==================== block 1
Fig. 1: block 1, cells colored by class
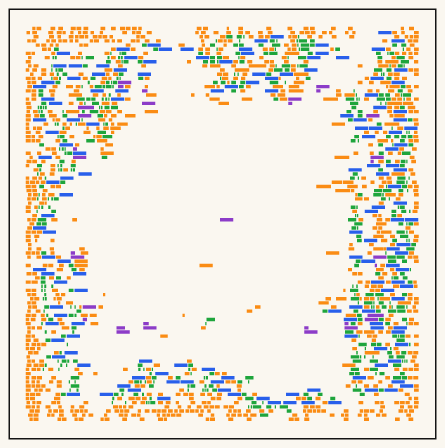
Fig. 2: block 1, local utilization
28 x 28 tiles, from white (low) to dark blue (high), 0 to 100% covered.
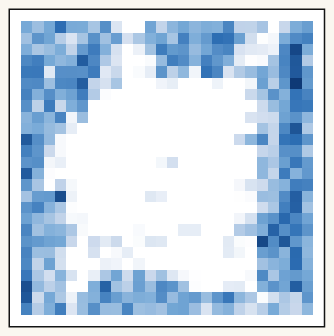
Fig. 3: block 1, register map, names as in the netlist
Scale bar: 100 um. Other sequential cells in the stronger gray, the rest of the logic in the fainter gray.
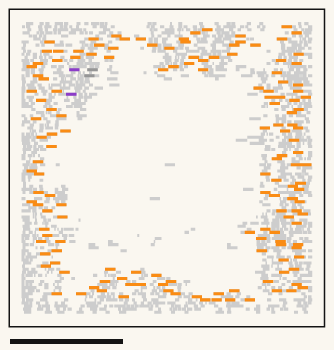
<file path="config.mk">
export PLATFORM = sky130hd
export DESIGN_NAME = tl_arb2
export DESIGN_NICKNAME = d
export VERILOG_FILES = /design/src/rtl/tl_arb2.sv
export SDC_FILE = /design/constraint.sdc
export NUM_CORES = 1
export LEC_CHECK = 0
export CORE_AREA = 10 10 268 270
export DETAILED_ROUTE_END_ITERATION = 12
export DIE_AREA = 0 0 278 280
export GPL_TIMING_DRIVEN = 0
export PLACE_DENSITY_LB_ADDON = 0.3
export SLEW_MARGIN = 20
export SYNTH_ARGS = -nofsm -noshare
export SYNTH_HDL_FRONTEND = slang
export SYNTH_SLANG_ARGS = --single-unit
</file>
<file path="constraint.sdc">
create_clock -name clk_i -period 1.7 [get_ports clk_i]
set_input_delay 0.255 -clock clk_i [delete_from_list [all_inputs] [get_ports clk_i]]
set_output_delay 0.255 -clock clk_i [all_outputs]
set_load 0.005 [all_outputs]
</file>
<file path="src/rtl/tl_arb2.sv">
// tl_arb2: two-master round-robin arbiter feeding one single-beat TileLink slave.
// Only one transaction is outstanding; the D response is routed back to its requester.
package tl_pkg;
    localparam int AW = 64;
    localparam int DW = 64;
    typedef struct packed {
        logic [2:0]      opcode;
        logic [2:0]      param;
        logic [2:0]      size;
        logic [3:0]      source;
        logic [AW-1:0]   address;
        logic [DW/8-1:0] mask;
        logic [DW-1:0]   data;
        logic            corrupt;
    } A_chan_bits_t;
    typedef struct packed {
        logic [2:0]    opcode;
        logic [1:0]    param;
        logic [2:0]    size;
        logic [3:0]    source;
        logic          sink;
        logic          denied;
        logic [DW-1:0] data;
        logic          corrupt;
    } D_chan_bits_t;
endpackage

module tl_arb2 #(
    parameter int ADDR_WIDTH = 64,
    parameter int DATA_WIDTH = 64
) (
    input  logic                 clk_i,
    input  logic                 rst_i,
    input  logic                 m0_A_valid_i,
    output logic                 m0_A_ready_o,
    input  tl_pkg::A_chan_bits_t m0_A_bits_i,
    output logic                 m0_D_valid_o,
    input  logic                 m0_D_ready_i,
    output tl_pkg::D_chan_bits_t m0_D_bits_o,
    input  logic                 m1_A_valid_i,
    output logic                 m1_A_ready_o,
    input  tl_pkg::A_chan_bits_t m1_A_bits_i,
    output logic                 m1_D_valid_o,
    input  logic                 m1_D_ready_i,
    output tl_pkg::D_chan_bits_t m1_D_bits_o,
    output logic                 s_A_valid_o,
    input  logic                 s_A_ready_i,
    output tl_pkg::A_chan_bits_t s_A_bits_o,
    input  logic                 s_D_valid_i,
    output logic                 s_D_ready_o,
    input  tl_pkg::D_chan_bits_t s_D_bits_i,
    output logic                 busy_o
);
    // The channel structs are sized by the package, so the parameters must agree with it.
    if (ADDR_WIDTH != tl_pkg::AW || DATA_WIDTH != tl_pkg::DW) begin : g_width_check
        $error("tl_arb2: ADDR_WIDTH/DATA_WIDTH must match tl_pkg");
    end

    typedef enum logic [1:0] {IDLE, SEND, WAIT_D} state_t;

    state_t               state_q, state_d;
    logic                 prio_q, prio_d;
    logic                 gnt_q, gnt_d;
    tl_pkg::A_chan_bits_t req_q, req_d;
    logic                 any_valid;
    logic                 win;
    logic                 d_ready;

    assign any_valid = m0_A_valid_i | m1_A_valid_i;
    // Tie goes to prio_q; otherwise the single valid master wins.
    assign win = (m0_A_valid_i & m1_A_valid_i) ? prio_q : m1_A_valid_i;
    assign d_ready = gnt_q ? m1_D_ready_i : m0_D_ready_i;

    assign s_A_bits_o  = req_q;
    assign m0_D_bits_o = s_D_bits_i;
    assign m1_D_bits_o = s_D_bits_i;
    assign busy_o      = state_q != IDLE;

    always_ff @(posedge clk_i or negedge rst_i) begin
        if (!rst_i) begin
            state_q <= IDLE;
            prio_q  <= 1'b0;
            gnt_q   <= 1'b0;
            req_q   <= '0;
        end else begin
            state_q <= state_d;
            prio_q  <= prio_d;
            gnt_q   <= gnt_d;
            req_q   <= req_d;
        end
    end

    always_comb begin
        state_d      = state_q;
        prio_d       = prio_q;
        gnt_d        = gnt_q;
        req_d        = req_q;
        m0_A_ready_o = 1'b0;
        m1_A_ready_o = 1'b0;
        s_A_valid_o  = 1'b0;
        s_D_ready_o  = 1'b0;
        m0_D_valid_o = 1'b0;
        m1_D_valid_o = 1'b0;
        case (state_q)
            IDLE: begin
                // Ready is gated by reset so nothing handshakes while reset is held.
                if (rst_i && any_valid) begin
                    m0_A_ready_o = !win;
                    m1_A_ready_o = win;
                    req_d        = win ? m1_A_bits_i : m0_A_bits_i;
                    gnt_d        = win;
                    state_d      = SEND;
                end
            end
            SEND: begin
                s_A_valid_o = 1'b1;
                state_d     = s_A_ready_i ? WAIT_D : SEND;
            end
            WAIT_D: begin
                s_D_ready_o  = d_ready;
                m0_D_valid_o = !gnt_q & s_D_valid_i;
                m1_D_valid_o = gnt_q & s_D_valid_i;
                if (s_D_valid_i && d_ready) begin
                    state_d = IDLE;
                    prio_d  = !gnt_q;
                end
            end
            default: state_d = IDLE;
        endcase
    end
endmodule

</file>
==> run notes <==
The run finished, with violations left. Signal routing reaches up to met5. The checks that failed: negative setup slack. Setup repair after global routing could not meet its margin everywhere. Endpoints with negative setup slack in the final report add up to 154. According to the dpl log, the detail-placed design has an HPWL of 44,900 um. The mean instance size in the synthesized netlist was 10.2 um2; the count of maximum capacitance violations was 0.

Summed over the clock group, the power is 0.00418 W. The tools report the number of global-route vias before repair as 11,000. For reference, the final report shows the max-slew violation count at 0. The number of nets produced by synthesis is 1,260, and the flip-flop and latch power is 0.00656 W.

The cell that appears most often on the critical path is buf_12. Per the final timing report, the hold violations number 0. The proportion of netlist area held by the largest area contributor is 43.1%. The proportion of layout cells with a drive suffix above 1 is 28.2%, and the met1 capacity usage during global routing is 15.1%.

Per the timing report, the biggest fanout along the worst path comes to 3. The number of inserted diodes came out at 0. The detailed-route wire length was 59,100 um; the routed wire length on met2 was 30,000 um. RePlAce ended its routability-driven mode at a weighted congestion of 0.811. For the power in combinational cells, the log shows 0.0124 W.

Per the layout report, the design carries 18 clock buffers. The internal portion of the total power is 0.0150 W. The total track usage was 14.4%. The critical path ends at m1_A_ready_o. In this run the VDD rail shows a maximum IR drop of 0.000632 V. Summed over all cells, the static leakage comes to 8.26 nW. The horizontal die dimension reported for this design is 278 um. The gate-level netlist out of Yosys references 24 unique cell types.

The flow reports an fmax of 475 MHz. On the worst path, the slowest cell contributes a delay of 430 ps. The count of buffers inserted at the top-level ports came out at 621. Among the non-sequential cells, simple AND/OR/NAND/NOR gates take the most area. For the initial antenna violation count, the log shows 2. The highest-count logic cell in the final layout is clkdlybuf4s50_1.

Subtracting the final worst setup slack from the clock period gives 2100 ps. Registers are responsible for 28.4% of the overall power. The run gives 934 for the number of buffers other than clock buffers in the final layout. The clock buffer and inverter area fraction after layout is 3.18%, and the level count of the clock H-tree is 4.

The wire length of the first global-routing pass is 81,900 um. In the layout the commonest cells are clkdlybuf4s50_1, buf_4, nand2_1, dfrtp_1, a221o_1. The die outline height was 280 um; the total cell area reported by yosys after synthesis was 8940 um2. The sequential element share of the synthesized area was 43.1%. The non-clock inverters instantiated in the layout total 4.

On the critical path the data arrives at 1850 ps. The worst path setup slack after routing is -405 ps. The most common cell in the synthesized netlist is buf_4. The number of standard cells reported by yosys is 873. Of the total standard cell area in the layout, the sequential portion is 20.2%.

Summed over all layers, the global routing overflow is 0. For flop-to-flop paths, the worst setup slack is -330 ps. Looking at the worst setup and hold paths, the clock pins of their registers show a slew of 70 ps.

The length in cells of the worst reg-to-reg path was 9; the required time of the critical path was 1440 ps.
Notes on Fig. 1 above:
[purple] clock drivers and dummy loads | cells: 32 | share of their area: 3.4%
[orange] remaining buffers and delay cells | cells: 934 | share of their area: 53%
[green] remaining logic cells | cells: 477 | share of their area: 22%
[blue] registers | cells: 154 | share of their area: 21%

Notes on Fig. 2 above:
nearly empty tiles: 46%
mean over tiles: 23%
emptiest ninth of the die: center
tiles over 75% full: 3.2%
core utilization at floorplan: 13.4%
core region area: 66,600 um2
final core area utilization: 28.7%

Notes on Fig. 3 above:
[orange] s_A_bits_o | placed flops: 150 | where: spread over the die
[purple] state_q | placed flops: 2
not colored: 2

==> per-stage QoR <==
| step | area, um2 | total power (W) | std cells |
|---|---|---|---|
| after floorplan | 8940 | 0.0101 | 873 |
| after global placement | 16200 | 0.0168 | 2367 |
| after detailed placement | 16300 | 0.0168 | 2370 |
| after CTS | 18700 | 0.0232 | 2461 |
| after global routing | 19100 | 0.0244 | 2470 |
| final | 19100 | 0.0231 | 2470 |
==> worst max-delay path, delay by kind of cell (launching register included) <==
kind / cells / cell delay, ps
buffers and inverters: 3 / 380
DFF: 1 / 400
and+or+nand+nor: 2 / 570

==================== block 2
Fig. 4: block 2, register map, names as in the netlist
Scale bar: 20 um. Other sequential cells in the stronger gray, the rest of the logic in the fainter gray.
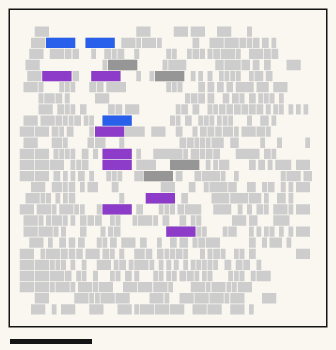
Fig. 5: block 2, cell placement
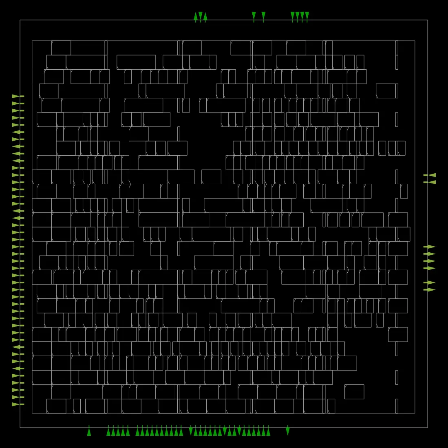
--- src/rtl/rr_mux_pkg.sv ---
// Shared definitions for the 8-to-1 round-robin collector.
//   N_CH / SEL_W   : channel count and width of a channel index
//   pick_t         : result of a cyclic priority search (found flag + index)
//   onehot_to_idx  : encode a one-hot (or zero) vector to its bit index
//   rr_pick        : first set request at or after ptr, searching cyclically
package rr_mux_pkg;

  localparam int N_CH  = 8;
  localparam int SEL_W = 3;

  typedef struct packed {
    logic             found;
    logic [SEL_W-1:0] idx;
  } pick_t;

  function automatic logic [SEL_W-1:0] onehot_to_idx(input logic [N_CH-1:0] oh);
    logic [SEL_W-1:0] idx;
    idx = '0;
    for (int i = 0; i < N_CH; i++) begin
      if (oh[i]) idx = idx | SEL_W'(i);
    end
    return idx;
  endfunction

  // Offsets are walked from farthest to nearest so the nearest hit is the
  // last assignment; no early exit is needed.
  function automatic pick_t rr_pick(input logic [N_CH-1:0] req,
                                    input logic [SEL_W-1:0] ptr);
    pick_t            r;
    logic [SEL_W-1:0] idx;
    r = '0;
    for (int k = N_CH - 1; k >= 0; k--) begin
      idx = ptr + SEL_W'(k);
      if (req[idx]) begin
        r.found = 1'b1;
        r.idx   = idx;
      end
    end
    return r;
  endfunction

endpackage

--- src/rtl/rr_arb_8.sv ---
// Eight-way arbiter holding the round-robin pointer.
//   clk, rst      : clock, synchronous active-high reset (pointer to 0)
//   req           : per-channel requests
//   advance       : a grant was taken this cycle; pointer moves past it
//   grant_onehot  : one-hot grant (zero when nothing requests)
//   grant_idx     : index of the granted channel
//   found         : some channel requests
// Build option RR_MUX_FIXED_PRIO_EN: no pointer, channel 0 always highest
// priority.
module rr_arb_8
  import rr_mux_pkg::*;
(
  input  logic              clk,
  input  logic              rst,
  input  logic [N_CH-1:0]   req,
  input  logic              advance,
  output logic [N_CH-1:0]   grant_onehot,
  output logic [SEL_W-1:0]  grant_idx,
  output logic              found
);

  pick_t pick;

`ifdef RR_MUX_FIXED_PRIO_EN
  logic unused_arb_inputs;
  assign unused_arb_inputs = ^{clk, rst, advance};
  assign pick = rr_pick(req, '0);
`else
  logic [SEL_W-1:0] ptr_q;
  logic [SEL_W-1:0] ptr_d;

  assign pick = rr_pick(req, ptr_q);

  // 3-bit add wraps index 7 back to 0.
  always_comb begin
    ptr_d = ptr_q;
    if (advance) ptr_d = pick.idx + SEL_W'(1);
  end

  always_ff @(posedge clk) begin
    if (rst) ptr_q <= '0;
    else     ptr_q <= ptr_d;
  end
`endif

  assign found        = pick.found;
  assign grant_onehot = pick.found ? (N_CH'(1) << pick.idx) : '0;
  assign grant_idx    = onehot_to_idx(grant_onehot);

endmodule

--- src/rtl/rr_mux_8_to_1.sv ---
// 8-to-1 valid/ready collector with a one-entry registered output buffer.
// Each output word carries the index of the channel that supplied it.
//   clk, rst   : clock, synchronous active-high reset
//   in_valid   : per-channel request
//   in_data    : packed channel data, channel i at [i*W +: W]
//   in_ready   : one-hot accept (zero while stalled, idle or in reset)
//   out_valid  : output buffer holds a word
//   out_data   : buffered word
//   out_sel    : source channel of the buffered word
//   out_ready  : downstream takes the word this cycle
// Build option RR_MUX_FIXED_PRIO_EN: fixed priority instead of round-robin.
module rr_mux_8_to_1
  import rr_mux_pkg::*;
#(
  parameter int W = 8
) (
  input  logic                clk,
  input  logic                rst,
  input  logic [N_CH-1:0]     in_valid,
  input  logic [N_CH*W-1:0]   in_data,
  output logic [N_CH-1:0]     in_ready,
  output logic                out_valid,
  output logic [W-1:0]        out_data,
  output logic [SEL_W-1:0]    out_sel,
  input  logic                out_ready
);

  logic [N_CH-1:0]  grant_onehot;
  logic [SEL_W-1:0] grant_idx;
  logic             found;
  logic             free;
  logic             xfer;

  logic             out_valid_q, out_valid_d;
  logic [W-1:0]     out_data_q,  out_data_d;
  logic [SEL_W-1:0] out_sel_q,   out_sel_d;

  rr_arb_8 u_arb (
    .clk          (clk),
    .rst          (rst),
    .req          (in_valid),
    .advance      (xfer),
    .grant_onehot (grant_onehot),
    .grant_idx    (grant_idx),
    .found        (found)
  );

  // Buffer can take a word when empty or when its word leaves this cycle.
  assign free     = !out_valid_q || out_ready;
  assign in_ready = (free && found && !rst) ? grant_onehot : '0;
  assign xfer     = |in_ready;

  always_comb begin
    out_valid_d = out_valid_q;
    out_data_d  = out_data_q;
    out_sel_d   = out_sel_q;
    if (xfer) begin
      out_valid_d = 1'b1;
      out_data_d  = in_data[int'(grant_idx)*W +: W];
      out_sel_d   = grant_idx;
    end else if (out_ready) begin
      out_valid_d = 1'b0;
    end
  end

  always_ff @(posedge clk) begin
    if (rst) begin
      out_valid_q <= 1'b0;
      out_data_q  <= '0;
      out_sel_q   <= '0;
    end else begin
      out_valid_q <= out_valid_d;
      out_data_q  <= out_data_d;
      out_sel_q   <= out_sel_d;
    end
  end

  assign out_valid = out_valid_q;
  assign out_data  = out_data_q;
  assign out_sel   = out_sel_q;

endmodule

--- config.mk ---
export PLATFORM = sky130hd
export DESIGN_NAME = rr_mux_8_to_1
export DESIGN_NICKNAME = d
export VERILOG_FILES = /design/src/rtl/rr_mux_pkg.sv /design/src/rtl/rr_arb_8.sv /design/src/rtl/rr_mux_8_to_1.sv
export SDC_FILE = /design/constraint.sdc
export NUM_CORES = 1
export LEC_CHECK = 0
export ABC_AREA = 1
export CORE_MARGIN = 2
export CORE_UTILIZATION = 40
export CTS_CLUSTER_DIAMETER = 30
export DETAILED_ROUTE_END_ITERATION = 8
export PLACE_DENSITY = 0.77
export SYNTH_ARGS = -nofsm -noshare
export SYNTH_HDL_FRONTEND = slang
export SYNTH_SLANG_ARGS = --single-unit
--- constraint.sdc ---
create_clock -name clk -period 6.6 [get_ports clk]
set_clock_uncertainty 0.05 [all_clocks]
set_input_delay 0.66 -clock clk [delete_from_list [all_inputs] [get_ports clk]]
set_output_delay 0.66 -clock clk [all_outputs]
set_load 0.005 [all_outputs]
==> run notes <==
The flow ran to the end, and the final reports show no timing, DRC or antenna violations. Per the cell usage report, the commonest logic cell in the layout is nand2_1. Per the run summary, max-cap violations total 0. The final report gives the standard cell area, fillers excluded, as 3120 um2.

With the length in cells of the worst reg-to-reg path at 22, the total setup violations reported at the end of the flow is 0. For this block, wires on met1 add up to 2930 um. In the synthesis report, Yosys lists the chip area as 2150 um2.

In the Yosys report the total cell count is 396. Entering global routing, the biggest net connects 33 pins. In this design, the largest share of critical-path delay is due to buffers and inverters. After global routing, the most crowded layer is met2. After detailed routing, no signal wire sits above met4. The synthesized netlist cell count was 396; the setup slack of the most critical reg-to-reg path was 1920 ps. For this design the top-level I/O count stands at 95. Measured along the y axis, the die boundary spans 77.4 um.

Post-CTS repair changed the size of 0 cells. The pin slew with the least headroom to its limit is 685 ps. For the placed standard-cell area, the log shows 3080 um2. The maximum single-stage delay on the critical path was 590 ps; the worst path setup slack after routing was 1910 ps. In the Yosys report, the sequential cells make up 13.9% of the chip area. For reference, the mux area share after synthesis is 0%.

The number of placed cells counting well taps came out at 545. The run gives 0 for the global route total overflow. Yosys shows that the main logic family after synthesis is simple AND/OR/NAND/NOR gates. Clock tree synthesis found a total of 15 sinks. The number of CTS-inserted buffers was 3; the proportion of layout cells with a drive suffix above 1 was 7.93%.

Routability-driven placement finished with a final weighted congestion of 0.948. The xor and xnor fraction of the mapped netlist area works out to 0.407%.
About Fig. 4:
[blue] out_sel | placed flops: 3
[purple] out_data | placed flops: 8
not colored: 4
final core area utilization: 60.7%
Sequential Area: 300 um2
Seq area share: 9.62%

About Fig. 5:
flop count: 15
Tap Cells: 70
core region area: 5140 um2
placement row count: 26
number of inserted filler cells in the final layout: 530

-- cell type report --
cell class | instances | share of cell area [%]
Tap cell | 70 | 2.81
Inverter | 78 | 9.54
Sequential cell | 15 | 9.62
Multi-Input combinational cell | 288 | 46.5
Clock buffer | 4 | 1.44
Timing Repair Buffer | 94 | 30.1

==================== block 3
[src/rtl/wb_front.sv]
// Wishbone slave front end for the config/routing macro: registers each bus
// cycle, issues a one-cycle command strobe and returns the ack or a timeout.
module wb_front #(
  parameter int unsigned TIMEOUT     = 64,
  parameter logic [31:0] TIMEOUT_DAT = 32'hDEAD_DEAD
) (
  input  logic        clk,
  input  logic        rst,
  input  logic        wbs_cyc_i,
  input  logic        wbs_stb_i,
  input  logic        wbs_we_i,
  input  logic [3:0]  wbs_sel_i,
  input  logic [31:0] wbs_adr_i,
  input  logic [31:0] wbs_dat_i,
  output logic        wbs_ack_o,
  output logic [31:0] wbs_dat_o,
  output logic        wb_cmd_val,
  output logic [31:0] wb_cmd_adr,
  output logic        wb_cmd_we,
  output logic [3:0]  wb_cmd_sel,
  output logic [31:0] wb_cmd_dat,
  input  logic        wb_rd_ack,
  input  logic [31:0] wb_rd_dat,
  output logic        busy,
  output logic [7:0]  to_cnt
);

  typedef enum logic [1:0] {S_IDLE, S_CMD, S_WAIT, S_ACK} state_e;

  typedef struct packed {
    logic [31:0] adr;
    logic        we;
    logic [3:0]  sel;
    logic [31:0] dat;
  } cmd_t;

  localparam logic [7:0] TO_LAST = 8'(TIMEOUT - 1);

  state_e      state_q, state_d;
  cmd_t        cmd_q, cmd_d;
  logic [7:0]  cnt_q, cnt_d;
  logic [31:0] rdat_q, rdat_d;
  logic [7:0]  to_cnt_q, to_cnt_d;

  always_comb begin
    // NOTE: every variable gets a default first so no path leaves it unassigned (no latches).
    state_d  = state_q;
    cmd_d    = cmd_q;
    cnt_d    = cnt_q;
    rdat_d   = rdat_q;
    to_cnt_d = to_cnt_q;
    unique case (state_q)
      S_IDLE: begin
        if (wbs_cyc_i && wbs_stb_i) begin
          cmd_d   = '{adr: wbs_adr_i, we: wbs_we_i, sel: wbs_sel_i, dat: wbs_dat_i};
          state_d = S_CMD;
        end
      end
      S_CMD: begin
        cnt_d = '0;
        if (cmd_q.we) begin
          state_d = S_ACK;
        end else if (wb_rd_ack) begin
          rdat_d  = wb_rd_dat;
          state_d = S_ACK;
        end else begin
          state_d = S_WAIT;
        end
      end
      S_WAIT: begin
        cnt_d = cnt_q + 8'd1;
        // An abandoned cycle wins over everything: the master no longer wants an ack.
        if (!wbs_cyc_i) begin
          state_d = S_IDLE;
        end else if (wb_rd_ack) begin
          rdat_d  = wb_rd_dat;
          state_d = S_ACK;
        end else if (cnt_q == TO_LAST) begin
          rdat_d  = TIMEOUT_DAT;
          if (to_cnt_q != 8'hFF) to_cnt_d = to_cnt_q + 8'd1;
          state_d = S_ACK;
        end
      end
      S_ACK:   state_d = S_IDLE;
      default: state_d = S_IDLE;
    endcase
  end

  always_ff @(posedge clk or negedge rst) begin
    if (!rst) begin
      state_q  <= S_IDLE;
      cmd_q    <= '0;
      cnt_q    <= '0;
      rdat_q   <= '0;
      to_cnt_q <= '0;
    end else begin
      // NOTE: non-blocking assignments so all state updates together at the edge.
      state_q  <= state_d;
      cmd_q    <= cmd_d;
      cnt_q    <= cnt_d;
      rdat_q   <= rdat_d;
      to_cnt_q <= to_cnt_d;
    end
  end

  // Strobes are pure state decodes, so reset removes them asynchronously.
  assign wb_cmd_val = (state_q == S_CMD);
  assign wbs_ack_o  = (state_q == S_ACK);
  assign busy       = (state_q != S_IDLE);
  assign wb_cmd_adr = cmd_q.adr;
  assign wb_cmd_we  = cmd_q.we;
  assign wb_cmd_sel = cmd_q.sel;
  assign wb_cmd_dat = cmd_q.dat;
  assign wbs_dat_o  = rdat_q;
  assign to_cnt     = to_cnt_q;

endmodule

[config.mk]
export PLATFORM = sky130hd
export DESIGN_NAME = wb_front
export DESIGN_NICKNAME = d
export VERILOG_FILES = /design/src/rtl/wb_front.sv
export SDC_FILE = /design/constraint.sdc
export NUM_CORES = 1
export LEC_CHECK = 0
export CORE_MARGIN = 3
export CORE_UTILIZATION = 44
export CTS_CLUSTER_SIZE = 12
export DETAILED_ROUTE_END_ITERATION = 8
export GPL_TIMING_DRIVEN = 0
export PLACE_DENSITY_LB_ADDON = 0.08
export SLEW_MARGIN = 20
export SYNTH_ARGS = -nofsm -noshare
export SYNTH_HDL_FRONTEND = slang
export SYNTH_SLANG_ARGS = --single-unit
[constraint.sdc]
create_clock -name clk -period 5.55 [get_ports clk]
set_input_delay 0.8325 -clock clk [delete_from_list [all_inputs] [get_ports clk]]
set_output_delay 0.8325 -clock clk [all_outputs]
set_load 0.02 [all_outputs]
Fig. 6: block 3, cells colored by class
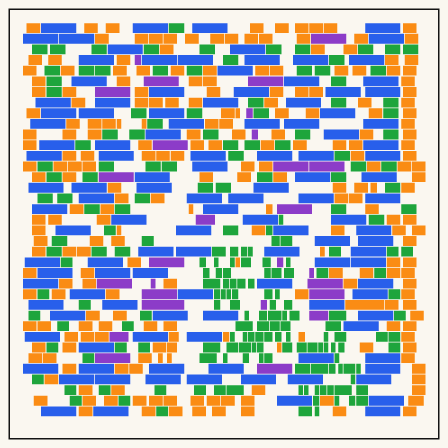
[purple] clock drivers and dummy loads | cells: 27 | share of their area: 6.8%
[green] remaining logic cells | cells: 195 | share of their area: 22%
[orange] remaining buffers and delay cells | cells: 233 | share of their area: 31%
[blue] registers | cells: 119 | share of their area: 40%

==> run notes <==
The flow ran to the end, and the final reports show no timing, DRC or antenna violations. Synthesized netlist cell count: 330. Counting both buffers and inverters, the worst setup path holds a total of 3.

Pin slew with the least headroom to its limit: 692 ps. For the met3 wire length, the log shows 1380 um. For this run, asynchronously set or reset flops after synthesis account for 100%.

The placed standard-cell area came out at 7060 um2. The largest net degree at the start of global routing was 76. With the tightest hold margin at 245 ps, the number of CTS-inserted buffers is 17. The final routed DRC violation total is 0, and the post-synth tally of flip-flops with integrated enable is 0. The synthesized netlist devotes 0.746% of its cell area to XOR and XNOR gates. The maximum single-stage delay on the critical path came out at 600 ps. The horizontal die size is 109 um.

The met3 track demand over resource is 9.75%. The clock tree synthesis step divided the H-tree into 4 levels. Gates resized during post-CTS repair numbered 0. Warnings raised by the tools during the run amount to 29. For this design, the slowest cell found on the critical path is clkdlybuf4s50_1. Per the detail_route log, met2 wirelength is 6070 um. During placement, the flow inserted port buffers numbering 216. The most frequent cell on the critical path was inv_1. The proportion of layout cells with a drive suffix above 1 was 18.3%; the number of buffers added to fix hold violations after cts was 0.

The vertical die dimension reported for this design is 109 um. The detail route stage leaves a number of antenna-violating nets equal to 0. The tool flagged a number of max-cap violations equal to 0. Relative to the synthesized area, the layout overhead comes to 61.0%. The run gives 12,000 um2 as the overall chip area.

TritonCTS built the clock tree. STA classifies the critical path startpoint as a register. With the clock latency reported for the late side of the worst-skew pair at 510 ps, the total iterations of the first detailed-routing run is 4. The cell leakage power was 3.18 nW; the number of buffers other than clock buffers in the final layout was 233.

After synthesis, the chip area reported by Yosys is 4700 um2. Looking at the worst setup and hold paths, the clock pins of their registers show a slew of 50 ps. The clock buffer and inverter area fraction after layout works out to 6.67%. According to the tapcell log, the count of inserted taps is 136. The share of the final layout cell area in sequential cells is 39.4%. In the final run the clock tree shows a worst skew of 5.37 ps.

The net count after synthesis is 442. The filler cells instantiated in the layout total 737. In the final layout, flip-flops and latches occupy 2980 um2. The capture point of the worst register-to-register path is recorded as wbs_dat_o[2]$_DFFE_PN0P_. After Yosys synthesis, AND-OR and OR-AND compound gates account for 8.92% of the synthesized area.

The first global-routing pass estimated 18,800 um of wire. The number of max-slew violations in the final report is 0. Multi-input gates account for 21.1% of the area.

With the violation count after the first detailed-route iteration at 98, the total setup violations reported at the end of the flow is 0. The met1 capacity usage during global routing came out at 23.2%. The run gives 5.04 for the average via count per standard cell. The timing-limited maximum frequency is 358 MHz, and the floorplan-stage core utilization is 45.3%. In this run the critical register-to-register path is launched from state_q[0]$_DFFE_PN0P_. The number of nets at the end of the flow is 678, and the row count is 37. The report lists the power per cell area as 615 nW/um2.

Of the total synthesized cell area, the portion taken by full adders, half adders and majority gates is 1.60%. The worst slack at placement was 2760 ps.
Fig. 7: block 3, cell placement
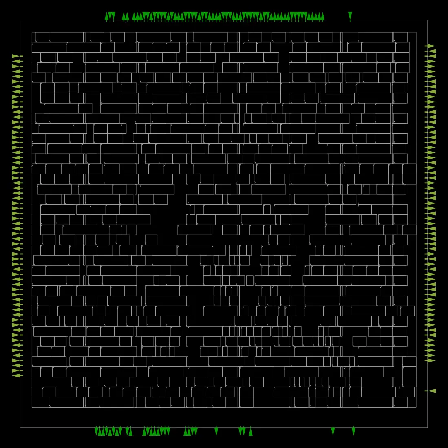
non-filler cells, final: 710
flop count: 119

synth_stat cells, drive strengths merged (3+ instances only):
master,number
nor2,10
dfrtp,119
nand2,6
clkbuf,5
nor3,3
mux2,71
a22o,10
nor2b,3
or4,4
o21ai,6
mux2i,3
ha,6
xor2,4
o22a,22
buf,11
nand3,9
a21oi,5
inv,13
power breakdown:
part / internal (W) / switching [W] / total, W / leakage, nW
Combinational: 0.00116 / 0.00109 / 0.00225 / 1.50
Clock: 0.000598 / 0.000343 / 0.000941 / 0.255
Sequential: 0.00126 / 0.000200 / 0.00146 / 1.43

==================== block 4
[config.mk]
export PLATFORM = sky130hd
export DESIGN_NAME = op_rec_packer
export DESIGN_NICKNAME = d
export VERILOG_FILES = /design/src/rtl/op_rec_pkg.sv /design/src/rtl/op_rec_packer.sv
export SDC_FILE = /design/constraint.sdc
export NUM_CORES = 1
export LEC_CHECK = 0
export ABC_AREA = 0
export CAP_MARGIN = 20
export CORE_MARGIN = 8
export CORE_UTILIZATION = 46
export CTS_BUF_LIST = sky130_fd_sc_hd__clkbuf_4
export DETAILED_ROUTE_END_ITERATION = 8
export GPL_ROUTABILITY_DRIVEN = 0
export PLACE_DENSITY = 0.87
export SLEW_MARGIN = 20
export SYNTH_ARGS = -nofsm -noshare
export SYNTH_HDL_FRONTEND = slang
export SYNTH_SLANG_ARGS = --single-unit
export TNS_END_PERCENT = 10
[constraint.sdc]
create_clock -name clock -period 2.1 [get_ports clock]
set_input_delay 0.315 -clock clock [delete_from_list [all_inputs] [get_ports clock]]
set_output_delay 0.315 -clock clock [all_outputs]
set_load 0.005 [all_outputs]
[src/rtl/op_rec_pkg.sv]
`default_nettype none
// ============================================================================
// Module  : op_rec_pkg
// Brief   : Shared op-width constant and packer state type for the
//           op/payload record path.
// Revision: 1.0 - initial release
// ============================================================================
package op_rec_pkg;

  localparam int OP_W = 32;

  typedef enum logic [1:0] {
    HEAD = 2'd0,
    BODY = 2'd1,
    HOLD = 2'd2
  } state_t;

endpackage
`default_nettype wire

[src/rtl/op_rec_packer.sv]
`default_nettype none
// ============================================================================
// Module  : op_rec_packer
// Brief   : Packs a header beat plus payload tuser flags into one op/payload
//           record per packet. Optional: OP_REC_PACKER_ERR_CNT_EN adds err_cnt.
// Revision: 1.0 - initial release
// ============================================================================
module op_rec_packer
  import op_rec_pkg::*;
#(
  parameter int NUM = 6
) (
  input  logic                     clock,
  input  logic                     rst,
  input  logic [31:0]              in_tdata,
  input  logic                     in_tuser,
  input  logic                     in_tlast,
  input  logic                     in_tvalid,
  output logic                     in_tready,
  output logic [OP_W-1:0]          rec_op,
  output logic [NUM-1:0]           rec_pl,
  output logic [$clog2(NUM+1)-1:0] rec_cnt,
  output logic                     rec_err,
  output logic                     rec_valid,
`ifdef OP_REC_PACKER_ERR_CNT_EN
  output logic [15:0]              err_cnt,
`endif
  input  logic                     rec_ready
);

  localparam int CW = $clog2(NUM + 1);

  // Record layout matches the downstream stage; pl width follows NUM.
  typedef struct packed {
    logic [OP_W-1:0] op;
    logic [NUM-1:0]  pl;
    logic [CW-1:0]   cnt;
    logic            err;
  } rec_t;

  state_t state;
  rec_t   rec;
  logic   beat_xfer;
  logic   rec_xfer;

  assign beat_xfer = in_tvalid && in_tready;
  assign rec_xfer  = rec_valid && rec_ready;

  always_ff @(posedge clock) begin
    if (rst) begin
      state     <= HEAD;
      in_tready <= 1'b0;
      rec_valid <= 1'b0;
      rec       <= '0;
    end else begin
      case (state)
        HEAD: begin
          in_tready <= 1'b1;
          if (beat_xfer) begin
            rec.op  <= in_tdata;
            rec.pl  <= '0;
            rec.cnt <= '0;
            rec.err <= 1'b0;
            if (in_tlast) begin
              state     <= HOLD;
              in_tready <= 1'b0;
              rec_valid <= 1'b1;
            end else begin
              state <= BODY;
            end
          end
        end
        BODY: begin
          if (beat_xfer) begin
            // Beats beyond NUM are dropped; only the overflow flag remembers them.
            if (rec.cnt < CW'(NUM)) begin
              rec.pl[rec.cnt] <= in_tuser;
              rec.cnt         <= rec.cnt + CW'(1);
            end else begin
              rec.err <= 1'b1;
            end
            if (in_tlast) begin
              state     <= HOLD;
              in_tready <= 1'b0;
              rec_valid <= 1'b1;
            end
          end
        end
        HOLD: begin
          if (rec_xfer) begin
            state     <= HEAD;
            in_tready <= 1'b1;
            rec_valid <= 1'b0;
          end
        end
        default: begin
          state     <= HEAD;
          in_tready <= 1'b0;
          rec_valid <= 1'b0;
        end
      endcase
    end
  end

  assign rec_op  = rec.op;
  assign rec_pl  = rec.pl;
  assign rec_cnt = rec.cnt;
  assign rec_err = rec.err;

`ifdef OP_REC_PACKER_ERR_CNT_EN
  always_ff @(posedge clock) begin
    if (rst) begin
      err_cnt <= 16'd0;
    end else if (rec_xfer && rec.err && (err_cnt != 16'hFFFF)) begin
      err_cnt <= err_cnt + 16'd1;
    end
  end
`endif

endmodule
`default_nettype wire
Fig. 8: block 4, cell placement
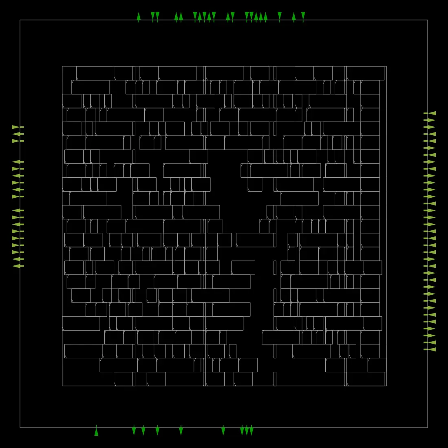
Seq area share: 33.8%
placement row count: 23
Tap Cells: 50
non-filler cells, final: 347

Fig. 9: block 4, cells colored by class
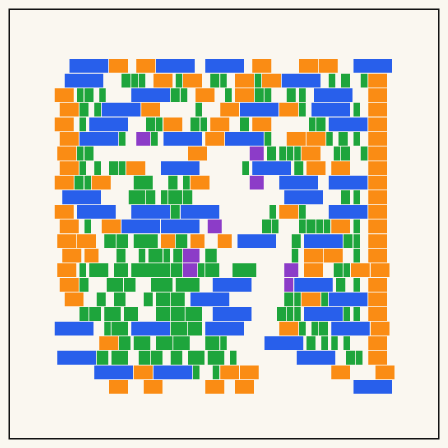
[orange] remaining buffers and delay cells | cells: 85 | share of their area: 32%
[purple] clock drivers and dummy loads | cells: 8 | share of their area: 2.2%
[blue] registers | cells: 46 | share of their area: 35%
[green] remaining logic cells | cells: 158 | share of their area: 32%
final core area utilization: 68.6%
core region area: 3970 um2
cell area after layout: 2720 um2

[flip-flops by register name, summed over array words and instances, names as in the netlist]
name       flops
rec_op        32
rec_pl         6
rec_cnt        3
state          2
in_tready      1
rec_err        1
rec_valid      1
[kinds of logic after synthesis]
| kind of cell | count (synthesis) |
|---|---|
| buffers and inverters | 24 |
| AND-OR/OR-AND | 57 |
| adder cells (fa/ha/maj) | 1 |
| AND/OR/NAND/NOR | 95 |
| flip-flops | 46 |
==> run notes <==
The run finished with clean final reports. Cell count of the worst hold path: 2. For this sky-water flow run, the detailed-routed wirelength per cell is reported as 14.4 um. The maximum single-stage delay on the critical path was 630 ps; the total setup violations reported at the end of the flow was 0. The most popular library cell in the synthesized design by count is nand2_1.

With the setup slack of the most critical reg-to-reg path at 490 ps, the level count of the clock H-tree is 2. The part of the cycle the worst path needs is 90.2%, and the proportion of register bits with asynchronous set or reset after synthesis is 0%. The run gives 26.0% for the fraction of power spent switching nets. Per the GRT log, the top usage layer is met2.

The synthesis stat section lists a flop and latch total of 46. After synthesis, the share of cell area in mux cells is 0%. By count the netlist is led by nand2_1, dfxtp_1, a21oi_1, a211oi_1, buf_2.

The highest-count logic cell in the final layout was clkdlybuf4s50_1. The run gives 153 for the number of logic gates. Clock tree synthesis inserted a total of 5 buffers. The top cell type by area accounts for 49.2% of the synthesized area. The run gives 81 for the count of buffers inserted at the top-level ports. In this run the deepest clock path goes through 2 buffers.

==================== block 5
Fig. 10: block 5, local utilization
13 x 13 tiles, from white (low) to dark blue (high), 0 to 100% covered.
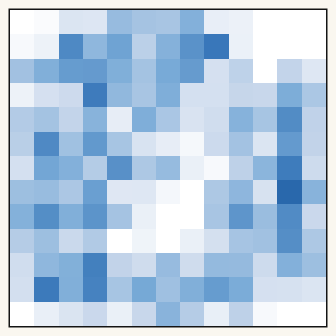
Fig. 11: block 5, M3 wires
Scale bar: 50 um.
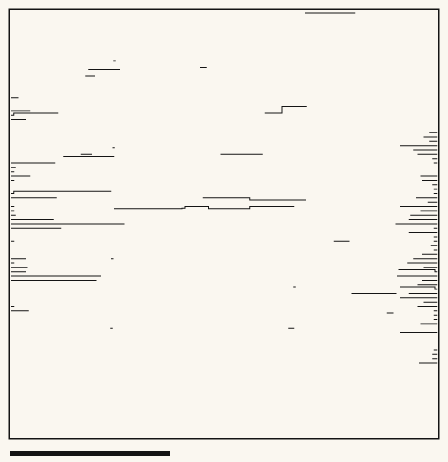
===== src/rtl/pipe_pkg.sv =====
// Shared pipeline definitions: NOP encoding, base opcodes and register-use decode helpers.
package pipe_pkg;

   localparam logic [31:0] NOP_INSTR = 32'h0000_0013;

   localparam logic [6:0] OP_R      = 7'b0110011;
   localparam logic [6:0] OP_I      = 7'b0010011;
   localparam logic [6:0] OP_LOAD   = 7'b0000011;
   localparam logic [6:0] OP_STORE  = 7'b0100011;
   localparam logic [6:0] OP_BRANCH = 7'b1100011;
   localparam logic [6:0] OP_JAL    = 7'b1101111;
   localparam logic [6:0] OP_JALR   = 7'b1100111;
   localparam logic [6:0] OP_LUI    = 7'b0110111;
   localparam logic [6:0] OP_AUIPC  = 7'b0010111;

   function automatic logic uses_rs1(input logic [6:0] opcode);
      return !((opcode == OP_LUI) || (opcode == OP_AUIPC) || (opcode == OP_JAL));
   endfunction

   function automatic logic uses_rs2(input logic [6:0] opcode);
      return (opcode == OP_R) || (opcode == OP_STORE) || (opcode == OP_BRANCH);
   endfunction

endpackage


===== src/rtl/hazard_unit.sv =====
// Load-use hazard detection between the instruction in IF/ID and a load sitting in EX.
module hazard_unit
   import pipe_pkg::*;
#(
   parameter int unsigned INS_W = 32,
   parameter int unsigned RF_AW = 5
) (
   input  logic [INS_W-1:0] instr_i,
   input  logic             valid_i,
   input  logic             ex_is_load_i,
   input  logic [RF_AW-1:0] ex_rd_i,
   output logic             hazard_o
);

   logic [6:0]       opcode;
   logic [RF_AW-1:0] rs1;
   logic [RF_AW-1:0] rs2;
   logic             rs1_hit;
   logic             rs2_hit;
   logic             unused_instr_bits;

   assign opcode  = instr_i[6:0];
   assign rs1     = instr_i[15 +: RF_AW];
   assign rs2     = instr_i[20 +: RF_AW];

   assign rs1_hit = uses_rs1(opcode) && (rs1 == ex_rd_i);
   assign rs2_hit = uses_rs2(opcode) && (rs2 == ex_rd_i);

   // x0 is never a real dependency.
   assign hazard_o = ex_is_load_i && valid_i && (ex_rd_i != '0) && (rs1_hit || rs2_hit);

   assign unused_instr_bits = ^{instr_i[INS_W-1:25], instr_i[14:7]};

endmodule


===== src/rtl/fetch_ifid_stage.sv =====
// Fetch stage: owns the PC, drives instruction memory and holds the IF/ID pipeline register.
module fetch_ifid_stage
   import pipe_pkg::*;
#(
   parameter int unsigned PC_W  = 9,
   parameter int unsigned INS_W = 32,
   parameter int unsigned RF_AW = 5,
   parameter int unsigned CNT_W = 16
) (
   input  logic             clk,
   input  logic             reset,
   output logic [PC_W-1:0]  imem_addr,
   input  logic [INS_W-1:0] imem_instr,
   input  logic             PCSrc,
   input  logic [PC_W-1:0]  BrPC,
   input  logic             IDEX_IsLoad,
   input  logic [RF_AW-1:0] IDEX_RD,
   output logic [PC_W-1:0]  IFID_PC,
   output logic [PC_W-1:0]  IFID_PCPlus4,
   output logic [INS_W-1:0] IFID_Instr,
   output logic             IFID_Valid,
   output logic             id_bubble,
   output logic [CNT_W-1:0] stall_cnt,
   output logic [CNT_W-1:0] flush_cnt
);

   logic [PC_W-1:0]  pc_q;
   logic [PC_W-1:0]  pc_plus4;
   logic [PC_W-1:0]  ifid_pc_q;
   logic [PC_W-1:0]  ifid_pc4_q;
   logic [INS_W-1:0] ifid_instr_q;
   logic             ifid_valid_q;
   logic [CNT_W-1:0] stall_cnt_q;
   logic [CNT_W-1:0] flush_cnt_q;
   logic             hazard;
   logic             stall;
   logic             unused_brpc_lsb;

   hazard_unit #(
      .INS_W (INS_W),
      .RF_AW (RF_AW)
   ) u_hazard_unit (
      .instr_i      (ifid_instr_q),
      .valid_i      (ifid_valid_q),
      .ex_is_load_i (IDEX_IsLoad),
      .ex_rd_i      (IDEX_RD),
      .hazard_o     (hazard)
   );

   // Wraps modulo 2^PC_W by construction.
   assign pc_plus4 = pc_q + PC_W'(4);

   // A redirect from EX squashes any stall in the same cycle.
   assign stall = hazard && !PCSrc;

   always_ff @(posedge clk or posedge reset) begin
      if (reset) begin
         pc_q         <= '0;
         ifid_pc_q    <= '0;
         ifid_pc4_q   <= '0;
         ifid_instr_q <= INS_W'(NOP_INSTR);
         ifid_valid_q <= 1'b0;
      end else if (PCSrc) begin
         pc_q         <= {BrPC[PC_W-1:2], 2'b00};
         ifid_pc_q    <= '0;
         ifid_pc4_q   <= '0;
         ifid_instr_q <= INS_W'(NOP_INSTR);
         ifid_valid_q <= 1'b0;
      end else if (!hazard) begin
         pc_q         <= pc_plus4;
         ifid_pc_q    <= pc_q;
         ifid_pc4_q   <= pc_plus4;
         ifid_instr_q <= imem_instr;
         ifid_valid_q <= 1'b1;
      end
   end

   always_ff @(posedge clk or posedge reset) begin
      if (reset) begin
         stall_cnt_q <= '0;
         flush_cnt_q <= '0;
      end else begin
         if (stall && (stall_cnt_q != '1)) begin
            stall_cnt_q <= stall_cnt_q + CNT_W'(1);
         end
         if (PCSrc && (flush_cnt_q != '1)) begin
            flush_cnt_q <= flush_cnt_q + CNT_W'(1);
         end
      end
   end

   assign imem_addr    = pc_q;
   assign IFID_PC      = ifid_pc_q;
   assign IFID_PCPlus4 = ifid_pc4_q;
   assign IFID_Instr   = ifid_instr_q;
   assign IFID_Valid   = ifid_valid_q;
   assign id_bubble    = stall && !reset;
   assign stall_cnt    = stall_cnt_q;
   assign flush_cnt    = flush_cnt_q;

   assign unused_brpc_lsb = ^BrPC[1:0];

endmodule


===== config.mk =====
export PLATFORM = sky130hd
export DESIGN_NAME = fetch_ifid_stage
export DESIGN_NICKNAME = d
export VERILOG_FILES = /design/src/rtl/pipe_pkg.sv /design/src/rtl/hazard_unit.sv /design/src/rtl/fetch_ifid_stage.sv
export SDC_FILE = /design/constraint.sdc
export NUM_CORES = 1
export LEC_CHECK = 0
export CAP_MARGIN = 20
export CORE_UTILIZATION = 23
export CTS_BUF_LIST = sky130_fd_sc_hd__clkbuf_8 sky130_fd_sc_hd__clkbuf_16
export DETAILED_ROUTE_END_ITERATION = 10
export PLACE_DENSITY = 0.45
export SLEW_MARGIN = 20
export SYNTH_ARGS = -nofsm -noshare
export SYNTH_HDL_FRONTEND = slang
export SYNTH_SLANG_ARGS = --single-unit

===== constraint.sdc =====
create_clock -name clk -period 6.35 [get_ports clk]
set_input_delay 0.635 -clock clk [delete_from_list [all_inputs] [get_ports clk]]
set_output_delay 0.635 -clock clk [all_outputs]
set_load 0.02 [all_outputs]

==> run notes <==
The run finished with clean final reports. For this run, the script counts the antenna cells in the layout as 0. The run gives 0.000435 W as the switching power. For the number of global-route vias before repair, the log shows 3,405. The tools report the worst path setup slack after routing as 2820 ps. For the final routed database, the setup TNS stands at 0 ps. The share of the Yosys chip area taken by registers is 54.5%. Per the post-route antenna check, the number of violating nets is 0. Of the cells placed in the final design, the portion with a size suffix greater than 1 is 6.33%. Largest non-sequential cell family by area: simple AND/OR/NAND/NOR gates.

The count of buffers added by post-CTS timing repair for setup was 0; the number of max-slew violations in the final report was 0. Setup repair after global routing left no endpoint under its margin. The register with the most flip-flops in the layout has 32 of them. In the synthesized netlist, mux cells make up 0.657% of the area. Entering global routing, the biggest net connects 100 pins. For reference, XOR and XNOR gates occupy 9.41% of the area reported after synthesis. The run gives 757 for the count of non-filler cells in the finished layout.
About Fig. 10:
emptiest ninth of the die: north-east
tiles over 75% full: 0.60%
nearly empty tiles: 9.5%

About Fig. 11:
nets with wire on the layer: 84
longest straight run: 35.2 um

[area by class of cell]
| class | count | area [um2] | share of cell area [%] |
|---|---|---|---|
| clock buffers | 11 | 253 | 4.32 |
| well taps | 220 | 275 | 4.71 |
| flip-flops and latches | 87 | 2180 | 37.3 |
| clock inverters | 5 | 32.5 | 0.556 |
| inverters | 4 | 17.5 | 0.299 |
| multi-input cells | 288 | 1680 | 28.7 |
| repair buffers | 142 | 1410 | 24.1 |
[critical path: cells and delay by family]
family          cells  cell delay, ps
buf+inv             3            1250
simple gates        2             610
compound gates      3             380

==================== block 6
Fig. 12: block 6, cell placement
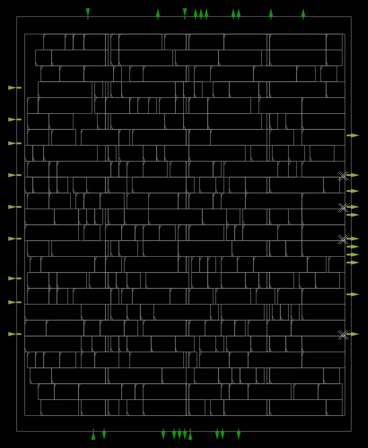
Fig. 13: block 6, M3 wires
Scale bar: 20 um.
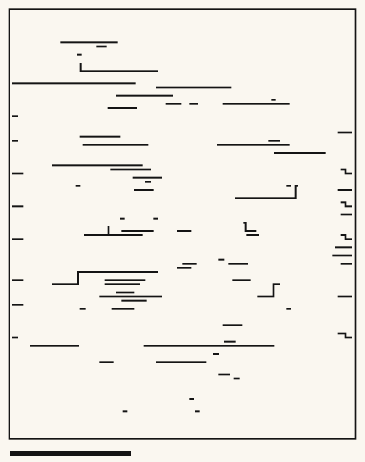
[src/rtl/gray_bin_pipe.sv]
// Two-stage pipelined Gray<->binary converter with a valid/ready stream interface.
// Each word's mode bit picks its direction: 0 = Gray->binary, 1 = binary->Gray.
module gray_bin_pipe #(
    parameter int WIDTH     = 8,
    parameter int CNT_WIDTH = 16
) (
    input  logic                 clk,
    input  logic                 rst,
    input  logic                 in_valid,
    output logic                 in_ready,
    input  logic [WIDTH-1:0]     in_data,
    input  logic                 in_mode,
    output logic                 out_valid,
    input  logic                 out_ready,
    output logic [WIDTH-1:0]     out_data,
    output logic                 out_mode,
    output logic [CNT_WIDTH-1:0] xfer_cnt
);

    logic                 s1_valid_q, s1_valid_d;
    logic [WIDTH-1:0]     s1_data_q,  s1_data_d;
    logic                 s1_mode_q,  s1_mode_d;
    logic                 out_valid_q, out_valid_d;
    logic [WIDTH-1:0]     out_data_q,  out_data_d;
    logic                 out_mode_q,  out_mode_d;
    logic [CNT_WIDTH-1:0] xfer_cnt_q,  xfer_cnt_d;

    logic             s1_en;
    logic             s2_en;
    logic [WIDTH-1:0] conv_data;

    // NOTE: in_ready depends combinationally on out_ready; upstream must not
    // feed in_ready back into out_ready or a loop forms.
    assign s2_en    = !out_valid_q || out_ready;
    assign s1_en    = !s1_valid_q || s2_en;
    assign in_ready = s1_en;

    // Gray->binary is a running XOR from the MSB down; binary->Gray is b ^ (b >> 1).
    always_comb begin
        logic acc;
        conv_data = '0;
        acc       = 1'b0;
        if (s1_mode_q) begin
            conv_data = s1_data_q ^ (s1_data_q >> 1);
        end else begin
            for (int i = WIDTH - 1; i >= 0; i--) begin
                acc          = acc ^ s1_data_q[i];
                conv_data[i] = acc;
            end
        end
    end

    always_comb begin
        s1_valid_d  = s1_valid_q;
        s1_data_d   = s1_data_q;
        s1_mode_d   = s1_mode_q;
        out_valid_d = out_valid_q;
        out_data_d  = out_data_q;
        out_mode_d  = out_mode_q;
        xfer_cnt_d  = xfer_cnt_q;

        // Bubbles advance the valid bit only; data registers keep their last value.
        if (s1_en) begin
            s1_valid_d = in_valid;
            if (in_valid) begin
                s1_data_d = in_data;
                s1_mode_d = in_mode;
            end
        end

        if (s2_en) begin
            out_valid_d = s1_valid_q;
            if (s1_valid_q) begin
                out_data_d = conv_data;
                out_mode_d = s1_mode_q;
            end
        end

        if (out_valid_q && out_ready) begin
            xfer_cnt_d = xfer_cnt_q + CNT_WIDTH'(1);
        end
    end

    // NOTE: data registers are reset too, so no X can reach out_data after reset.
    always_ff @(posedge clk or posedge rst) begin
        if (rst) begin
            s1_valid_q  <= 1'b0;
            s1_data_q   <= '0;
            s1_mode_q   <= 1'b0;
            out_valid_q <= 1'b0;
            out_data_q  <= '0;
            out_mode_q  <= 1'b0;
            xfer_cnt_q  <= '0;
        end else begin
            s1_valid_q  <= s1_valid_d;
            s1_data_q   <= s1_data_d;
            s1_mode_q   <= s1_mode_d;
            out_valid_q <= out_valid_d;
            out_data_q  <= out_data_d;
            out_mode_q  <= out_mode_d;
            xfer_cnt_q  <= xfer_cnt_d;
        end
    end

    assign out_valid = out_valid_q;
    assign out_data  = out_data_q;
    assign out_mode  = out_mode_q;
    assign xfer_cnt  = xfer_cnt_q;

endmodule

[config.mk]
export PLATFORM = sky130hd
export DESIGN_NAME = gray_bin_pipe
export DESIGN_NICKNAME = d
export VERILOG_FILES = /design/src/rtl/gray_bin_pipe.sv
export SDC_FILE = /design/constraint.sdc
export NUM_CORES = 1
export LEC_CHECK = 0
export ABC_AREA = 1
export CAP_MARGIN = 20
export CORE_ASPECT_RATIO = 1.25
export CORE_MARGIN = 1
export CORE_UTILIZATION = 44
export CTS_CLUSTER_DIAMETER = 30
export CTS_CLUSTER_SIZE = 24
export DETAILED_ROUTE_END_ITERATION = 8
export GPL_ROUTABILITY_DRIVEN = 0
export PLACE_DENSITY = 0.85
export REMOVE_ABC_BUFFERS = 1
export SETUP_SLACK_MARGIN = 0.02
export SYNTH_ARGS = -nofsm -noshare
export SYNTH_HDL_FRONTEND = slang
export SYNTH_SLANG_ARGS = --single-unit
[constraint.sdc]
create_clock -name clk -period 1.3 [get_ports clk]
set_input_delay 0.39 -clock clk [delete_from_list [all_inputs] [get_ports clk]]
set_output_delay 0.39 -clock clk [all_outputs]
set_load 0.1 [all_outputs]
==> run notes <==
The run finished, with violations left. The final reports fail on design-rule violations, negative setup slack. Once synthesis finished, the tally of register bits stood at 36. Per the synthesis report, the AND-OR/OR-AND share of the synthesized area is 5.68%. The tools report the total setup violations reported at the end of the flow as 30. The die covers 4060 um2. Setup repair after global routing could not meet its margin everywhere.

The area added between synthesis and finish is 98.5%. For the clock latency reported for the late side of the worst-skew pair, the log shows 300 ps. Per the detail_route report, DRC violations left total 8. The run gives 0.00171 W as the flip-flop and latch power. Buffers added to address setup during post-CTS repair amount to 24.

For the synthesized netlist cell count, the log shows 177. The tools report the tightest hold margin as 492 ps. The highest-count logic cell in the final layout was buf_4. The power report attributes to the combinational group a share of 63.9%. In this run the register-to-register setup slack is -490 ps. Highest routing layer actually used: met4. The cell family with the largest share of critical-path delay was simple AND/OR/NAND/NOR gates.

Counting buffers and inverters, the worst setup path is 9 cells deep. The worst setup path is launched from a register. The class of the tightest hold or removal check is in2async.

The slowest library cell on the worst path was dfrtp_1. Yosys printed 0 warnings. The run gives 0.000855 W for the power drawn by the clock network.

The longest clock path from root to sink contains 2 buffers. The run gives 0.00348 W for the switching power. The number of OpenROAD warnings is 27.

The logs give 36 for the clock net sink count and 12.0% for the clock network fraction of total power. The number of CTS-inserted buffers was 5; the wire length of the first global-routing pass was 8020 um. The average wire length per cell after detail routing is 20.1 um, and the violation count after the first detailed-route iteration is 76. The top cell type by area accounts for 53.8% of the synthesized area. With the worst path setup slack after routing at -494 ps, the total cell area reported by yosys after synthesis is 1680 um2. The placed instances occupy a cell area of 2680 um2. The power report shows net switching accounting for 48.8% of the total. The largest non-sequential cell family by area was simple AND/OR/NAND/NOR gates. Recorded from the global router log, the overflow total was 0.

The mean instance size in the synthesized netlist is 9.47 um2, and the count of non-filler cells in the finished layout is 334. The met3 wire length was 340 um; the count of buffers inserted at the top-level ports was 39. Looking at the power breakdown, sequential logic takes 24.1% of the total. Walking the worst path, the cells encountered are ha_2 > nand2_2 > nor3_4 > nand2_1 > nor2_2 > nand2_2 > nor2_4 > nand2_1 > xnor2_1. The logs give 0 for the initial antenna violation count and -5190 ps for the final total negative setup slack.
About Fig. 12:
Seq area share: 27.5%
flop count: 36
final core area utilization: 93.1%

About Fig. 13:
main direction: horizontal
wire length on this layer: 340 um
met3 layer usage reported by global route: 7.31%
via count: 1,859
final wirelength: 6720 um

## area by class of cell
cell class                      count  area, um2  share of cell area, %
Timing Repair Buffer              110       1290                   38.7
Tap cell                           39       48.8                   1.47
Multi-Input combinational cell    120        893                   26.9
Inverter                           20       85.1                   2.56
Clock buffer                        8       90.1                   2.71
Timing Repair inverter              1       7.51                  0.226
Sequential cell                    36        913                   27.5
## registers in the layout, indices dropped and copies added (netlist names)
signal      cells
out_data        8
out_mode        1
out_valid       1
s1_data_q       8
s1_mode_q       1
s1_valid_q      1
xfer_cnt       16
## worst min-delay path: cells and delay by family
kind                   cells  cell delay, ps
buffers and inverters      3             760

==================== block 7
**src/rtl/shift_unit.sv**
```systemverilog
// shift_unit -- multi-cycle shifter / rotator with valid/ready handshakes.
//
// A request (in_data, in_shift, in_mode) is captured in IDLE. The unit then
// shifts the accumulator by at most STEP bits per clock in BUSY until the
// remaining distance is exhausted, and presents the result in DONE until
// the consumer takes it.
//
// Ports
//   clk, rst_n          clock, asynchronous active-low reset
//   in_valid/in_ready   request handshake (ready only in IDLE)
//   in_data             operand, WIDTH bits
//   in_shift            shift distance 0..WIDTH-1
//   in_mode             000 SLL, 001 SRL, 010 SRA, 011 ROL, 100 ROR, others reserved
//   out_valid/out_ready result handshake (valid only in DONE)
//   out_data            result (the accumulator)
//   out_err             result came from a reserved mode
//   busy                unit is not in IDLE
module shift_unit #(
  parameter int WIDTH = 32,
  parameter int STEP  = 4,
  localparam int SHW  = $clog2(WIDTH)
) (
  input  logic             clk,
  input  logic             rst_n,
  input  logic             in_valid,
  output logic             in_ready,
  input  logic [WIDTH-1:0] in_data,
  input  logic [SHW-1:0]   in_shift,
  input  logic [2:0]       in_mode,
  output logic             out_valid,
  input  logic             out_ready,
  output logic [WIDTH-1:0] out_data,
  output logic             out_err,
  output logic             busy
);

  typedef enum logic [1:0] {IDLE, BUSY, DONE} state_t;

  localparam logic [2:0] M_SLL = 3'd0;
  localparam logic [2:0] M_SRL = 3'd1;
  localparam logic [2:0] M_SRA = 3'd2;
  localparam logic [2:0] M_ROL = 3'd3;
  localparam logic [2:0] M_ROR = 3'd4;

  // One bit wider than rem so STEP == WIDTH is representable.
  localparam logic [SHW:0] STEP_W  = (SHW+1)'(STEP);
  localparam logic [SHW:0] WIDTH_W = (SHW+1)'(WIDTH);

  state_t           state;
  logic [WIDTH-1:0] acc;
  logic [SHW-1:0]   rem;
  logic [2:0]       mode;

  logic [SHW-1:0]   d;
  logic [SHW:0]     d_inv;
  logic [WIDTH-1:0] acc_nxt;
  logic             accept;
  logic             reserved;

  // Ready is gated by rst_n so it reads 0 for the whole reset window.
  assign in_ready = (state == IDLE) && rst_n;
  assign accept   = in_valid && in_ready;
  assign reserved = (in_mode > M_ROR);
  assign out_data = acc;

  // Per-clock distance d = min(STEP, rem). When STEP == WIDTH the first
  // branch is never taken because rem < WIDTH.
  always_comb begin
    d = rem;
    if ({1'b0, rem} > STEP_W) d = STEP_W[SHW-1:0];
    d_inv = WIDTH_W - {1'b0, d};
  end

  // SRA keeps the sign bit in the MSB of acc on every step, so repeated
  // arithmetic shifts keep filling with the original operand MSB.
  always_comb begin
    acc_nxt = acc;
    case (mode)
      M_SLL:   acc_nxt = acc << d;
      M_SRL:   acc_nxt = acc >> d;
      M_SRA:   acc_nxt = WIDTH'($signed(acc) >>> d);
      M_ROL:   acc_nxt = (acc << d) | (acc >> d_inv);
      M_ROR:   acc_nxt = (acc >> d) | (acc << d_inv);
      default: acc_nxt = acc;
    endcase
  end

  always_ff @(posedge clk or negedge rst_n) begin
    if (!rst_n) begin
      state     <= IDLE;
      acc       <= '0;
      rem       <= '0;
      mode      <= '0;
      out_valid <= 1'b0;
      out_err   <= 1'b0;
      busy      <= 1'b0;
    end else begin
      case (state)
        IDLE: begin
          if (accept) begin
            acc  <= in_data;
            rem  <= in_shift;
            mode <= in_mode;
            busy <= 1'b1;
            // Nothing to shift: result is the operand itself.
            if (in_shift == '0 || reserved) begin
              state     <= DONE;
              out_valid <= 1'b1;
              out_err   <= reserved;
            end else begin
              state <= BUSY;
            end
          end
        end
        BUSY: begin
          acc <= acc_nxt;
          rem <= rem - d;
          if (rem == d) begin
            state     <= DONE;
            out_valid <= 1'b1;
          end
        end
        DONE: begin
          if (out_ready) begin
            state     <= IDLE;
            out_valid <= 1'b0;
            out_err   <= 1'b0;
            busy      <= 1'b0;
          end
        end
        default: begin
          state     <= IDLE;
          out_valid <= 1'b0;
          out_err   <= 1'b0;
          busy      <= 1'b0;
        end
      endcase
    end
  end

endmodule

```
**config.mk**
```make
export PLATFORM = sky130hd
export DESIGN_NAME = shift_unit
export DESIGN_NICKNAME = d
export VERILOG_FILES = /design/src/rtl/shift_unit.sv
export SDC_FILE = /design/constraint.sdc
export NUM_CORES = 1
export LEC_CHECK = 0
export CAP_MARGIN = 20
export CORE_MARGIN = 2
export CORE_UTILIZATION = 52
export DETAILED_ROUTE_END_ITERATION = 16
export PLACE_DENSITY = 0.79
export SLEW_MARGIN = 20
export SYNTH_ARGS = -nofsm -noshare
export SYNTH_HDL_FRONTEND = slang
export SYNTH_SLANG_ARGS = --single-unit
```
**constraint.sdc**
```tcl
create_clock -name clk -period 3.37 [get_ports clk]
set_clock_uncertainty 0.05 [all_clocks]
set_input_delay 0.337 -clock clk [delete_from_list [all_inputs] [get_ports clk]]
set_output_delay 0.337 -clock clk [all_outputs]
set_load 0.02 [all_outputs]
```
==> run notes <==
STA classifies the critical path endpoint as a register. Max-slew check failures listed in the final report amount to 0. Clock transition at the registers of the reported paths: 80 ps. For this block, the routed nets add up to 29,500 um of wire.

The flow ran to the end, and the final reports show no timing, DRC or antenna violations. The run gives 11,900 um2 as the core box area. The part of the cycle the worst path needs is 89.5%, and the total track usage is 45.7%. TritonRoute output was used to compute an average wire per cell of 28.1 um. By instance count after routing, the leading logic cell type is nand2_1. The pin slew with the least headroom to its limit was 897 ps; the buffering stage count on the worst path with inverters included was 1. The run gives 12,900 um2 as the overall chip area. The total iterations of the first detailed-routing run came out at 7.

The tools report the start of the worst register-to-register path as rem[2]$_DFFE_PN0P_. Counting distinct cell types in the post-synthesis netlist gives 72. The number of inserted diodes is 0, and the initial antenna violation count is 0. The run gives 881 as the synthesized netlist cell count. The critical path in this run is classified as reg2reg. The number of buffers between clock root and the deepest sink was 2.

The yosys synthesis warning count is 0. The slew check shows that the tightest pin keeps a relative margin of 40.2%. After detailed routing, the met3 layer carries 3970 um of wire. The logs give 881 for the number of standard cells reported by yosys and 11,500 um for the detailed-routing wirelength on met1.
metrics by stage:
stage	hold slack, ps	worst slack, ps	cells
5_1_grt	159	266	1050
3_5_place_dp	421	430	1042
3_3_place_gp	410	443	1042
6_report	103	354	1050
2_1_floorplan	-8.59	152	881
4_1_cts	123	424	1050
area by class of cell:
class	instances	area (um2)	share of cell area (%)
repair buffers	127	1150	15.7
well taps	147	184	2.52
flip-flops and latches	45	1130	15.4
clock inverters	3	46.3	0.634
clock buffers	5	125	1.71
multi-input cells	716	4640	63.6
inverters	7	26.3	0.360
Fig. 14: block 7, register map, names as in the netlist
Scale bar: 20 um. Other sequential cells in the stronger gray, the rest of the logic in the fainter gray.
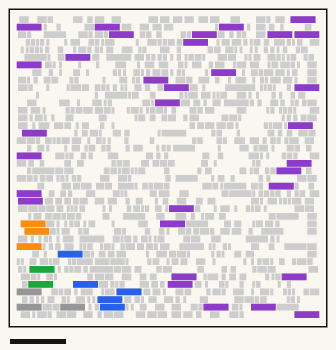
[blue] rem | placed flops: 5
[orange] mode | placed flops: 3
[purple] out_data | placed flops: 32 | where: spread over the die
[green] state | placed flops: 2

Fig. 15: block 7, cell placement
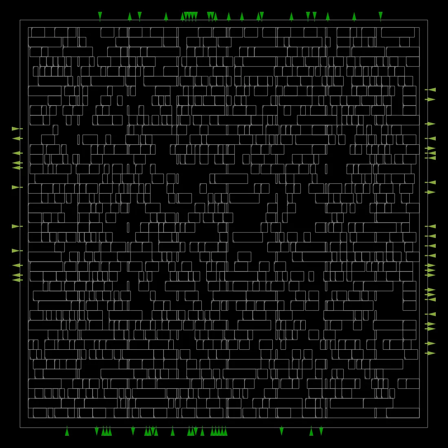
final core area utilization: 61.5%
placement row count: 40
flop count: 45
non-filler cells, final: 1,050


==================== block 8
Fig. 16: block 8, M3 wires
Scale bar: 20 um.
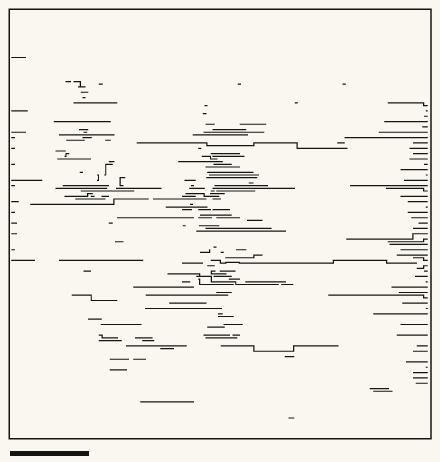
Fig. 17: block 8, local utilization
11 x 11 tiles, from white (low) to dark blue (high), 0 to 100% covered.
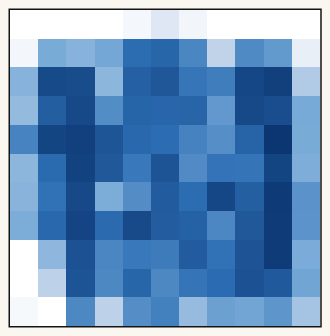
<file path="config.mk">
export PLATFORM = sky130hd
export DESIGN_NAME = vt_text_writer_flat
export DESIGN_NICKNAME = d
export VERILOG_FILES = /design/src/rtl/vt_text_pkg.sv /design/src/rtl/vt_text_writer_if.sv /design/src/rtl/vt_wb_single_master.sv /design/src/rtl/vt_text_writer.sv /design/src/flat_wrapper.sv
export SDC_FILE = /design/constraint.sdc
export NUM_CORES = 1
export LEC_CHECK = 0
export CORE_AREA = 2 2 105 107
export DETAILED_ROUTE_END_ITERATION = 16
export DIE_AREA = 0 0 107 109
export PLACE_DENSITY = 0.85
export SLEW_MARGIN = 20
export SYNTH_ARGS = -nofsm -noshare
export SYNTH_HDL_FRONTEND = slang
export SYNTH_SLANG_ARGS = --single-unit
</file>
<file path="constraint.sdc">
create_clock -name wb_clk_i -period 8.2 [get_ports wb_clk_i]
set_clock_uncertainty 0.2 [all_clocks]
set_input_delay 1.23 -clock wb_clk_i [delete_from_list [all_inputs] [get_ports wb_clk_i]]
set_output_delay 1.23 -clock wb_clk_i [all_outputs]
set_load 0.01 [all_outputs]
</file>
<file path="src/rtl/vt_text_pkg.sv">
// Shared types and constants for the terminal text writer.
package vt_text_pkg;

  // Writer FSM states
  typedef enum logic [2:0] {
    ST_IDLE,
    ST_PUT,
    ST_SCR_RD,
    ST_SCR_WR,
    ST_CLR
  } tw_state_e;

  // Control codes interpreted by the writer
  localparam logic [7:0] CODE_BS = 8'h08;
  localparam logic [7:0] CODE_LF = 8'h0A;
  localparam logic [7:0] CODE_FF = 8'h0C;
  localparam logic [7:0] CODE_CR = 8'h0D;

  // Text-area heights selected by lmode, and the default row width
  localparam int ROWS_L0      = 24;
  localparam int ROWS_L1      = 38;
  localparam int COLS_DEFAULT = 80;

endpackage

</file>
<file path="src/rtl/vt_text_writer_if.sv">
// Wishbone classic bus between the text writer (master) and the VRAM slave.
interface vt_text_writer_if;
  logic [15:0] wb_adr_o;
  logic [15:0] wb_dat_o;
  logic [15:0] wb_dat_i;
  logic        wb_cyc_o;
  logic        wb_stb_o;
  logic        wb_we_o;
  logic [1:0]  wb_sel_o;
  logic        wb_ack_i;

  modport master (
    output wb_adr_o, wb_dat_o, wb_cyc_o, wb_stb_o, wb_we_o, wb_sel_o,
    input  wb_dat_i, wb_ack_i
  );

  modport slave (
    input  wb_adr_o, wb_dat_o, wb_cyc_o, wb_stb_o, wb_we_o, wb_sel_o,
    output wb_dat_i, wb_ack_i
  );
endinterface

</file>
<file path="src/rtl/vt_wb_single_master.sv">
// One-transfer Wishbone classic engine: latches a request, holds cyc/stb
// until ack, then releases the bus for at least one cycle.
module vt_wb_single_master (
  input  logic             wb_clk_i,
  input  logic             wb_rst_i,
  vt_text_writer_if.master wb,
  input  logic             req,
  input  logic             we,
  input  logic [15:0]      adr,
  input  logic [1:0]       sel,
  input  logic [15:0]      dat,
  output logic             done,
  output logic [15:0]      rdata
);

  // Completion is the ack edge itself, so the caller advances in step with cyc dropping
  assign done = wb.wb_cyc_o & wb.wb_stb_o & wb.wb_ack_i;

  // Bus cycle register: start on req while idle, end on ack, capture read data
  always_ff @(posedge wb_clk_i or posedge wb_rst_i) begin
    if (wb_rst_i) begin
      wb.wb_cyc_o <= 1'b0;
      wb.wb_stb_o <= 1'b0;
      wb.wb_we_o  <= 1'b0;
      wb.wb_sel_o <= 2'b00;
      wb.wb_adr_o <= 16'h0000;
      wb.wb_dat_o <= 16'h0000;
      rdata       <= 16'h0000;
    end else if (wb.wb_cyc_o) begin
      if (wb.wb_ack_i) begin
        wb.wb_cyc_o <= 1'b0;
        wb.wb_stb_o <= 1'b0;
        if (!wb.wb_we_o) rdata <= wb.wb_dat_i;
      end
    end else if (req) begin
      wb.wb_cyc_o <= 1'b1;
      wb.wb_stb_o <= 1'b1;
      wb.wb_we_o  <= we;
      wb.wb_sel_o <= sel;
      wb.wb_adr_o <= adr;
      wb.wb_dat_o <= dat;
    end
  end

endmodule

</file>
<file path="src/rtl/vt_text_writer.sv">
// Terminal text writer: decodes a byte stream (CR/LF/BS/FF/printables),
// tracks the cursor and writes VRAM over Wishbone, scrolling by word copy.
// Rows below TOP_ROW form the service area and are never written.
// Build option: define TEXT_WRITER_AUTOWRAP_EN to wrap printables at the
// last column onto the next line (scrolling at the bottom); otherwise the
// column saturates and the last cell is overwritten.
module vt_text_writer
  import vt_text_pkg::*;
#(
  parameter logic [15:0] BASE_ADR  = 16'h0000,
  parameter int          COLS      = COLS_DEFAULT,
  parameter int          TOP_ROW   = 2,
  parameter logic [7:0]  FILL_CHAR = 8'h20
) (
  input  logic             wb_clk_i,
  input  logic             wb_rst_i,
  vt_text_writer_if.master wb,
  input  logic [7:0]       in_data,
  input  logic             in_valid,
  output logic             in_ready,
  input  logic             lmode,
  output logic [12:0]      cursor,
  output logic             busy
);

  localparam logic [12:0] TOP_ADDR = 13'(TOP_ROW * COLS);
  localparam logic [6:0]  COL_MAX  = 7'(COLS - 1);

  tw_state_e   state, state_nx;
  logic [5:0]  row, last_q, last_now, row_eff;
  logic [6:0]  col;
  logic [12:0] ptr, ptr_nx, cur_addr, copy_end, clr_end, vaddr;
  logic [7:0]  code_q;
  logic        home_q;
  logic        req, we, done;
  logic [1:0]  sel;
  logic [15:0] wdat, rdata;

  assign in_ready = (state == ST_IDLE);
  assign busy     = (state != ST_IDLE);

  // Bottom row for the lmode seen now; a row left beyond it is pulled back
  assign last_now = 6'(TOP_ROW + (lmode ? ROWS_L1 : ROWS_L0) - 1);
  assign row_eff  = (row > last_now) ? last_now : row;

  assign cur_addr = 13'(row) * 13'(COLS) + 13'(col);
  assign copy_end = 13'(last_q) * 13'(COLS);
  assign clr_end  = copy_end + 13'(COLS);
  assign ptr_nx   = ptr + 13'd2;

  vt_wb_single_master u_wb (
    .wb_clk_i (wb_clk_i),
    .wb_rst_i (wb_rst_i),
    .wb       (wb),
    .req      (req),
    .we       (we),
    .adr      (BASE_ADR + {3'b000, vaddr}),
    .sel      (sel),
    .dat      (wdat),
    .done     (done),
    .rdata    (rdata)
  );

  // State register
  always_ff @(posedge wb_clk_i or posedge wb_rst_i) begin
    if (wb_rst_i) state <= ST_IDLE;
    else          state <= state_nx;
  end

  // Next state and bus request for the current state
  always_comb begin
    state_nx = state;
    req      = 1'b0;
    we       = 1'b0;
    vaddr    = ptr;
    sel      = 2'b11;
    wdat     = {FILL_CHAR, FILL_CHAR};
    case (state)
      ST_IDLE: begin
        if (in_valid) begin
          if (in_data >= 8'h20)                              state_nx = ST_PUT;
          else if (in_data == CODE_LF && row_eff >= last_now) state_nx = ST_SCR_RD;
          else if (in_data == CODE_FF)                        state_nx = ST_CLR;
        end
      end
      ST_PUT: begin
        req   = 1'b1;
        we    = 1'b1;
        vaddr = cur_addr;
        sel   = cur_addr[0] ? 2'b10 : 2'b01;
        wdat  = {code_q, code_q};
        if (done) begin
`ifdef TEXT_WRITER_AUTOWRAP_EN
          state_nx = (col == COL_MAX && row >= last_q) ? ST_SCR_RD : ST_IDLE;
`else
          state_nx = ST_IDLE;
`endif
        end
      end
      ST_SCR_RD: begin
        req   = 1'b1;
        vaddr = ptr + 13'(COLS);
        if (done) state_nx = ST_SCR_WR;
      end
      ST_SCR_WR: begin
        req  = 1'b1;
        we   = 1'b1;
        wdat = rdata;
        if (done) state_nx = (ptr_nx == copy_end) ? ST_CLR : ST_SCR_RD;
      end
      ST_CLR: begin
        req = 1'b1;
        we  = 1'b1;
        if (done && ptr_nx == clr_end) state_nx = ST_IDLE;
      end
      default: state_nx = ST_IDLE;
    endcase
  end

  // Row/column counters, copy pointer and per-byte latched context
  always_ff @(posedge wb_clk_i or posedge wb_rst_i) begin
    if (wb_rst_i) begin
      row    <= 6'(TOP_ROW);
      col    <= 7'd0;
      ptr    <= TOP_ADDR;
      last_q <= 6'(TOP_ROW + ROWS_L0 - 1);
      code_q <= 8'h00;
      home_q <= 1'b0;
    end else begin
      case (state)
        ST_IDLE: begin
          if (in_valid) begin
            last_q <= last_now;
            code_q <= in_data;
            home_q <= 1'b0;
            ptr    <= TOP_ADDR;
            if (in_data >= 8'h20) begin
              row <= row_eff;
            end else begin
              case (in_data)
                CODE_CR: col <= 7'd0;
                CODE_BS: if (col != 7'd0) col <= col - 7'd1;
                CODE_LF: row <= (row_eff < last_now) ? row_eff + 6'd1 : row_eff;
                CODE_FF: home_q <= 1'b1;
                default: ;
              endcase
            end
          end
        end
        ST_PUT: begin
          if (done) begin
`ifdef TEXT_WRITER_AUTOWRAP_EN
            if (col == COL_MAX) begin
              col <= 7'd0;
              if (row < last_q) row <= row + 6'd1;
            end else begin
              col <= col + 7'd1;
            end
`else
            if (col != COL_MAX) col <= col + 7'd1;
`endif
          end
        end
        ST_SCR_WR: if (done) ptr <= ptr_nx;
        ST_CLR: begin
          if (done) begin
            ptr <= ptr_nx;
            if (ptr_nx == clr_end && home_q) begin
              row <= 6'(TOP_ROW);
              col <= 7'd0;
            end
          end
        end
        default: ;
      endcase
    end
  end

  // Cursor output follows the counters one cycle later
  always_ff @(posedge wb_clk_i or posedge wb_rst_i) begin
    if (wb_rst_i) cursor <= TOP_ADDR;
    else          cursor <= cur_addr;
  end

endmodule

</file>
<file path="src/flat_wrapper.sv">
// flat-port wrapper written by rule: the top's interface ports become plain ports
module vt_text_writer_flat import vt_text_pkg::*;
#(
  parameter logic [15:0] BASE_ADR  = 16'h0000,
  parameter int          COLS      = COLS_DEFAULT,
  parameter int          TOP_ROW   = 2,
  parameter logic [7:0]  FILL_CHAR = 8'h20
)
  (wb_clk_i, wb_rst_i, in_data, in_valid, in_ready, lmode, cursor, busy, wb_wb_adr_o, wb_wb_dat_o, wb_wb_cyc_o, wb_wb_stb_o, wb_wb_we_o, wb_wb_sel_o, wb_wb_dat_i, wb_wb_ack_i);
  vt_text_writer_if wb_i ();
  input  logic wb_clk_i;
  input  logic wb_rst_i;
  input  logic [7:0] in_data;
  input  logic in_valid;
  output logic in_ready;
  input  logic lmode;
  output logic [12:0] cursor;
  output logic busy;
  output wire logic [$bits(wb_i.wb_adr_o)-1:0] wb_wb_adr_o;
  output wire logic [$bits(wb_i.wb_dat_o)-1:0] wb_wb_dat_o;
  output wire logic [$bits(wb_i.wb_cyc_o)-1:0] wb_wb_cyc_o;
  output wire logic [$bits(wb_i.wb_stb_o)-1:0] wb_wb_stb_o;
  output wire logic [$bits(wb_i.wb_we_o)-1:0] wb_wb_we_o;
  output wire logic [$bits(wb_i.wb_sel_o)-1:0] wb_wb_sel_o;
  input wire logic [$bits(wb_i.wb_dat_i)-1:0] wb_wb_dat_i;
  input wire logic [$bits(wb_i.wb_ack_i)-1:0] wb_wb_ack_i;
  assign wb_wb_adr_o = wb_i.wb_adr_o;
  assign wb_wb_dat_o = wb_i.wb_dat_o;
  assign wb_wb_cyc_o = wb_i.wb_cyc_o;
  assign wb_wb_stb_o = wb_i.wb_stb_o;
  assign wb_wb_we_o = wb_i.wb_we_o;
  assign wb_wb_sel_o = wb_i.wb_sel_o;
  assign wb_i.wb_dat_i = wb_wb_dat_i;
  assign wb_i.wb_ack_i = wb_wb_ack_i;
  vt_text_writer #(.BASE_ADR(BASE_ADR), .COLS(COLS), .TOP_ROW(TOP_ROW), .FILL_CHAR(FILL_CHAR)) u_core (.wb_clk_i(wb_clk_i), .wb_rst_i(wb_rst_i), .wb(wb_i), .in_data(in_data), .in_valid(in_valid), .in_ready(in_ready), .lmode(lmode), .cursor(cursor), .busy(busy));
endmodule
</file>
==> run notes <==
The run gives 33 for the number of OpenROAD warnings. In the final timing run, aggregate negative setup slack is 0 ps. The flow ran to the end, and the final reports show no timing, DRC or antenna violations.

By instance count, the leading cell after synthesis is dfrtp_1. The number of cells upsized or downsized after cts came out at 0. Compared with the post-synthesis result, the final layout area differs by 16.5%. Highest-count logic cell in the final layout: dfrtp_1. The total track usage came out at 28.9%. The detailed router finished its first iteration with 579 violations. The kind of cell with the highest combined delay along the critical path is AND-OR/OR-AND gates. The number of clock buffers added by TritonCTS is 9. Post-route period utilization is reported as 71.3%. In this run, placement finished with an instance count of 840. After layout, the worst setup slack is 2350 ps. By area the synthesized netlist is led by dfrtp_1, ha_1, mux2_2. Looking at the worst setup and hold paths, the clock pins of their registers show a slew of 90 ps.

The count of final hold-check violations was 0; the average wire length per cell after detail routing was 18.4 um. Headroom to the max-slew limit came out at 21.1%.
## Picture notes: Fig. 16
wire length on this layer: 1,290 um
longest straight run: 24.2 um
share of all routed wire: 8.2%
main direction: horizontal
nets with wire on the layer: 143

## Picture notes: Fig. 17
tiles over 75% full: 41%
mean over tiles: 61%
fullest tile: 98%
nearly empty tiles: 9.1%
core region area: 10,600 um2
core utilization at floorplan: 58.6%
final core area utilization: 68.2%

==> power by group <==
group	switching (W)	leakage (nW)	internal [W]
sequential	0.000167	1.27	0.000706
clock	0.000175	0.0955	0.000150
combinational	0.000765	1.67	0.000648
total	0.00111	3.04	0.00150
==> per-stage QoR <==
stage	util [%]	instance area, um2	power, W
after floorplan	-	6220	0.00177
after global placement	66.1	7010	0.00219
after detailed placement	66.1	7010	0.00227
after CTS	68.0	7210	0.00260
after global routing	68.2	7230	0.00279
final	68.2	7230	0.00261

==================== block 9
==> src/rtl/keypad_scanner.sv <==
// 4x4 matrix keypad scanner: drives one active-low column at a time,
// classifies each 4-column frame as NONE / SINGLE(code) / MULTI,
// debounces on consecutive identical frames and emits a one-cycle strobe
// for every accepted press.
//
// state      | meaning
// -----------+-----------------------------------------------------------
// ST_IDLE    | no key accepted; waiting for a stable SINGLE frame
// ST_PRESSED | key accepted and strobed; waiting for a stable NONE frame
module keypad_scanner #(
    parameter int SCAN_DIV        = 50000,
    parameter int DEBOUNCE_FRAMES = 4
) (
    input  logic       clk,
    input  logic       rst,
    input  logic [3:0] key_row,
    output logic [3:0] key_col,
    output logic       key_valid,
    output logic [3:0] key_value,
    output logic       key_held
);

    localparam int               DIV_W    = $clog2(SCAN_DIV);
    localparam logic [DIV_W-1:0] DIV_LOAD = DIV_W'(SCAN_DIV - 1);
    localparam logic [3:0]       STAB_MAX = 4'(DEBOUNCE_FRAMES);

    typedef enum logic [1:0] {RES_NONE, RES_SINGLE, RES_MULTI} res_kind_t;
    typedef enum logic {ST_IDLE, ST_PRESSED} state_t;

    logic [3:0]       row_meta;
    logic [3:0]       row_sync;
    logic [DIV_W-1:0] div_cnt;
    logic [1:0]       col_idx;
    logic             slot_end;
    logic             frame_end;

    logic [3:0]       row_low;
    logic [2:0]       slot_hits;
    logic [1:0]       slot_row;

    res_kind_t        acc_kind;
    logic [3:0]       acc_code;
    res_kind_t        frame_kind;
    logic [3:0]       frame_code;

    res_kind_t        prev_kind;
    logic [3:0]       prev_code;
    logic [3:0]       stab_cnt;
    logic [3:0]       stab_next;
    logic             stable_hit;

    state_t           state;
    state_t           state_next;
    logic             press_accept;

    // Row code table: rows 1-2-3-A / 4-5-6-B / 7-8-9-C / *-0-#-D
    function automatic logic [3:0] key_code(input logic [1:0] row, input logic [1:0] col);
        logic [3:0] code;
        code = 4'd0;
        case ({row, col})
            4'd0:  code = 4'd1;
            4'd1:  code = 4'd2;
            4'd2:  code = 4'd3;
            4'd3:  code = 4'd12;
            4'd4:  code = 4'd4;
            4'd5:  code = 4'd5;
            4'd6:  code = 4'd6;
            4'd7:  code = 4'd13;
            4'd8:  code = 4'd7;
            4'd9:  code = 4'd8;
            4'd10: code = 4'd9;
            4'd11: code = 4'd14;
            4'd12: code = 4'd10;
            4'd13: code = 4'd0;
            4'd14: code = 4'd11;
            default: code = 4'd15;
        endcase
        return code;
    endfunction

    // Two-flop synchronizer on the asynchronous, pulled-up rows
    always_ff @(posedge clk) begin
        if (rst) begin
            row_meta <= 4'hF;
            row_sync <= 4'hF;
        end else begin
            row_meta <= key_row;
            row_sync <= row_meta;
        end
    end

    // Slot timer (down-counter, terminal count at zero) and column index
    always_ff @(posedge clk) begin
        if (rst) begin
            div_cnt <= DIV_LOAD;
            col_idx <= 2'd0;
        end else if (slot_end) begin
            div_cnt <= DIV_LOAD;
            col_idx <= col_idx + 2'd1;
        end else begin
            div_cnt <= div_cnt - DIV_W'(1);
        end
    end

    assign slot_end  = (div_cnt == '0);
    assign frame_end = slot_end && (col_idx == 2'd3);
    assign key_col   = ~(4'b0001 << col_idx);

    // Merge the current slot's row sample into the running frame result
    always_comb begin
        row_low    = ~row_sync;
        slot_hits  = {2'b00, row_low[0]} + {2'b00, row_low[1]}
                   + {2'b00, row_low[2]} + {2'b00, row_low[3]};
        slot_row   = 2'd0;
        for (int r = 0; r < 4; r++) begin
            if (row_low[r]) slot_row = 2'(r);
        end
        frame_kind = acc_kind;
        frame_code = acc_code;
        if (slot_hits > 3'd1) begin
            frame_kind = RES_MULTI;
        end else if (slot_hits == 3'd1) begin
            if (acc_kind == RES_NONE) begin
                frame_kind = RES_SINGLE;
                frame_code = key_code(slot_row, col_idx);
            end else begin
                frame_kind = RES_MULTI;
            end
        end
    end

    // Frame accumulator; cleared at frame end so each frame starts fresh
    always_ff @(posedge clk) begin
        if (rst || frame_end) begin
            acc_kind <= RES_NONE;
            acc_code <= 4'd0;
        end else if (slot_end) begin
            acc_kind <= frame_kind;
            acc_code <= frame_code;
        end
    end

    // Stability count for the frame result that is completing now
    always_comb begin
        stab_next = 4'd1;
        if ((frame_kind == prev_kind) &&
            ((frame_kind != RES_SINGLE) || (frame_code == prev_code))) begin
            stab_next = (stab_cnt >= STAB_MAX) ? STAB_MAX : stab_cnt + 4'd1;
        end
        stable_hit = frame_end && (stab_next == STAB_MAX);
    end

    // Debounce history: previous frame result and its run length
    always_ff @(posedge clk) begin
        if (rst) begin
            prev_kind <= RES_NONE;
            prev_code <= 4'd0;
            stab_cnt  <= 4'd0;
        end else if (frame_end) begin
            prev_kind <= frame_kind;
            prev_code <= frame_code;
            stab_cnt  <= stab_next;
        end
    end

    // FSM state register
    always_ff @(posedge clk) begin
        if (rst) begin
            state <= ST_IDLE;
        end else begin
            state <= state_next;
        end
    end

    // FSM next state; MULTI or a different SINGLE never moves PRESSED
    always_comb begin
        state_next   = state;
        press_accept = 1'b0;
        case (state)
            ST_IDLE: begin
                if (stable_hit && (frame_kind == RES_SINGLE)) begin
                    state_next   = ST_PRESSED;
                    press_accept = 1'b1;
                end
            end
            ST_PRESSED: begin
                if (stable_hit && (frame_kind == RES_NONE)) begin
                    state_next = ST_IDLE;
                end
            end
            default: state_next = ST_IDLE;
        endcase
    end

    // FSM outputs
    always_comb begin
        key_held = (state == ST_PRESSED);
    end

    // Press strobe and held key code, registered one cycle after frame end
    always_ff @(posedge clk) begin
        if (rst) begin
            key_valid <= 1'b0;
            key_value <= 4'd0;
        end else begin
            key_valid <= press_accept;
            if (press_accept) key_value <= frame_code;
        end
    end

endmodule

==> config.mk <==
export PLATFORM = sky130hd
export DESIGN_NAME = keypad_scanner
export DESIGN_NICKNAME = d
export VERILOG_FILES = /design/src/rtl/keypad_scanner.sv
export SDC_FILE = /design/constraint.sdc
export NUM_CORES = 1
export LEC_CHECK = 0
export ABC_AREA = 1
export CORE_AREA = 4 4 93 69
export CTS_CLUSTER_SIZE = 16
export DETAILED_ROUTE_END_ITERATION = 10
export DIE_AREA = 0 0 97 73
export HOLD_SLACK_MARGIN = 0.02
export PLACE_DENSITY_LB_ADDON = 0.3
export SLEW_MARGIN = 5
export SYNTH_ARGS = -nofsm -noshare
export SYNTH_HDL_FRONTEND = slang
export SYNTH_SLANG_ARGS = --single-unit
==> constraint.sdc <==
create_clock -name clk -period 3.9 [get_ports clk]
set_input_delay 0.78 -clock clk [delete_from_list [all_inputs] [get_ports clk]]
set_output_delay 0.78 -clock clk [all_outputs]
set_load 0.1 [all_outputs]
Fig. 18: block 9, cell placement
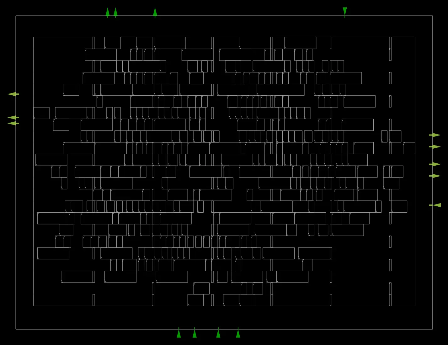
final core area utilization: 49.0%
number of inserted filler cells in the final layout: 562
Tap Cells: 75
core region area: 5550 um2

==> run notes <==
With the number of OpenROAD warnings at 33, the total track usage is 14.7%. The run gives 0% for the multiplexer fraction of the synthesized cell area. Per the STA report, the cell with the highest stage delay on the worst path is dfxtp_1.

Power group with the largest share: registers. The type of the worst setup path was reg2reg. Primary flip-flop cell chosen by synthesis mapping: dfxtp_1.

After synthesis the cells add up to 2380 um2. The flow ran to the end, and the final reports show no timing, DRC or antenna violations. The run gives 418 as the number of placed cells counting well taps. After synthesis, the mean cell area works out to 7.16 um2.

From bottom edge to top edge, the die measures 73 um. In the finished design, the share of the clock period the worst path needs comes to 82.9%. Pin placement for this block handled 16 I/O pins. The total iterations of the first detailed-routing run came out at 5. The library cells used most frequently in the layout, excluding fill and tap cells, are nand2_1, inv_1, dfxtp_1, nor2_1, nand3_1. The area-dominant cell class after layout is combinational gates. Final routed DRC violation total: 0. The timing report gives the clock slew at the launch and capture registers of the worst setup and hold paths as 80 ps. Per the final layout report, the fraction of cells sized above drive strength 1 comes to 8.83%.

The run gives 4100 ps as the required time of the critical path. The register with the highest flop count is div_cnt. At the pin with the least slew margin, the transition time is 969 ps.

The summed area of non-filler cells in the final layout was 2720 um2. Buffers outside the clock tree occupy 5.24% of the routed design's cell area. The weighted congestion at the end of routability-driven global placement is 0.892, and the number of buffers other than clock buffers in the final layout is 15. The largest fanout of any net on the critical path was 9. The count of inverters not on the clock network in the layout came out at 55. Global routing used 20.8% of the available met2 tracks. Relative to the synthesized area, the layout overhead comes to 14.6%. Counting both buffers and inverters, the worst setup path holds a total of 3. The largest single stage delay on the critical path is 490 ps.

The flow reports an fmax of 309 MHz. The repair_antennas step left the layout with diodes totalling 0. The clock network fraction of total power is 40.3%, and the complex-gate fraction of the synthesized area is 8.79%.

The endpoint identified for the worst register-to-register timing path is key_held$_SDFF_PP0_. In this run, post-CTS hold repair placed 0 buffers. Per the hold report, the tightest min-delay path originates at row_meta[3]$_SDFF_PP1_. Per the detail_route report, vias per standard cell equal 4.66. Summed over all layers, the global routing overflow is 0. The critical path goes through fa_1 > inv_1 > ha_1 > inv_1 > ha_1 > inv_1 > nand3b_1 > nand2_1 > o21ai_0 > nor2_1 > nor3_1 > nand3_2 > nor2_2 > nand3_1 > nand2_1 > nand2_1. In this run the worst hold path is classified as reg2reg. The length in cells of the worst reg-to-reg path is 16, and the total power density per cell area is 356 nW/um2. Combinational group share of total power: 8.1%.

In this run the core area contains 23 standard-cell rows. Setup repair after global routing left no endpoint under its margin. According to the timing report, the critical path is captured at key_held$_SDFF_PP0_. Per the power-grid run, VDD falls by no more than 0.000146 V. In the final layout, multi-input gates take up 43.8% of the cell area.
Fig. 19: block 9, M3 wires
Scale bar: 20 um.
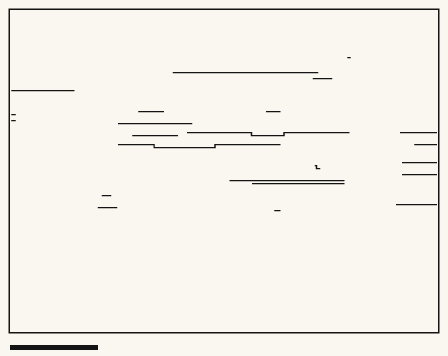
main direction: horizontal
share of all routed wire: 5.4%
wire length on this layer: 256 um

==> cell usage after synthesis, types with 4 or more instances <==
cell type | instances | area [um2]
nor2_1 | 47 | 176
a21oi_1 | 15 | 75.1
o21ai_0 | 13 | 65.1
nand3_1 | 26 | 130
xor2_1 | 4 | 35.0
nand2_1 | 69 | 259
dfxtp_1 | 48 | 961
inv_1 | 54 | 203
o22ai_1 | 6 | 37.5
or2_2 | 8 | 50.1
nor2_2 | 4 | 25.0
ha_1 | 12 | 150

==================== block 10
Fig. 20: block 10, register map, names as in the netlist
Scale bar: 20 um. Other sequential cells in the stronger gray, the rest of the logic in the fainter gray.
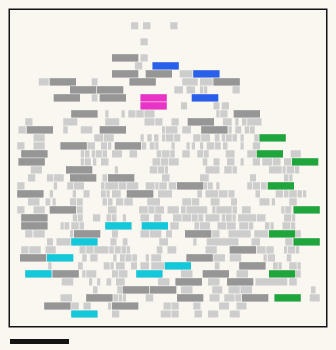
Fig. 21: block 10, cells colored by class
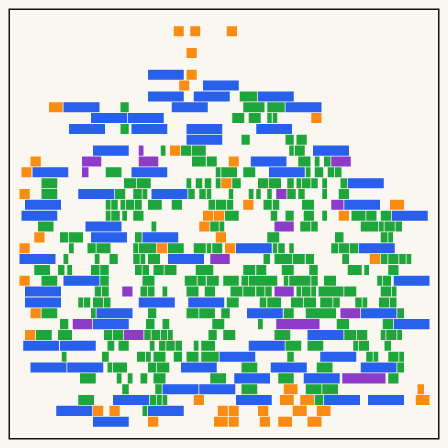
<file path="src/rtl/clk_div_monitor_pkg.sv">
// Shared types for the divided-clock monitor: FSM state encoding and error codes.
package clk_div_monitor_pkg;

    typedef enum logic [2:0] {
        IDLE      = 3'd0,
        WAIT_EDGE = 3'd1,
        MEASURE   = 3'd2,
        LOCKED    = 3'd3,
        ERROR     = 3'd4
    } state_t;

    localparam logic [1:0] ERR_NONE    = 2'd0;
    localparam logic [1:0] ERR_PERIOD  = 2'd1;
    localparam logic [1:0] ERR_DUTY    = 2'd2;
    localparam logic [1:0] ERR_TIMEOUT = 2'd3;

endpackage

</file>
<file path="src/rtl/sync_edge_det.sv">
// Synchronizes an asynchronous level into i_clk and emits registered
// one-cycle rise/fall strobes from the synchronized level.
module sync_edge_det #(
    parameter int SYNC_STAGES = 2
) (
    input  logic i_clk,
    input  logic i_rstn,
    input  logic i_async,
    output logic o_rise,
    output logic o_fall
);

    logic [SYNC_STAGES-1:0] sync_q;
    logic                   prev_q;

    always_ff @(posedge i_clk or negedge i_rstn) begin
        if (!i_rstn) begin
            sync_q <= '0;
            prev_q <= 1'b0;
            o_rise <= 1'b0;
            o_fall <= 1'b0;
        end else begin
            sync_q <= {sync_q[SYNC_STAGES-2:0], i_async};
            prev_q <= sync_q[SYNC_STAGES-1];
            o_rise <= sync_q[SYNC_STAGES-1] & ~prev_q;
            o_fall <= ~sync_q[SYNC_STAGES-1] & prev_q;
        end
    end

endmodule

</file>
<file path="src/rtl/clk_div_monitor.sv">
// Measures period and high time of a divided clock sampled as data, checks
// them against the expected ratio, and reports lock or a sticky error.
module clk_div_monitor
    import clk_div_monitor_pkg::*;
#(
    parameter int CNT_W       = 8,
    parameter int SYNC_STAGES = 2,
    parameter int LOCK_CNT    = 4
) (
    input  logic             i_clk,
    input  logic             i_rstn,
    input  logic             i_clk_divided,
    input  logic             i_en,
    input  logic [CNT_W-1:0] i_ratio,
    output logic             o_rise_pulse,
    output logic             o_fall_pulse,
    output logic             o_valid,
    output logic [CNT_W-1:0] o_period,
    output logic [CNT_W-1:0] o_high_cnt,
    output logic             o_locked,
    output logic             o_err,
    output logic [1:0]       o_err_code
);

    localparam int GOOD_W = $clog2(LOCK_CNT + 1);
    localparam logic [CNT_W-1:0] CNT_MAX = '1;

    state_t            state;
    logic              rise_s;
    logic              fall_s;
    logic [CNT_W-1:0]  ratio_q;
    logic [CNT_W-1:0]  period_cnt;
    logic [CNT_W-1:0]  high_cnt;
    logic              high_run;
    logic [CNT_W:0]    tmo_cnt;
    logic [GOOD_W-1:0] good_cnt;

    logic              ratio_ok;
    logic [CNT_W:0]    tmo_limit;
    logic              tmo_hit;
    logic              period_match;
    logic              duty_match;
    logic [CNT_W-1:0]  period_next;
    logic [CNT_W-1:0]  high_next;

    sync_edge_det #(
        .SYNC_STAGES(SYNC_STAGES)
    ) u_sync_edge_det (
        .i_clk   (i_clk),
        .i_rstn  (i_rstn),
        .i_async (i_clk_divided),
        .o_rise  (rise_s),
        .o_fall  (fall_s)
    );

    // Timeout fires on the cycle that would make 2*ratio cycles without a rise.
    assign ratio_ok     = ~i_ratio[0] && (i_ratio >= CNT_W'(2));
    assign tmo_limit    = {ratio_q, 1'b0} - (CNT_W+1)'(1);
    assign tmo_hit      = (tmo_cnt == tmo_limit);
    assign period_match = (period_cnt == ratio_q);
    assign duty_match   = (high_cnt == (ratio_q >> 1));
    assign period_next  = (period_cnt == CNT_MAX) ? period_cnt : period_cnt + CNT_W'(1);
    assign high_next    = (high_cnt == CNT_MAX) ? high_cnt : high_cnt + CNT_W'(1);

    always_ff @(posedge i_clk or negedge i_rstn) begin
        if (!i_rstn) begin
            state        <= IDLE;
            ratio_q      <= '0;
            period_cnt   <= '0;
            high_cnt     <= '0;
            high_run     <= 1'b0;
            tmo_cnt      <= '0;
            good_cnt     <= '0;
            o_rise_pulse <= 1'b0;
            o_fall_pulse <= 1'b0;
            o_valid      <= 1'b0;
            o_period     <= '0;
            o_high_cnt   <= '0;
            o_locked     <= 1'b0;
            o_err        <= 1'b0;
            o_err_code   <= ERR_NONE;
        end else begin
            o_rise_pulse <= rise_s;
            o_fall_pulse <= fall_s;
            o_valid      <= 1'b0;

            if (!i_en) begin
                state      <= IDLE;
                period_cnt <= '0;
                high_cnt   <= '0;
                high_run   <= 1'b0;
                tmo_cnt    <= '0;
                good_cnt   <= '0;
                o_locked   <= 1'b0;
                o_err      <= 1'b0;
                o_err_code <= ERR_NONE;
            end else begin
                case (state)
                    IDLE: begin
                        if (ratio_ok) begin
                            ratio_q <= i_ratio;
                            tmo_cnt <= '0;
                            state   <= WAIT_EDGE;
                        end else begin
                            o_err      <= 1'b1;
                            o_err_code <= ERR_TIMEOUT;
                            state      <= ERROR;
                        end
                    end

                    // The first rise only aligns the counters; it carries no measurement.
                    WAIT_EDGE: begin
                        if (rise_s) begin
                            period_cnt <= CNT_W'(1);
                            high_cnt   <= CNT_W'(1);
                            high_run   <= 1'b1;
                            tmo_cnt    <= '0;
                            good_cnt   <= '0;
                            state      <= MEASURE;
                        end else if (tmo_hit) begin
                            o_err      <= 1'b1;
                            o_err_code <= ERR_TIMEOUT;
                            state      <= ERROR;
                        end else begin
                            tmo_cnt <= tmo_cnt + (CNT_W+1)'(1);
                        end
                    end

                    MEASURE, LOCKED: begin
                        if (rise_s) begin
                            o_valid    <= 1'b1;
                            o_period   <= period_cnt;
                            o_high_cnt <= high_cnt;
                            period_cnt <= CNT_W'(1);
                            high_cnt   <= CNT_W'(1);
                            high_run   <= 1'b1;
                            tmo_cnt    <= '0;
                            if (period_match && duty_match) begin
                                if (state == MEASURE) begin
                                    good_cnt <= good_cnt + GOOD_W'(1);
                                    if (good_cnt == GOOD_W'(LOCK_CNT - 1)) begin
                                        o_locked <= 1'b1;
                                        state    <= LOCKED;
                                    end
                                end
                            end else begin
                                o_err      <= 1'b1;
                                o_err_code <= period_match ? ERR_DUTY : ERR_PERIOD;
                                o_locked   <= 1'b0;
                                good_cnt   <= '0;
                                state      <= ERROR;
                            end
                        end else if (tmo_hit) begin
                            o_err      <= 1'b1;
                            o_err_code <= ERR_TIMEOUT;
                            o_locked   <= 1'b0;
                            good_cnt   <= '0;
                            state      <= ERROR;
                        end else begin
                            tmo_cnt    <= tmo_cnt + (CNT_W+1)'(1);
                            period_cnt <= period_next;
                            if (fall_s) begin
                                high_run <= 1'b0;
                            end else if (high_run) begin
                                high_cnt <= high_next;
                            end
                        end
                    end

                    ERROR: begin
                        state <= ERROR;
                    end

                    default: begin
                        state <= IDLE;
                    end
                endcase
            end
        end
    end

endmodule

</file>
<file path="config.mk">
export PLATFORM = sky130hd
export DESIGN_NAME = clk_div_monitor
export DESIGN_NICKNAME = d
export VERILOG_FILES = /design/src/rtl/clk_div_monitor_pkg.sv /design/src/rtl/sync_edge_det.sv /design/src/rtl/clk_div_monitor.sv
export SDC_FILE = /design/constraint.sdc
export NUM_CORES = 1
export LEC_CHECK = 0
export CORE_MARGIN = 2
export CORE_UTILIZATION = 35
export DETAILED_ROUTE_END_ITERATION = 12
export PLACE_DENSITY = 0.58
export SKIP_CTS_REPAIR_TIMING = 1
export SLEW_MARGIN = 30
export SYNTH_ARGS = -nofsm -noshare
export SYNTH_HDL_FRONTEND = slang
export SYNTH_SLANG_ARGS = --single-unit
</file>
<file path="constraint.sdc">
create_clock -name i_clk -period 2.95 [get_ports i_clk]
set_clock_uncertainty 0.15 [all_clocks]
set_input_delay 0.295 -clock i_clk [delete_from_list [all_inputs] [get_ports i_clk]]
set_output_delay 0.295 -clock i_clk [all_outputs]
set_load 0.1 [all_outputs]
</file>
==> run notes <==
The flow ran to the end, and the final reports show no timing, DRC or antenna violations. The final total negative setup slack is 0 ps. For this design the ratio of total power to cell area is 505 nW/um2. Area occupied by registers: 1700 um2.

Setup repair after global routing left no endpoint under its margin. Signal routing reaches up to met4. Setup slack of the most critical reg-to-reg path: 400 ps.

In this run the core area contains 37 standard-cell rows. The mean instance size in the synthesized netlist came out at 10.1 um2. The class of the tightest hold or removal check was reg2reg. According to the finish report, the design has a final net count of 427. After synthesis the cells add up to 3740 um2. The tools report the clock network fraction of total power as 38.3%.

Sequential element share of the synthesized area: 45.5%. The worst setup path is launched from a register. The worst hold path terminates at u_sync_edge_det.sync_q[1]$_DFF_PN0_.

Counting pins that exceed their max-slew limit in the final report gives 0. Measured against its own limit, the worst slew margin works out to 54.5%. Clock tree synthesis selected as its root buffer the cell clkbuf_8. Per the synth stats, the flop cell with the highest instance count is dfrtp_1. The detailed router reports a met2 wire length of 4240 um.

Across the whole layout, storage elements make up 38.6% of the cell area. The number of placed instances, taps included, is 533. End point of the critical path: period_cnt[7]$_DFFE_PN0P_. For met3 alone, demand over resource in global routing was 3.93%. Clock transition at the registers of the reported paths: 80 ps.

The first global-routing pass estimated 15,100 um of wire. For reference, the critical path is launched at state[1]$_DFFE_PN0P_. The average wire length per cell after detail routing is 16.4 um. The core region is 10,400 um2. The largest non-sequential cell family by area was simple AND/OR/NAND/NOR gates. With the global route total overflow at 0, the cell count of the worst hold path is 0.
## Picture notes: Fig. 20
[magenta] o_err_code | placed flops: 2
[cyan] period_cnt | placed flops: 8
[blue] good_cnt | placed flops: 3
[green] tmo_cnt | placed flops: 9
not colored: 46

## Picture notes: Fig. 21
[orange] remaining buffers and delay cells | cells: 48 | share of their area: 9.1%
[blue] registers | cells: 68 | share of their area: 40%
[green] remaining logic cells | cells: 282 | share of their area: 46%
[purple] clock drivers and dummy loads | cells: 16 | share of their area: 5.1%

==> registers in the layout, summed over array words and instances (netlist names), 2 cells and up <==
| name | flops |
|---|---|
| o_err_code | 2 |
| o_period | 8 |
| period_cnt | 8 |
| tmo_cnt | 9 |
| state | 3 |
| u_sync_edge_det.sync_q | 2 |
| o_high_cnt | 8 |
| good_cnt | 3 |
| high_cnt | 8 |
| ratio_q | 8 |
==> worst max-delay path, stage by stage, from the launching register on <==
cell and delay (ps):
dfrtp_1 470, nor3b_1 190, buf_4 150, and2_1 240, a21oi_1 390, nand4_1 280, or4_1 460, a21oi_1 160

==================== block 11
**src/rtl/spi_master_sync.sv**
```systemverilog
// Synchronous SPI master: SCLK is a divided, registered copy of clk, so every
// SPI event lines up with a single clk edge. Frame length, mode and divider are per transaction.
module spi_master_sync #(
    parameter int SLAVE_COUNT = 8,
    parameter int MAX_BITS    = 32,
    parameter int DIV_WIDTH   = 8
) (
    input  logic                           clk,
    input  logic                           rst,
    input  logic                           start,
    output logic                           busy,
    output logic                           done,
    input  logic [MAX_BITS-1:0]            tx_data,
    output logic [MAX_BITS-1:0]            rx_data,
    input  logic [$clog2(MAX_BITS)-1:0]    len_m1,
    input  logic [$clog2(SLAVE_COUNT)-1:0] chip_addr,
    input  logic [DIV_WIDTH-1:0]           clk_div,
    input  logic                           cpol,
    input  logic                           cpha,
    input  logic                           lsb_first,
    input  logic                           default_val,
    output logic                           SCLK,
    output logic                           MOSI,
    input  logic                           MISO,
    output logic [SLAVE_COUNT-1:0]         CS
);
    localparam int LW = $clog2(MAX_BITS);
    localparam int EW = LW + 1;

    typedef enum logic [1:0] {IDLE, SETUP, XFER, HOLD} state_t;

    state_t               state_q, state_d;
    logic [DIV_WIDTH-1:0] cnt_q, cnt_d, div_q, div_d;
    logic [EW-1:0]        edge_q, edge_d;
    logic [MAX_BITS-1:0]  tx_q, tx_d, rx_sh_q, rx_sh_d, rx_data_q, rx_data_d;
    logic [LW-1:0]        len_q, len_d;
    logic                 cpol_q, cpol_d, cpha_q, cpha_d, lsb_q, lsb_d, dflt_q, dflt_d;
    logic                 sclk_q, sclk_d, mosi_q, mosi_d, done_q, done_d;
    logic [SLAVE_COUNT-1:0] cs_q, cs_d, cs_sel_n;

    logic [LW-1:0] len_in, half_idx, mosi_idx, rx_pos;
    logic          half_end, lead_edge, last_edge, sample_edge, shift_edge;

    // Position in the data word of the k-th bit on the wire.
    function automatic logic tx_bit(input logic [MAX_BITS-1:0] data, input logic [LW-1:0] len,
                                    input logic lsb, input logic [LW-1:0] k);
        logic [LW-1:0] pos;
        pos = lsb ? k : len - k;
        return data[pos];
    endfunction

    assign len_in = (int'(len_m1) > MAX_BITS - 1) ? LW'(MAX_BITS - 1) : len_m1;

    // Out-of-range addresses decode to no select at all.
    for (genvar gi = 0; gi < SLAVE_COUNT; gi++) begin : g_cs_decode
        assign cs_sel_n[gi] = (int'(chip_addr) != gi);
    end

    // edge_q counts SCLK edges already produced, so edge_q[0]==0 means the next one is leading.
    assign half_end    = (cnt_q == div_q);
    assign half_idx    = edge_q[EW-1:1];
    assign mosi_idx    = cpha_q ? half_idx : half_idx + 1'b1;
    assign rx_pos      = lsb_q ? half_idx : len_q - half_idx;
    assign lead_edge   = ~edge_q[0];
    assign last_edge   = (edge_q == {len_q, 1'b1});
    assign sample_edge = cpha_q ? ~lead_edge : lead_edge;
    assign shift_edge  = cpha_q ? lead_edge : (~lead_edge & ~last_edge);

    always_comb begin
        state_d   = state_q;
        cnt_d     = cnt_q;
        div_d     = div_q;
        edge_d    = edge_q;
        tx_d      = tx_q;
        rx_sh_d   = rx_sh_q;
        rx_data_d = rx_data_q;
        len_d     = len_q;
        cpol_d    = cpol_q;
        cpha_d    = cpha_q;
        lsb_d     = lsb_q;
        dflt_d    = dflt_q;
        sclk_d    = sclk_q;
        mosi_d    = mosi_q;
        cs_d      = cs_q;
        done_d    = 1'b0;
        unique case (state_q)
            IDLE: begin
                if (start) begin
                    state_d = SETUP;
                    cnt_d   = '0;
                    edge_d  = '0;
                    tx_d    = tx_data;
                    len_d   = len_in;
                    div_d   = clk_div;
                    cpol_d  = cpol;
                    cpha_d  = cpha;
                    lsb_d   = lsb_first;
                    dflt_d  = default_val;
                    sclk_d  = cpol;
                    cs_d    = cs_sel_n;
                    rx_sh_d = '0;
                    mosi_d  = cpha ? default_val : tx_bit(tx_data, len_in, lsb_first, '0);
                end
            end
            SETUP: begin
                if (half_end) begin
                    state_d = XFER;
                    cnt_d   = '0;
                end else begin
                    cnt_d = cnt_q + 1'b1;
                end
            end
            XFER: begin
                if (half_end) begin
                    cnt_d  = '0;
                    sclk_d = ~sclk_q;
                    edge_d = edge_q + 1'b1;
                    if (sample_edge) rx_sh_d[rx_pos] = MISO;
                    if (shift_edge) mosi_d = tx_bit(tx_q, len_q, lsb_q, mosi_idx);
                    if (last_edge) begin
                        state_d = HOLD;
                        edge_d  = '0;
                    end
                end else begin
                    cnt_d = cnt_q + 1'b1;
                end
            end
            HOLD: begin
                if (half_end) begin
                    state_d   = IDLE;
                    cnt_d     = '0;
                    cs_d      = '1;
                    mosi_d    = dflt_q;
                    rx_data_d = rx_sh_q;
                    done_d    = 1'b1;
                end else begin
                    cnt_d = cnt_q + 1'b1;
                end
            end
            default: state_d = IDLE;
        endcase
    end

    always_ff @(posedge clk or negedge rst) begin
        if (!rst) begin
            state_q   <= IDLE;
            cnt_q     <= '0;
            div_q     <= '0;
            edge_q    <= '0;
            tx_q      <= '0;
            rx_sh_q   <= '0;
            rx_data_q <= '0;
            len_q     <= '0;
            cpol_q    <= 1'b0;
            cpha_q    <= 1'b0;
            lsb_q     <= 1'b0;
            dflt_q    <= 1'b0;
            sclk_q    <= 1'b0;
            mosi_q    <= 1'b0;
            cs_q      <= '1;
            done_q    <= 1'b0;
        end else begin
            state_q   <= state_d;
            cnt_q     <= cnt_d;
            div_q     <= div_d;
            edge_q    <= edge_d;
            tx_q      <= tx_d;
            rx_sh_q   <= rx_sh_d;
            rx_data_q <= rx_data_d;
            len_q     <= len_d;
            cpol_q    <= cpol_d;
            cpha_q    <= cpha_d;
            lsb_q     <= lsb_d;
            dflt_q    <= dflt_d;
            sclk_q    <= sclk_d;
            mosi_q    <= mosi_d;
            cs_q      <= cs_d;
            done_q    <= done_d;
        end
    end

    assign busy    = (state_q != IDLE);
    assign done    = done_q;
    assign rx_data = rx_data_q;
    assign SCLK    = sclk_q;
    assign MOSI    = mosi_q;
    assign CS      = cs_q;
endmodule

```
**config.mk**
```make
export PLATFORM = sky130hd
export DESIGN_NAME = spi_master_sync
export DESIGN_NICKNAME = d
export VERILOG_FILES = /design/src/rtl/spi_master_sync.sv
export SDC_FILE = /design/constraint.sdc
export NUM_CORES = 1
export LEC_CHECK = 0
export CAP_MARGIN = 20
export CELL_PAD_IN_SITES_DETAIL_PLACEMENT = 0
export CELL_PAD_IN_SITES_GLOBAL_PLACEMENT = 1
export CORE_MARGIN = 2
export CORE_UTILIZATION = 32
export CTS_BUF_LIST = sky130_fd_sc_hd__clkbuf_8
export DETAILED_ROUTE_END_ITERATION = 10
export PLACE_DENSITY = 0.69
export SLEW_MARGIN = 40
export SYNTH_ARGS = -nofsm -noshare
export SYNTH_HDL_FRONTEND = slang
export SYNTH_SLANG_ARGS = --single-unit
```
**constraint.sdc**
```tcl
create_clock -name clk -period 4.45 [get_ports clk]
set_clock_uncertainty 0.1 [all_clocks]
set_input_delay 0.6675 -clock clk [delete_from_list [all_inputs] [get_ports clk]]
set_output_delay 0.6675 -clock clk [all_outputs]
set_load 0.02 [all_outputs]
```
Fig. 22: block 11, local utilization
16 x 16 tiles, from white (low) to dark blue (high), 0 to 100% covered.
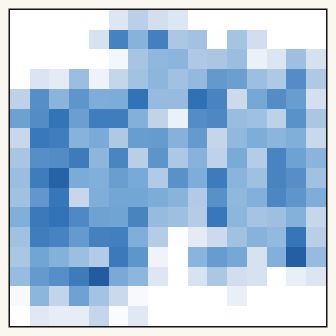
emptiest ninth of the die: north-west
mean over tiles: 35%
tiles over 75% full: 1.2%
core region area: 23,400 um2
final core area utilization: 39.3%
core utilization at floorplan: 32.5%

Fig. 23: block 11, cell placement
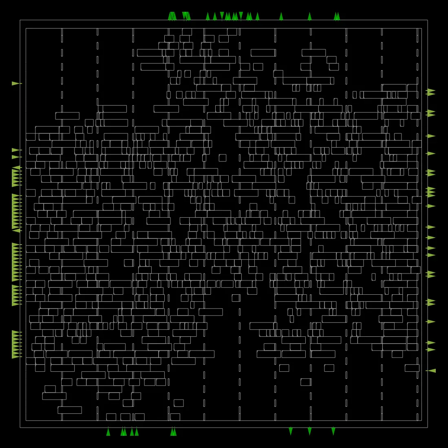
Seq area share: 37.9%
non-filler cells, final: 1,172

==> run notes <==
The run finished with clean final reports. For this run, the post-layout net count is 914. Class of the tightest hold or removal check: in2async. Counting plain and timing-repair buffers in the layout gives 108.

The pre-CTS setup check shows a worst slack of 1110 ps. The placed standard-cell area is 8830 um2. Among the non-sequential cells, simple AND/OR/NAND/NOR gates take the most area. The number of hold buffers added after CTS was 0. The clock tree synthesis step divided the H-tree into 4 levels. Ranked by total cell area, the synthesized netlist is headed by dfrtp_1, mux2_2, nand2_1. With the cell leakage power at 3.76 nW, the largest fanout of any net on the critical path is 11. The number of placed I/O pins came out at 100. The pin slew with the least headroom to its limit works out to 728 ps. Power spread over the standard cell area amounts to 758 nW/um2. Yosys stat counts 756 cells in the synthesized netlist. Checking max transition, the worst relative margin is 51.3%. Summing the areas of all and, or, nand and nor instances in the mapped netlist gives 16.1% of the synthesized area.

The run gives 319 as the count of inserted tapcells. The area of the mapped netlist is 7620 um2. The multiplexer fraction of the synthesized cell area is 13.8%.

The overall power after layout came out at 0.00697 W. After synthesis, flip-flops and latches occupy 45.8% of the total area. The run gives 0 as the number of inserted diodes.

The initial antenna violation count came out at 0. Start of the worst register-to-register path: edge_q[1]$_DFFE_PN0P_. VDD sags by at most 0.000309 V. The clock buffer and inverter area fraction after layout is 3.96%. The highest-count logic cell in the final layout is dfrtp_1.

The area occupied by registers came out at 3490 um2. The clock transition at the registers of the reported paths works out to 80 ps. Between the synthesized netlist and the finished layout, the area growth was recorded as 20.8%. Setup total negative slack on the finished layout was measured at 0 ps. Setup repair after global routing left no endpoint under its margin. The type of the worst setup path was reg2reg. 557 cells are multi-input combinational gates. Following the worst setup path forward leads to its endpoint at MOSI$_DFFE_PN0P_.

The proportion of layout cells with a drive suffix above 1 is 16.8%, and the setup slack of the most critical reg-to-reg path is 1120 ps.
==> worst max-delay path: cells and delay by family, from the launching register on <==
family / cells / cell delay, ps
flip-flops: 1 / 480
multiplexers: 3 / 810
adder cells (fa/ha/maj): 2 / 870
AND-OR/OR-AND: 3 / 830
AND/OR/NAND/NOR: 2 / 160
==> metal layers <==
layer,global-route usage (%),wire length [um]
met1,21.3,8950
met5,0,0
met3,3.02,771
met2,24.0,8490
met4,5.02,332
==> power breakdown <==
part / switching (W) / internal, W
Sequential: 0.000449 / 0.00186
Clock: 0.000498 / 0.000465
Combinational: 0.00202 / 0.00167
Total: 0.00297 / 0.00400

==================== block 12
===== src/rtl/muldiv_unit.sv =====
// -----------------------------------------------------------------------------
// muldiv_unit
//   Iterative multiply/divide unit for the MIPS datapath. Executes MULTU, MULT,
//   DIVU and DIV over WIDTH iterations into private HI/LO registers, and
//   supports MTHI/MTLO writes while idle.
//
//   Ports
//     clk_i      : clock, rising edge
//     rst_n_i    : asynchronous active-low reset
//     start_i    : launch an operation (sampled only while idle)
//     op_i       : 00 MULTU, 01 MULT, 10 DIVU, 11 DIV
//     rs_data_i  : multiplicand / dividend
//     rt_data_i  : multiplier / divisor
//     hi_we_i    : MTHI write strobe (idle only)
//     lo_we_i    : MTLO write strobe (idle only)
//     wdata_i    : MTHI/MTLO data
//     busy_o     : operation in flight, used as pipeline stall request
//     done_o     : one-cycle pulse after HI/LO are updated by an operation
//     hi_o/lo_o  : HI and LO registers
//
//   Timing: start sampled at edge N, WIDTH iterations on edges N+1..N+WIDTH,
//   sign fix and HI/LO write on edge N+WIDTH+1.
// -----------------------------------------------------------------------------
module muldiv_unit #(
   parameter int WIDTH = 32
) (
   input  logic             clk_i,
   input  logic             rst_n_i,
   input  logic             start_i,
   input  logic [1:0]       op_i,
   input  logic [WIDTH-1:0] rs_data_i,
   input  logic [WIDTH-1:0] rt_data_i,
   input  logic             hi_we_i,
   input  logic             lo_we_i,
   input  logic [WIDTH-1:0] wdata_i,
   output logic             busy_o,
   output logic             done_o,
   output logic [WIDTH-1:0] hi_o,
   output logic [WIDTH-1:0] lo_o
);

   localparam int CNT_W = (WIDTH > 1) ? $clog2(WIDTH) : 1;
   localparam logic [CNT_W-1:0] LAST_ITER = CNT_W'(WIDTH - 1);

   typedef enum logic [1:0] {
      IDLE = 2'd0,
      CALC = 2'd1,
      FIX  = 2'd2
   } state_t;

   state_t             state;
   logic [CNT_W-1:0]   count;
   logic [WIDTH-1:0]   opnd;      // multiplicand for MUL, divisor for DIV
   logic [2*WIDTH-1:0] acc;       // {upper, lower}: product or {remainder, quotient}
   logic               is_div;
   logic               neg_main;  // negate product / quotient
   logic               neg_rem;   // negate remainder
   logic               div_zero;
   logic [WIDTH-1:0]   hi_reg;
   logic [WIDTH-1:0]   lo_reg;
   logic               busy_reg;
   logic               done_reg;

   // Operand magnitudes at launch; the most-negative value maps onto itself,
   // which is exactly its unsigned magnitude.
   logic             rs_neg;
   logic             rt_neg;
   logic [WIDTH-1:0] rs_mag;
   logic [WIDTH-1:0] rt_mag;

   always_comb begin
      rs_neg = op_i[0] & rs_data_i[WIDTH-1];
      rt_neg = op_i[0] & rt_data_i[WIDTH-1];
      rs_mag = rs_neg ? (~rs_data_i + WIDTH'(1)) : rs_data_i;
      rt_mag = rt_neg ? (~rt_data_i + WIDTH'(1)) : rt_data_i;
   end

   // One iteration of shift-add multiply and restoring divide.
   logic [WIDTH:0]     mul_sum;
   logic [2*WIDTH-1:0] mul_next;
   logic [WIDTH:0]     rem_sh;
   logic               div_ge;
   logic [WIDTH-1:0]   div_diff;
   logic [2*WIDTH-1:0] div_next;

   always_comb begin
      // Add the multiplicand into the upper half when the current multiplier
      // bit is set, then shift the whole product right (carry drops into MSB).
      mul_sum  = {1'b0, acc[2*WIDTH-1:WIDTH]} + (acc[0] ? {1'b0, opnd} : {(WIDTH+1){1'b0}});
      mul_next = {mul_sum, acc[WIDTH-1:1]};

      // Remainder shifted left with the next dividend bit brought in. It is
      // below 2*divisor, so the W-bit difference is exact whenever it is kept.
      rem_sh   = acc[2*WIDTH-1:WIDTH-1];
      div_ge   = (rem_sh >= {1'b0, opnd});
      div_diff = rem_sh[WIDTH-1:0] - opnd;
      div_next = {(div_ge ? div_diff : rem_sh[WIDTH-1:0]), acc[WIDTH-2:0], div_ge};
   end

   // Sign correction applied in FIX.
   logic [2*WIDTH-1:0] prod_fix;
   logic [WIDTH-1:0]   quo_fix;
   logic [WIDTH-1:0]   rem_fix;

   always_comb begin
      prod_fix = neg_main ? (~acc + (2*WIDTH)'(1)) : acc;
      quo_fix  = neg_main ? (~acc[WIDTH-1:0] + WIDTH'(1)) : acc[WIDTH-1:0];
      rem_fix  = neg_rem ? (~acc[2*WIDTH-1:WIDTH] + WIDTH'(1)) : acc[2*WIDTH-1:WIDTH];
      // Divide by zero: the remainder path already reproduces rs; force LO.
      if (div_zero) begin
         quo_fix = {WIDTH{1'b1}};
      end
   end

   always_ff @(posedge clk_i or negedge rst_n_i) begin
      if (!rst_n_i) begin
         state    <= IDLE;
         count    <= '0;
         opnd     <= '0;
         acc      <= '0;
         is_div   <= 1'b0;
         neg_main <= 1'b0;
         neg_rem  <= 1'b0;
         div_zero <= 1'b0;
         hi_reg   <= '0;
         lo_reg   <= '0;
         busy_reg <= 1'b0;
         done_reg <= 1'b0;
      end else begin
         done_reg <= 1'b0;
         case (state)
            IDLE: begin
               // MTHI/MTLO land here; a simultaneous start overwrites them in FIX.
               if (hi_we_i) hi_reg <= wdata_i;
               if (lo_we_i) lo_reg <= wdata_i;
               if (start_i) begin
                  is_div   <= op_i[1];
                  neg_main <= rs_neg ^ rt_neg;
                  neg_rem  <= rs_neg;
                  div_zero <= op_i[1] & (rt_data_i == '0);
                  opnd     <= op_i[1] ? rt_mag : rs_mag;
                  acc      <= {{WIDTH{1'b0}}, (op_i[1] ? rs_mag : rt_mag)};
                  count    <= '0;
                  busy_reg <= 1'b1;
                  state    <= CALC;
               end
            end
            CALC: begin
               acc <= is_div ? div_next : mul_next;
               if (count == LAST_ITER) begin
                  state <= FIX;
               end else begin
                  count <= count + CNT_W'(1);
               end
            end
            FIX: begin
               if (is_div) begin
                  hi_reg <= rem_fix;
                  lo_reg <= quo_fix;
               end else begin
                  hi_reg <= prod_fix[2*WIDTH-1:WIDTH];
                  lo_reg <= prod_fix[WIDTH-1:0];
               end
               done_reg <= 1'b1;
               busy_reg <= 1'b0;
               count    <= '0;
               state    <= IDLE;
            end
            default: begin
               busy_reg <= 1'b0;
               state    <= IDLE;
            end
         endcase
      end
   end

   assign busy_o = busy_reg;
   assign done_o = done_reg;
   assign hi_o   = hi_reg;
   assign lo_o   = lo_reg;

endmodule


===== config.mk =====
export PLATFORM = sky130hd
export DESIGN_NAME = muldiv_unit
export DESIGN_NICKNAME = d
export VERILOG_FILES = /design/src/rtl/muldiv_unit.sv
export SDC_FILE = /design/constraint.sdc
export NUM_CORES = 1
export LEC_CHECK = 0
export ABC_AREA = 0
export CAP_MARGIN = 20
export CORE_AREA = 2 2 197 199
export CTS_CLUSTER_SIZE = 20
export DETAILED_ROUTE_END_ITERATION = 6
export DIE_AREA = 0 0 199 201
export SETUP_SLACK_MARGIN = 0.3
export SYNTH_ARGS = -nofsm -noshare
export SYNTH_HDL_FRONTEND = slang
export SYNTH_SLANG_ARGS = --single-unit

===== constraint.sdc =====
create_clock -name clk_i -period 3.9 [get_ports clk_i]
set_input_delay 0.78 -clock clk_i [delete_from_list [all_inputs] [get_ports clk_i]]
set_output_delay 0.78 -clock clk_i [all_outputs]
set_load 0.02 [all_outputs]

Fig. 24: block 12, register map, names as in the netlist
Scale bar: 50 um. Other sequential cells in the stronger gray, the rest of the logic in the fainter gray.
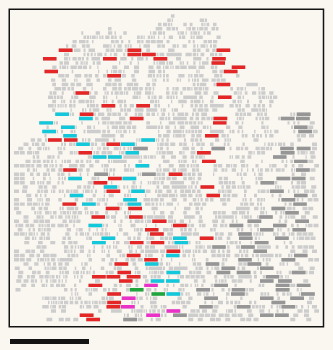
[cyan] opnd | placed flops: 32
[green] state | placed flops: 2
[red] acc | placed flops: 64
[magenta] count | placed flops: 5 | where: south
not colored: 70
power consumed by sequential cells: 0.00380 W
final core area utilization: 48.3%

Fig. 25: block 12, local utilization
20 x 20 tiles, from white (low) to dark blue (high), 0 to 100% covered.
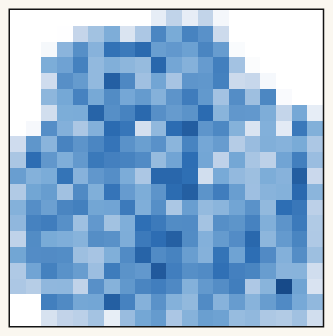
nearly empty tiles: 14%
mean over tiles: 44%
emptiest ninth of the die: north-east

==> run notes <==
The flow ran to the end, and the final reports show no timing, DRC or antenna violations. Counting cells, the worst reg-to-reg path comes to 8. Looking at the power breakdown, sequential logic takes 20.7% of the total. After layout, the design draws a total of 0.0184 W.

Summed over all failing endpoints, the final setup total negative slack is 0 ps. Register with the highest flop count: acc. The count of inserted tapcells is 518, and the number of max-slew violations in the final report is 0. Synthesis produced a netlist with a net count of 2,094.

In this run the worst setup path terminates at hi_o[20]$_DFFE_PN0P_. Per the OpenROAD power report, switching power amounts to 0.00934 W. The pin slew with the least headroom to its limit was 922 ps; the clock net sink count was 173. The run gives 3.24% as the met3 track demand over resource.

Among logic cells in the layout, the one with the most instances is o21ai_0. For this run, the number of Yosys warnings is 0. With the area occupied by registers at 4330 um2, the number of logic gates is 1,555. The number of global-route vias before repair is 14,500. The flip-flop and latch count was 173. Yosys reports the multiplexer fraction of the synthesized area as 4.53%. Sorting the synthesis cell report by count puts at the top o21ai_0. The largest part of the power goes to combinational cells. The cell-mix breakdown from Yosys lists the compound-gate area share as 27.9%.

With the xor and xnor fraction of the mapped netlist area at 9.72%, the number of buffers added to fix hold violations after cts is 0. The placed standard-cell area is 17,700 um2, and the wire length of the first global-routing pass is 85,200 um. Before antenna repair, the detailed router went through 5 iterations. In this run, synthesis inferred 0 flip-flops with an integrated enable. STA reports a reg2reg setup slack of 390 ps. The sequential element share of the synthesized area was 28.8%; the die outline height was 201 um. The fraction of cell area in multi-input combinational cells is reported as 54.7%.

Per the final timing report, the hold violations number 0. Clock root buffer master: clkbuf_16. The tools report the end of the worst register-to-register path as hi_o[20]$_DFFE_PN0P_. Setup repair after global routing could not meet its margin everywhere. TritonCTS created 17 clock buffers.

The count of buffers inserted at the top-level ports came out at 168. Summed over all nets, wire length on met3 after detailed routing comes to 3550 um. Once detail routing completed, the nets flagged for antenna violations numbered 0. The final routed DRC violation total was 0. The main area contributors are dfrtp_1, o21ai_0, a21oi_1. The logs give 2,615 for the count of non-filler cells in the finished layout and 27.5% for the total track usage.

Based on the critical path, the design can be clocked at up to 285 MHz. In the final layout, the clock buffer count is 18. The power drawn by the clock network is 0.00180 W, and the critical path arrival is 3820 ps.

For the synthesized netlist cell count, the log shows 1,919. Cell internal power was estimated by the tool at 0.00905 W. The run gives 2,579 for the number of placed cells counting well taps. The number of vias after detailed routing was 15,300; the part of the cycle the worst path needs was 89.9%. Per the cell usage report, the commonest logic cells after layout are o21ai_0, nand2_1, a21oi_1, dfrtp_1, clkdlybuf4s50_1.

The critical path startpoint category is a register.
Fig. 26: block 12, M3 wires
Scale bar: 50 um.
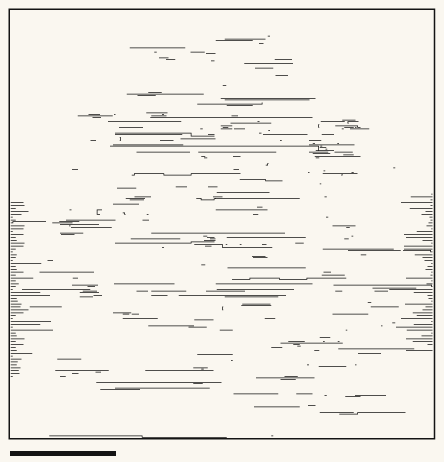
main direction: horizontal
share of all routed wire: 6.5%
wire length on this layer: 3,550 um
longest straight run: 97.8 um
nets with wire on the layer: 286

timing repair:
item / 4_1_cts / 5_1_grt
endpoints found under the setup margin: 1 / 15
gates resized: 1 / 17
pin swaps: 0 / 6
setup buffers: 0 / 4
worst max-delay path, cell delays in order, from the launching register on:
cell and delay [ps]:
dfrtp_1 380, or4_4 550, or4_4 440, or3_1 480
or4_4 630, nor2b_4 170, o31ai_4 180, xor2_1 410
a21oi_1 130


==> gallery <==
M3 wires.
shot_01.png
Scale bar: 50 um.
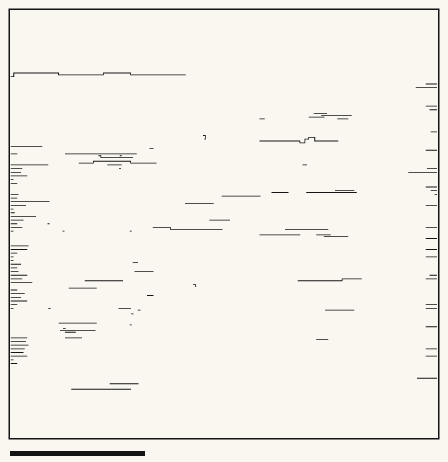
shot_02.png
Scale bar: 20 um.
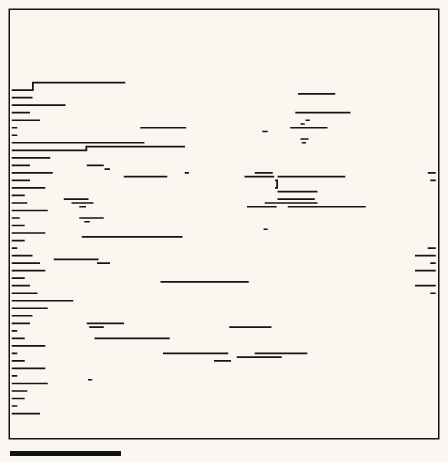
shot_03.png
Scale bar: 20 um.
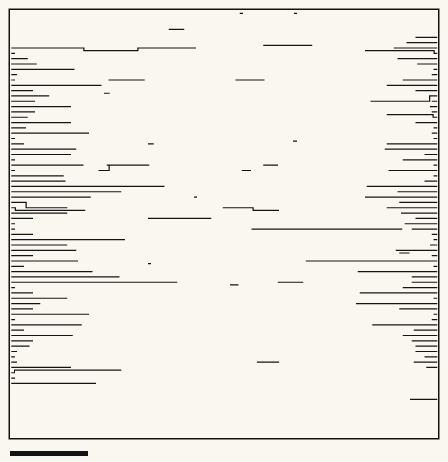
shot_04.png
Scale bar: 20 um.
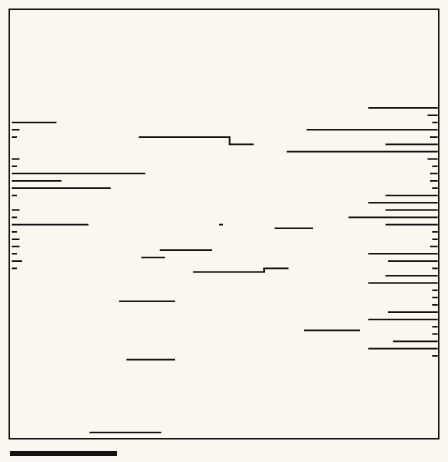
shot_05.png
Scale bar: 20 um.
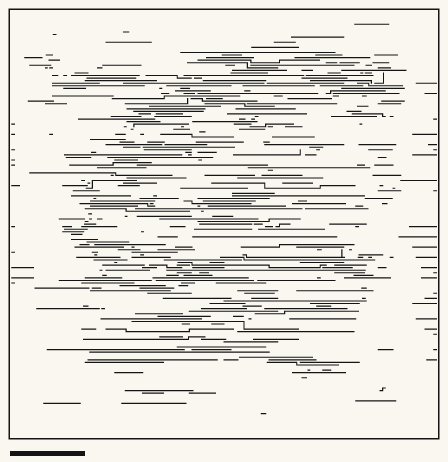
shot_06.png
Scale bar: 100 um.
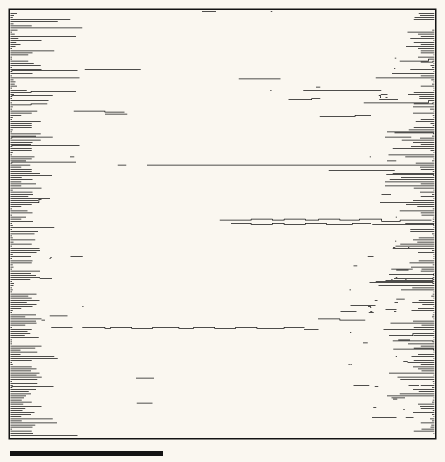
- largest die: shot_06.png
block 7 -> shot_05.png
block 1 -> shot_06.png
block 11 -> shot_01.png
block 2 -> shot_02.png
block 3 -> shot_03.png
block 4 -> shot_04.png


==> layout pictures side by side <==
Cells colored by class.
picture 1
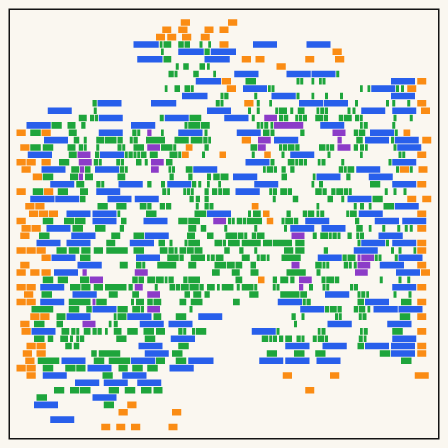
picture 2
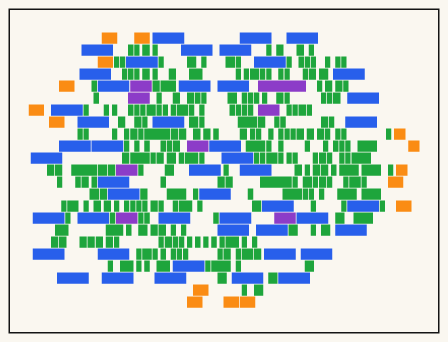
picture 3
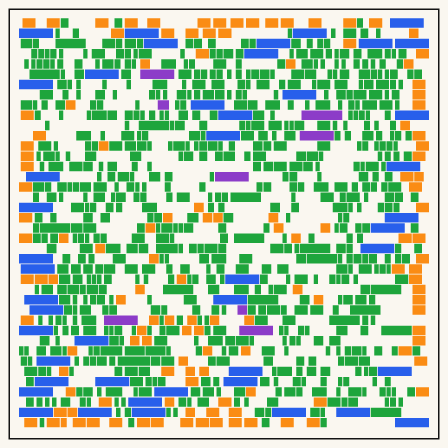
picture 4
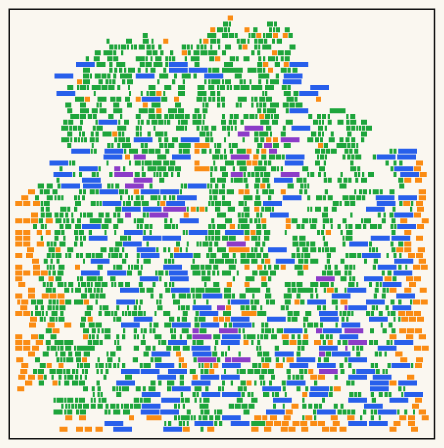
picture 5
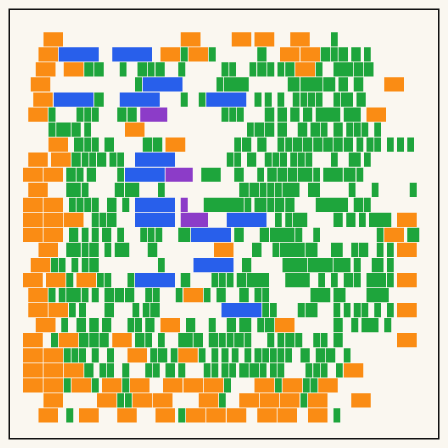
picture 6
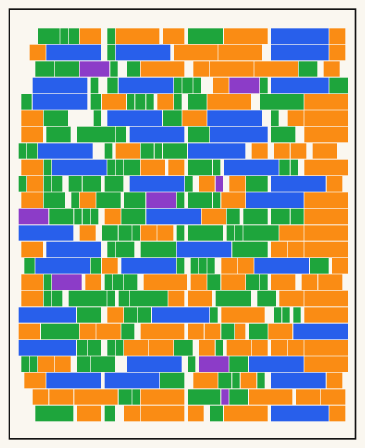
picture 4 -> block 12
picture 2 -> block 9
picture 1 -> block 11
picture 3 -> block 7
picture 6 -> block 6
picture 5 -> block 2
- fewest cells: picture 6
- most sequential cells: picture 4

Power is estimated from default activity; no workload was simulated.
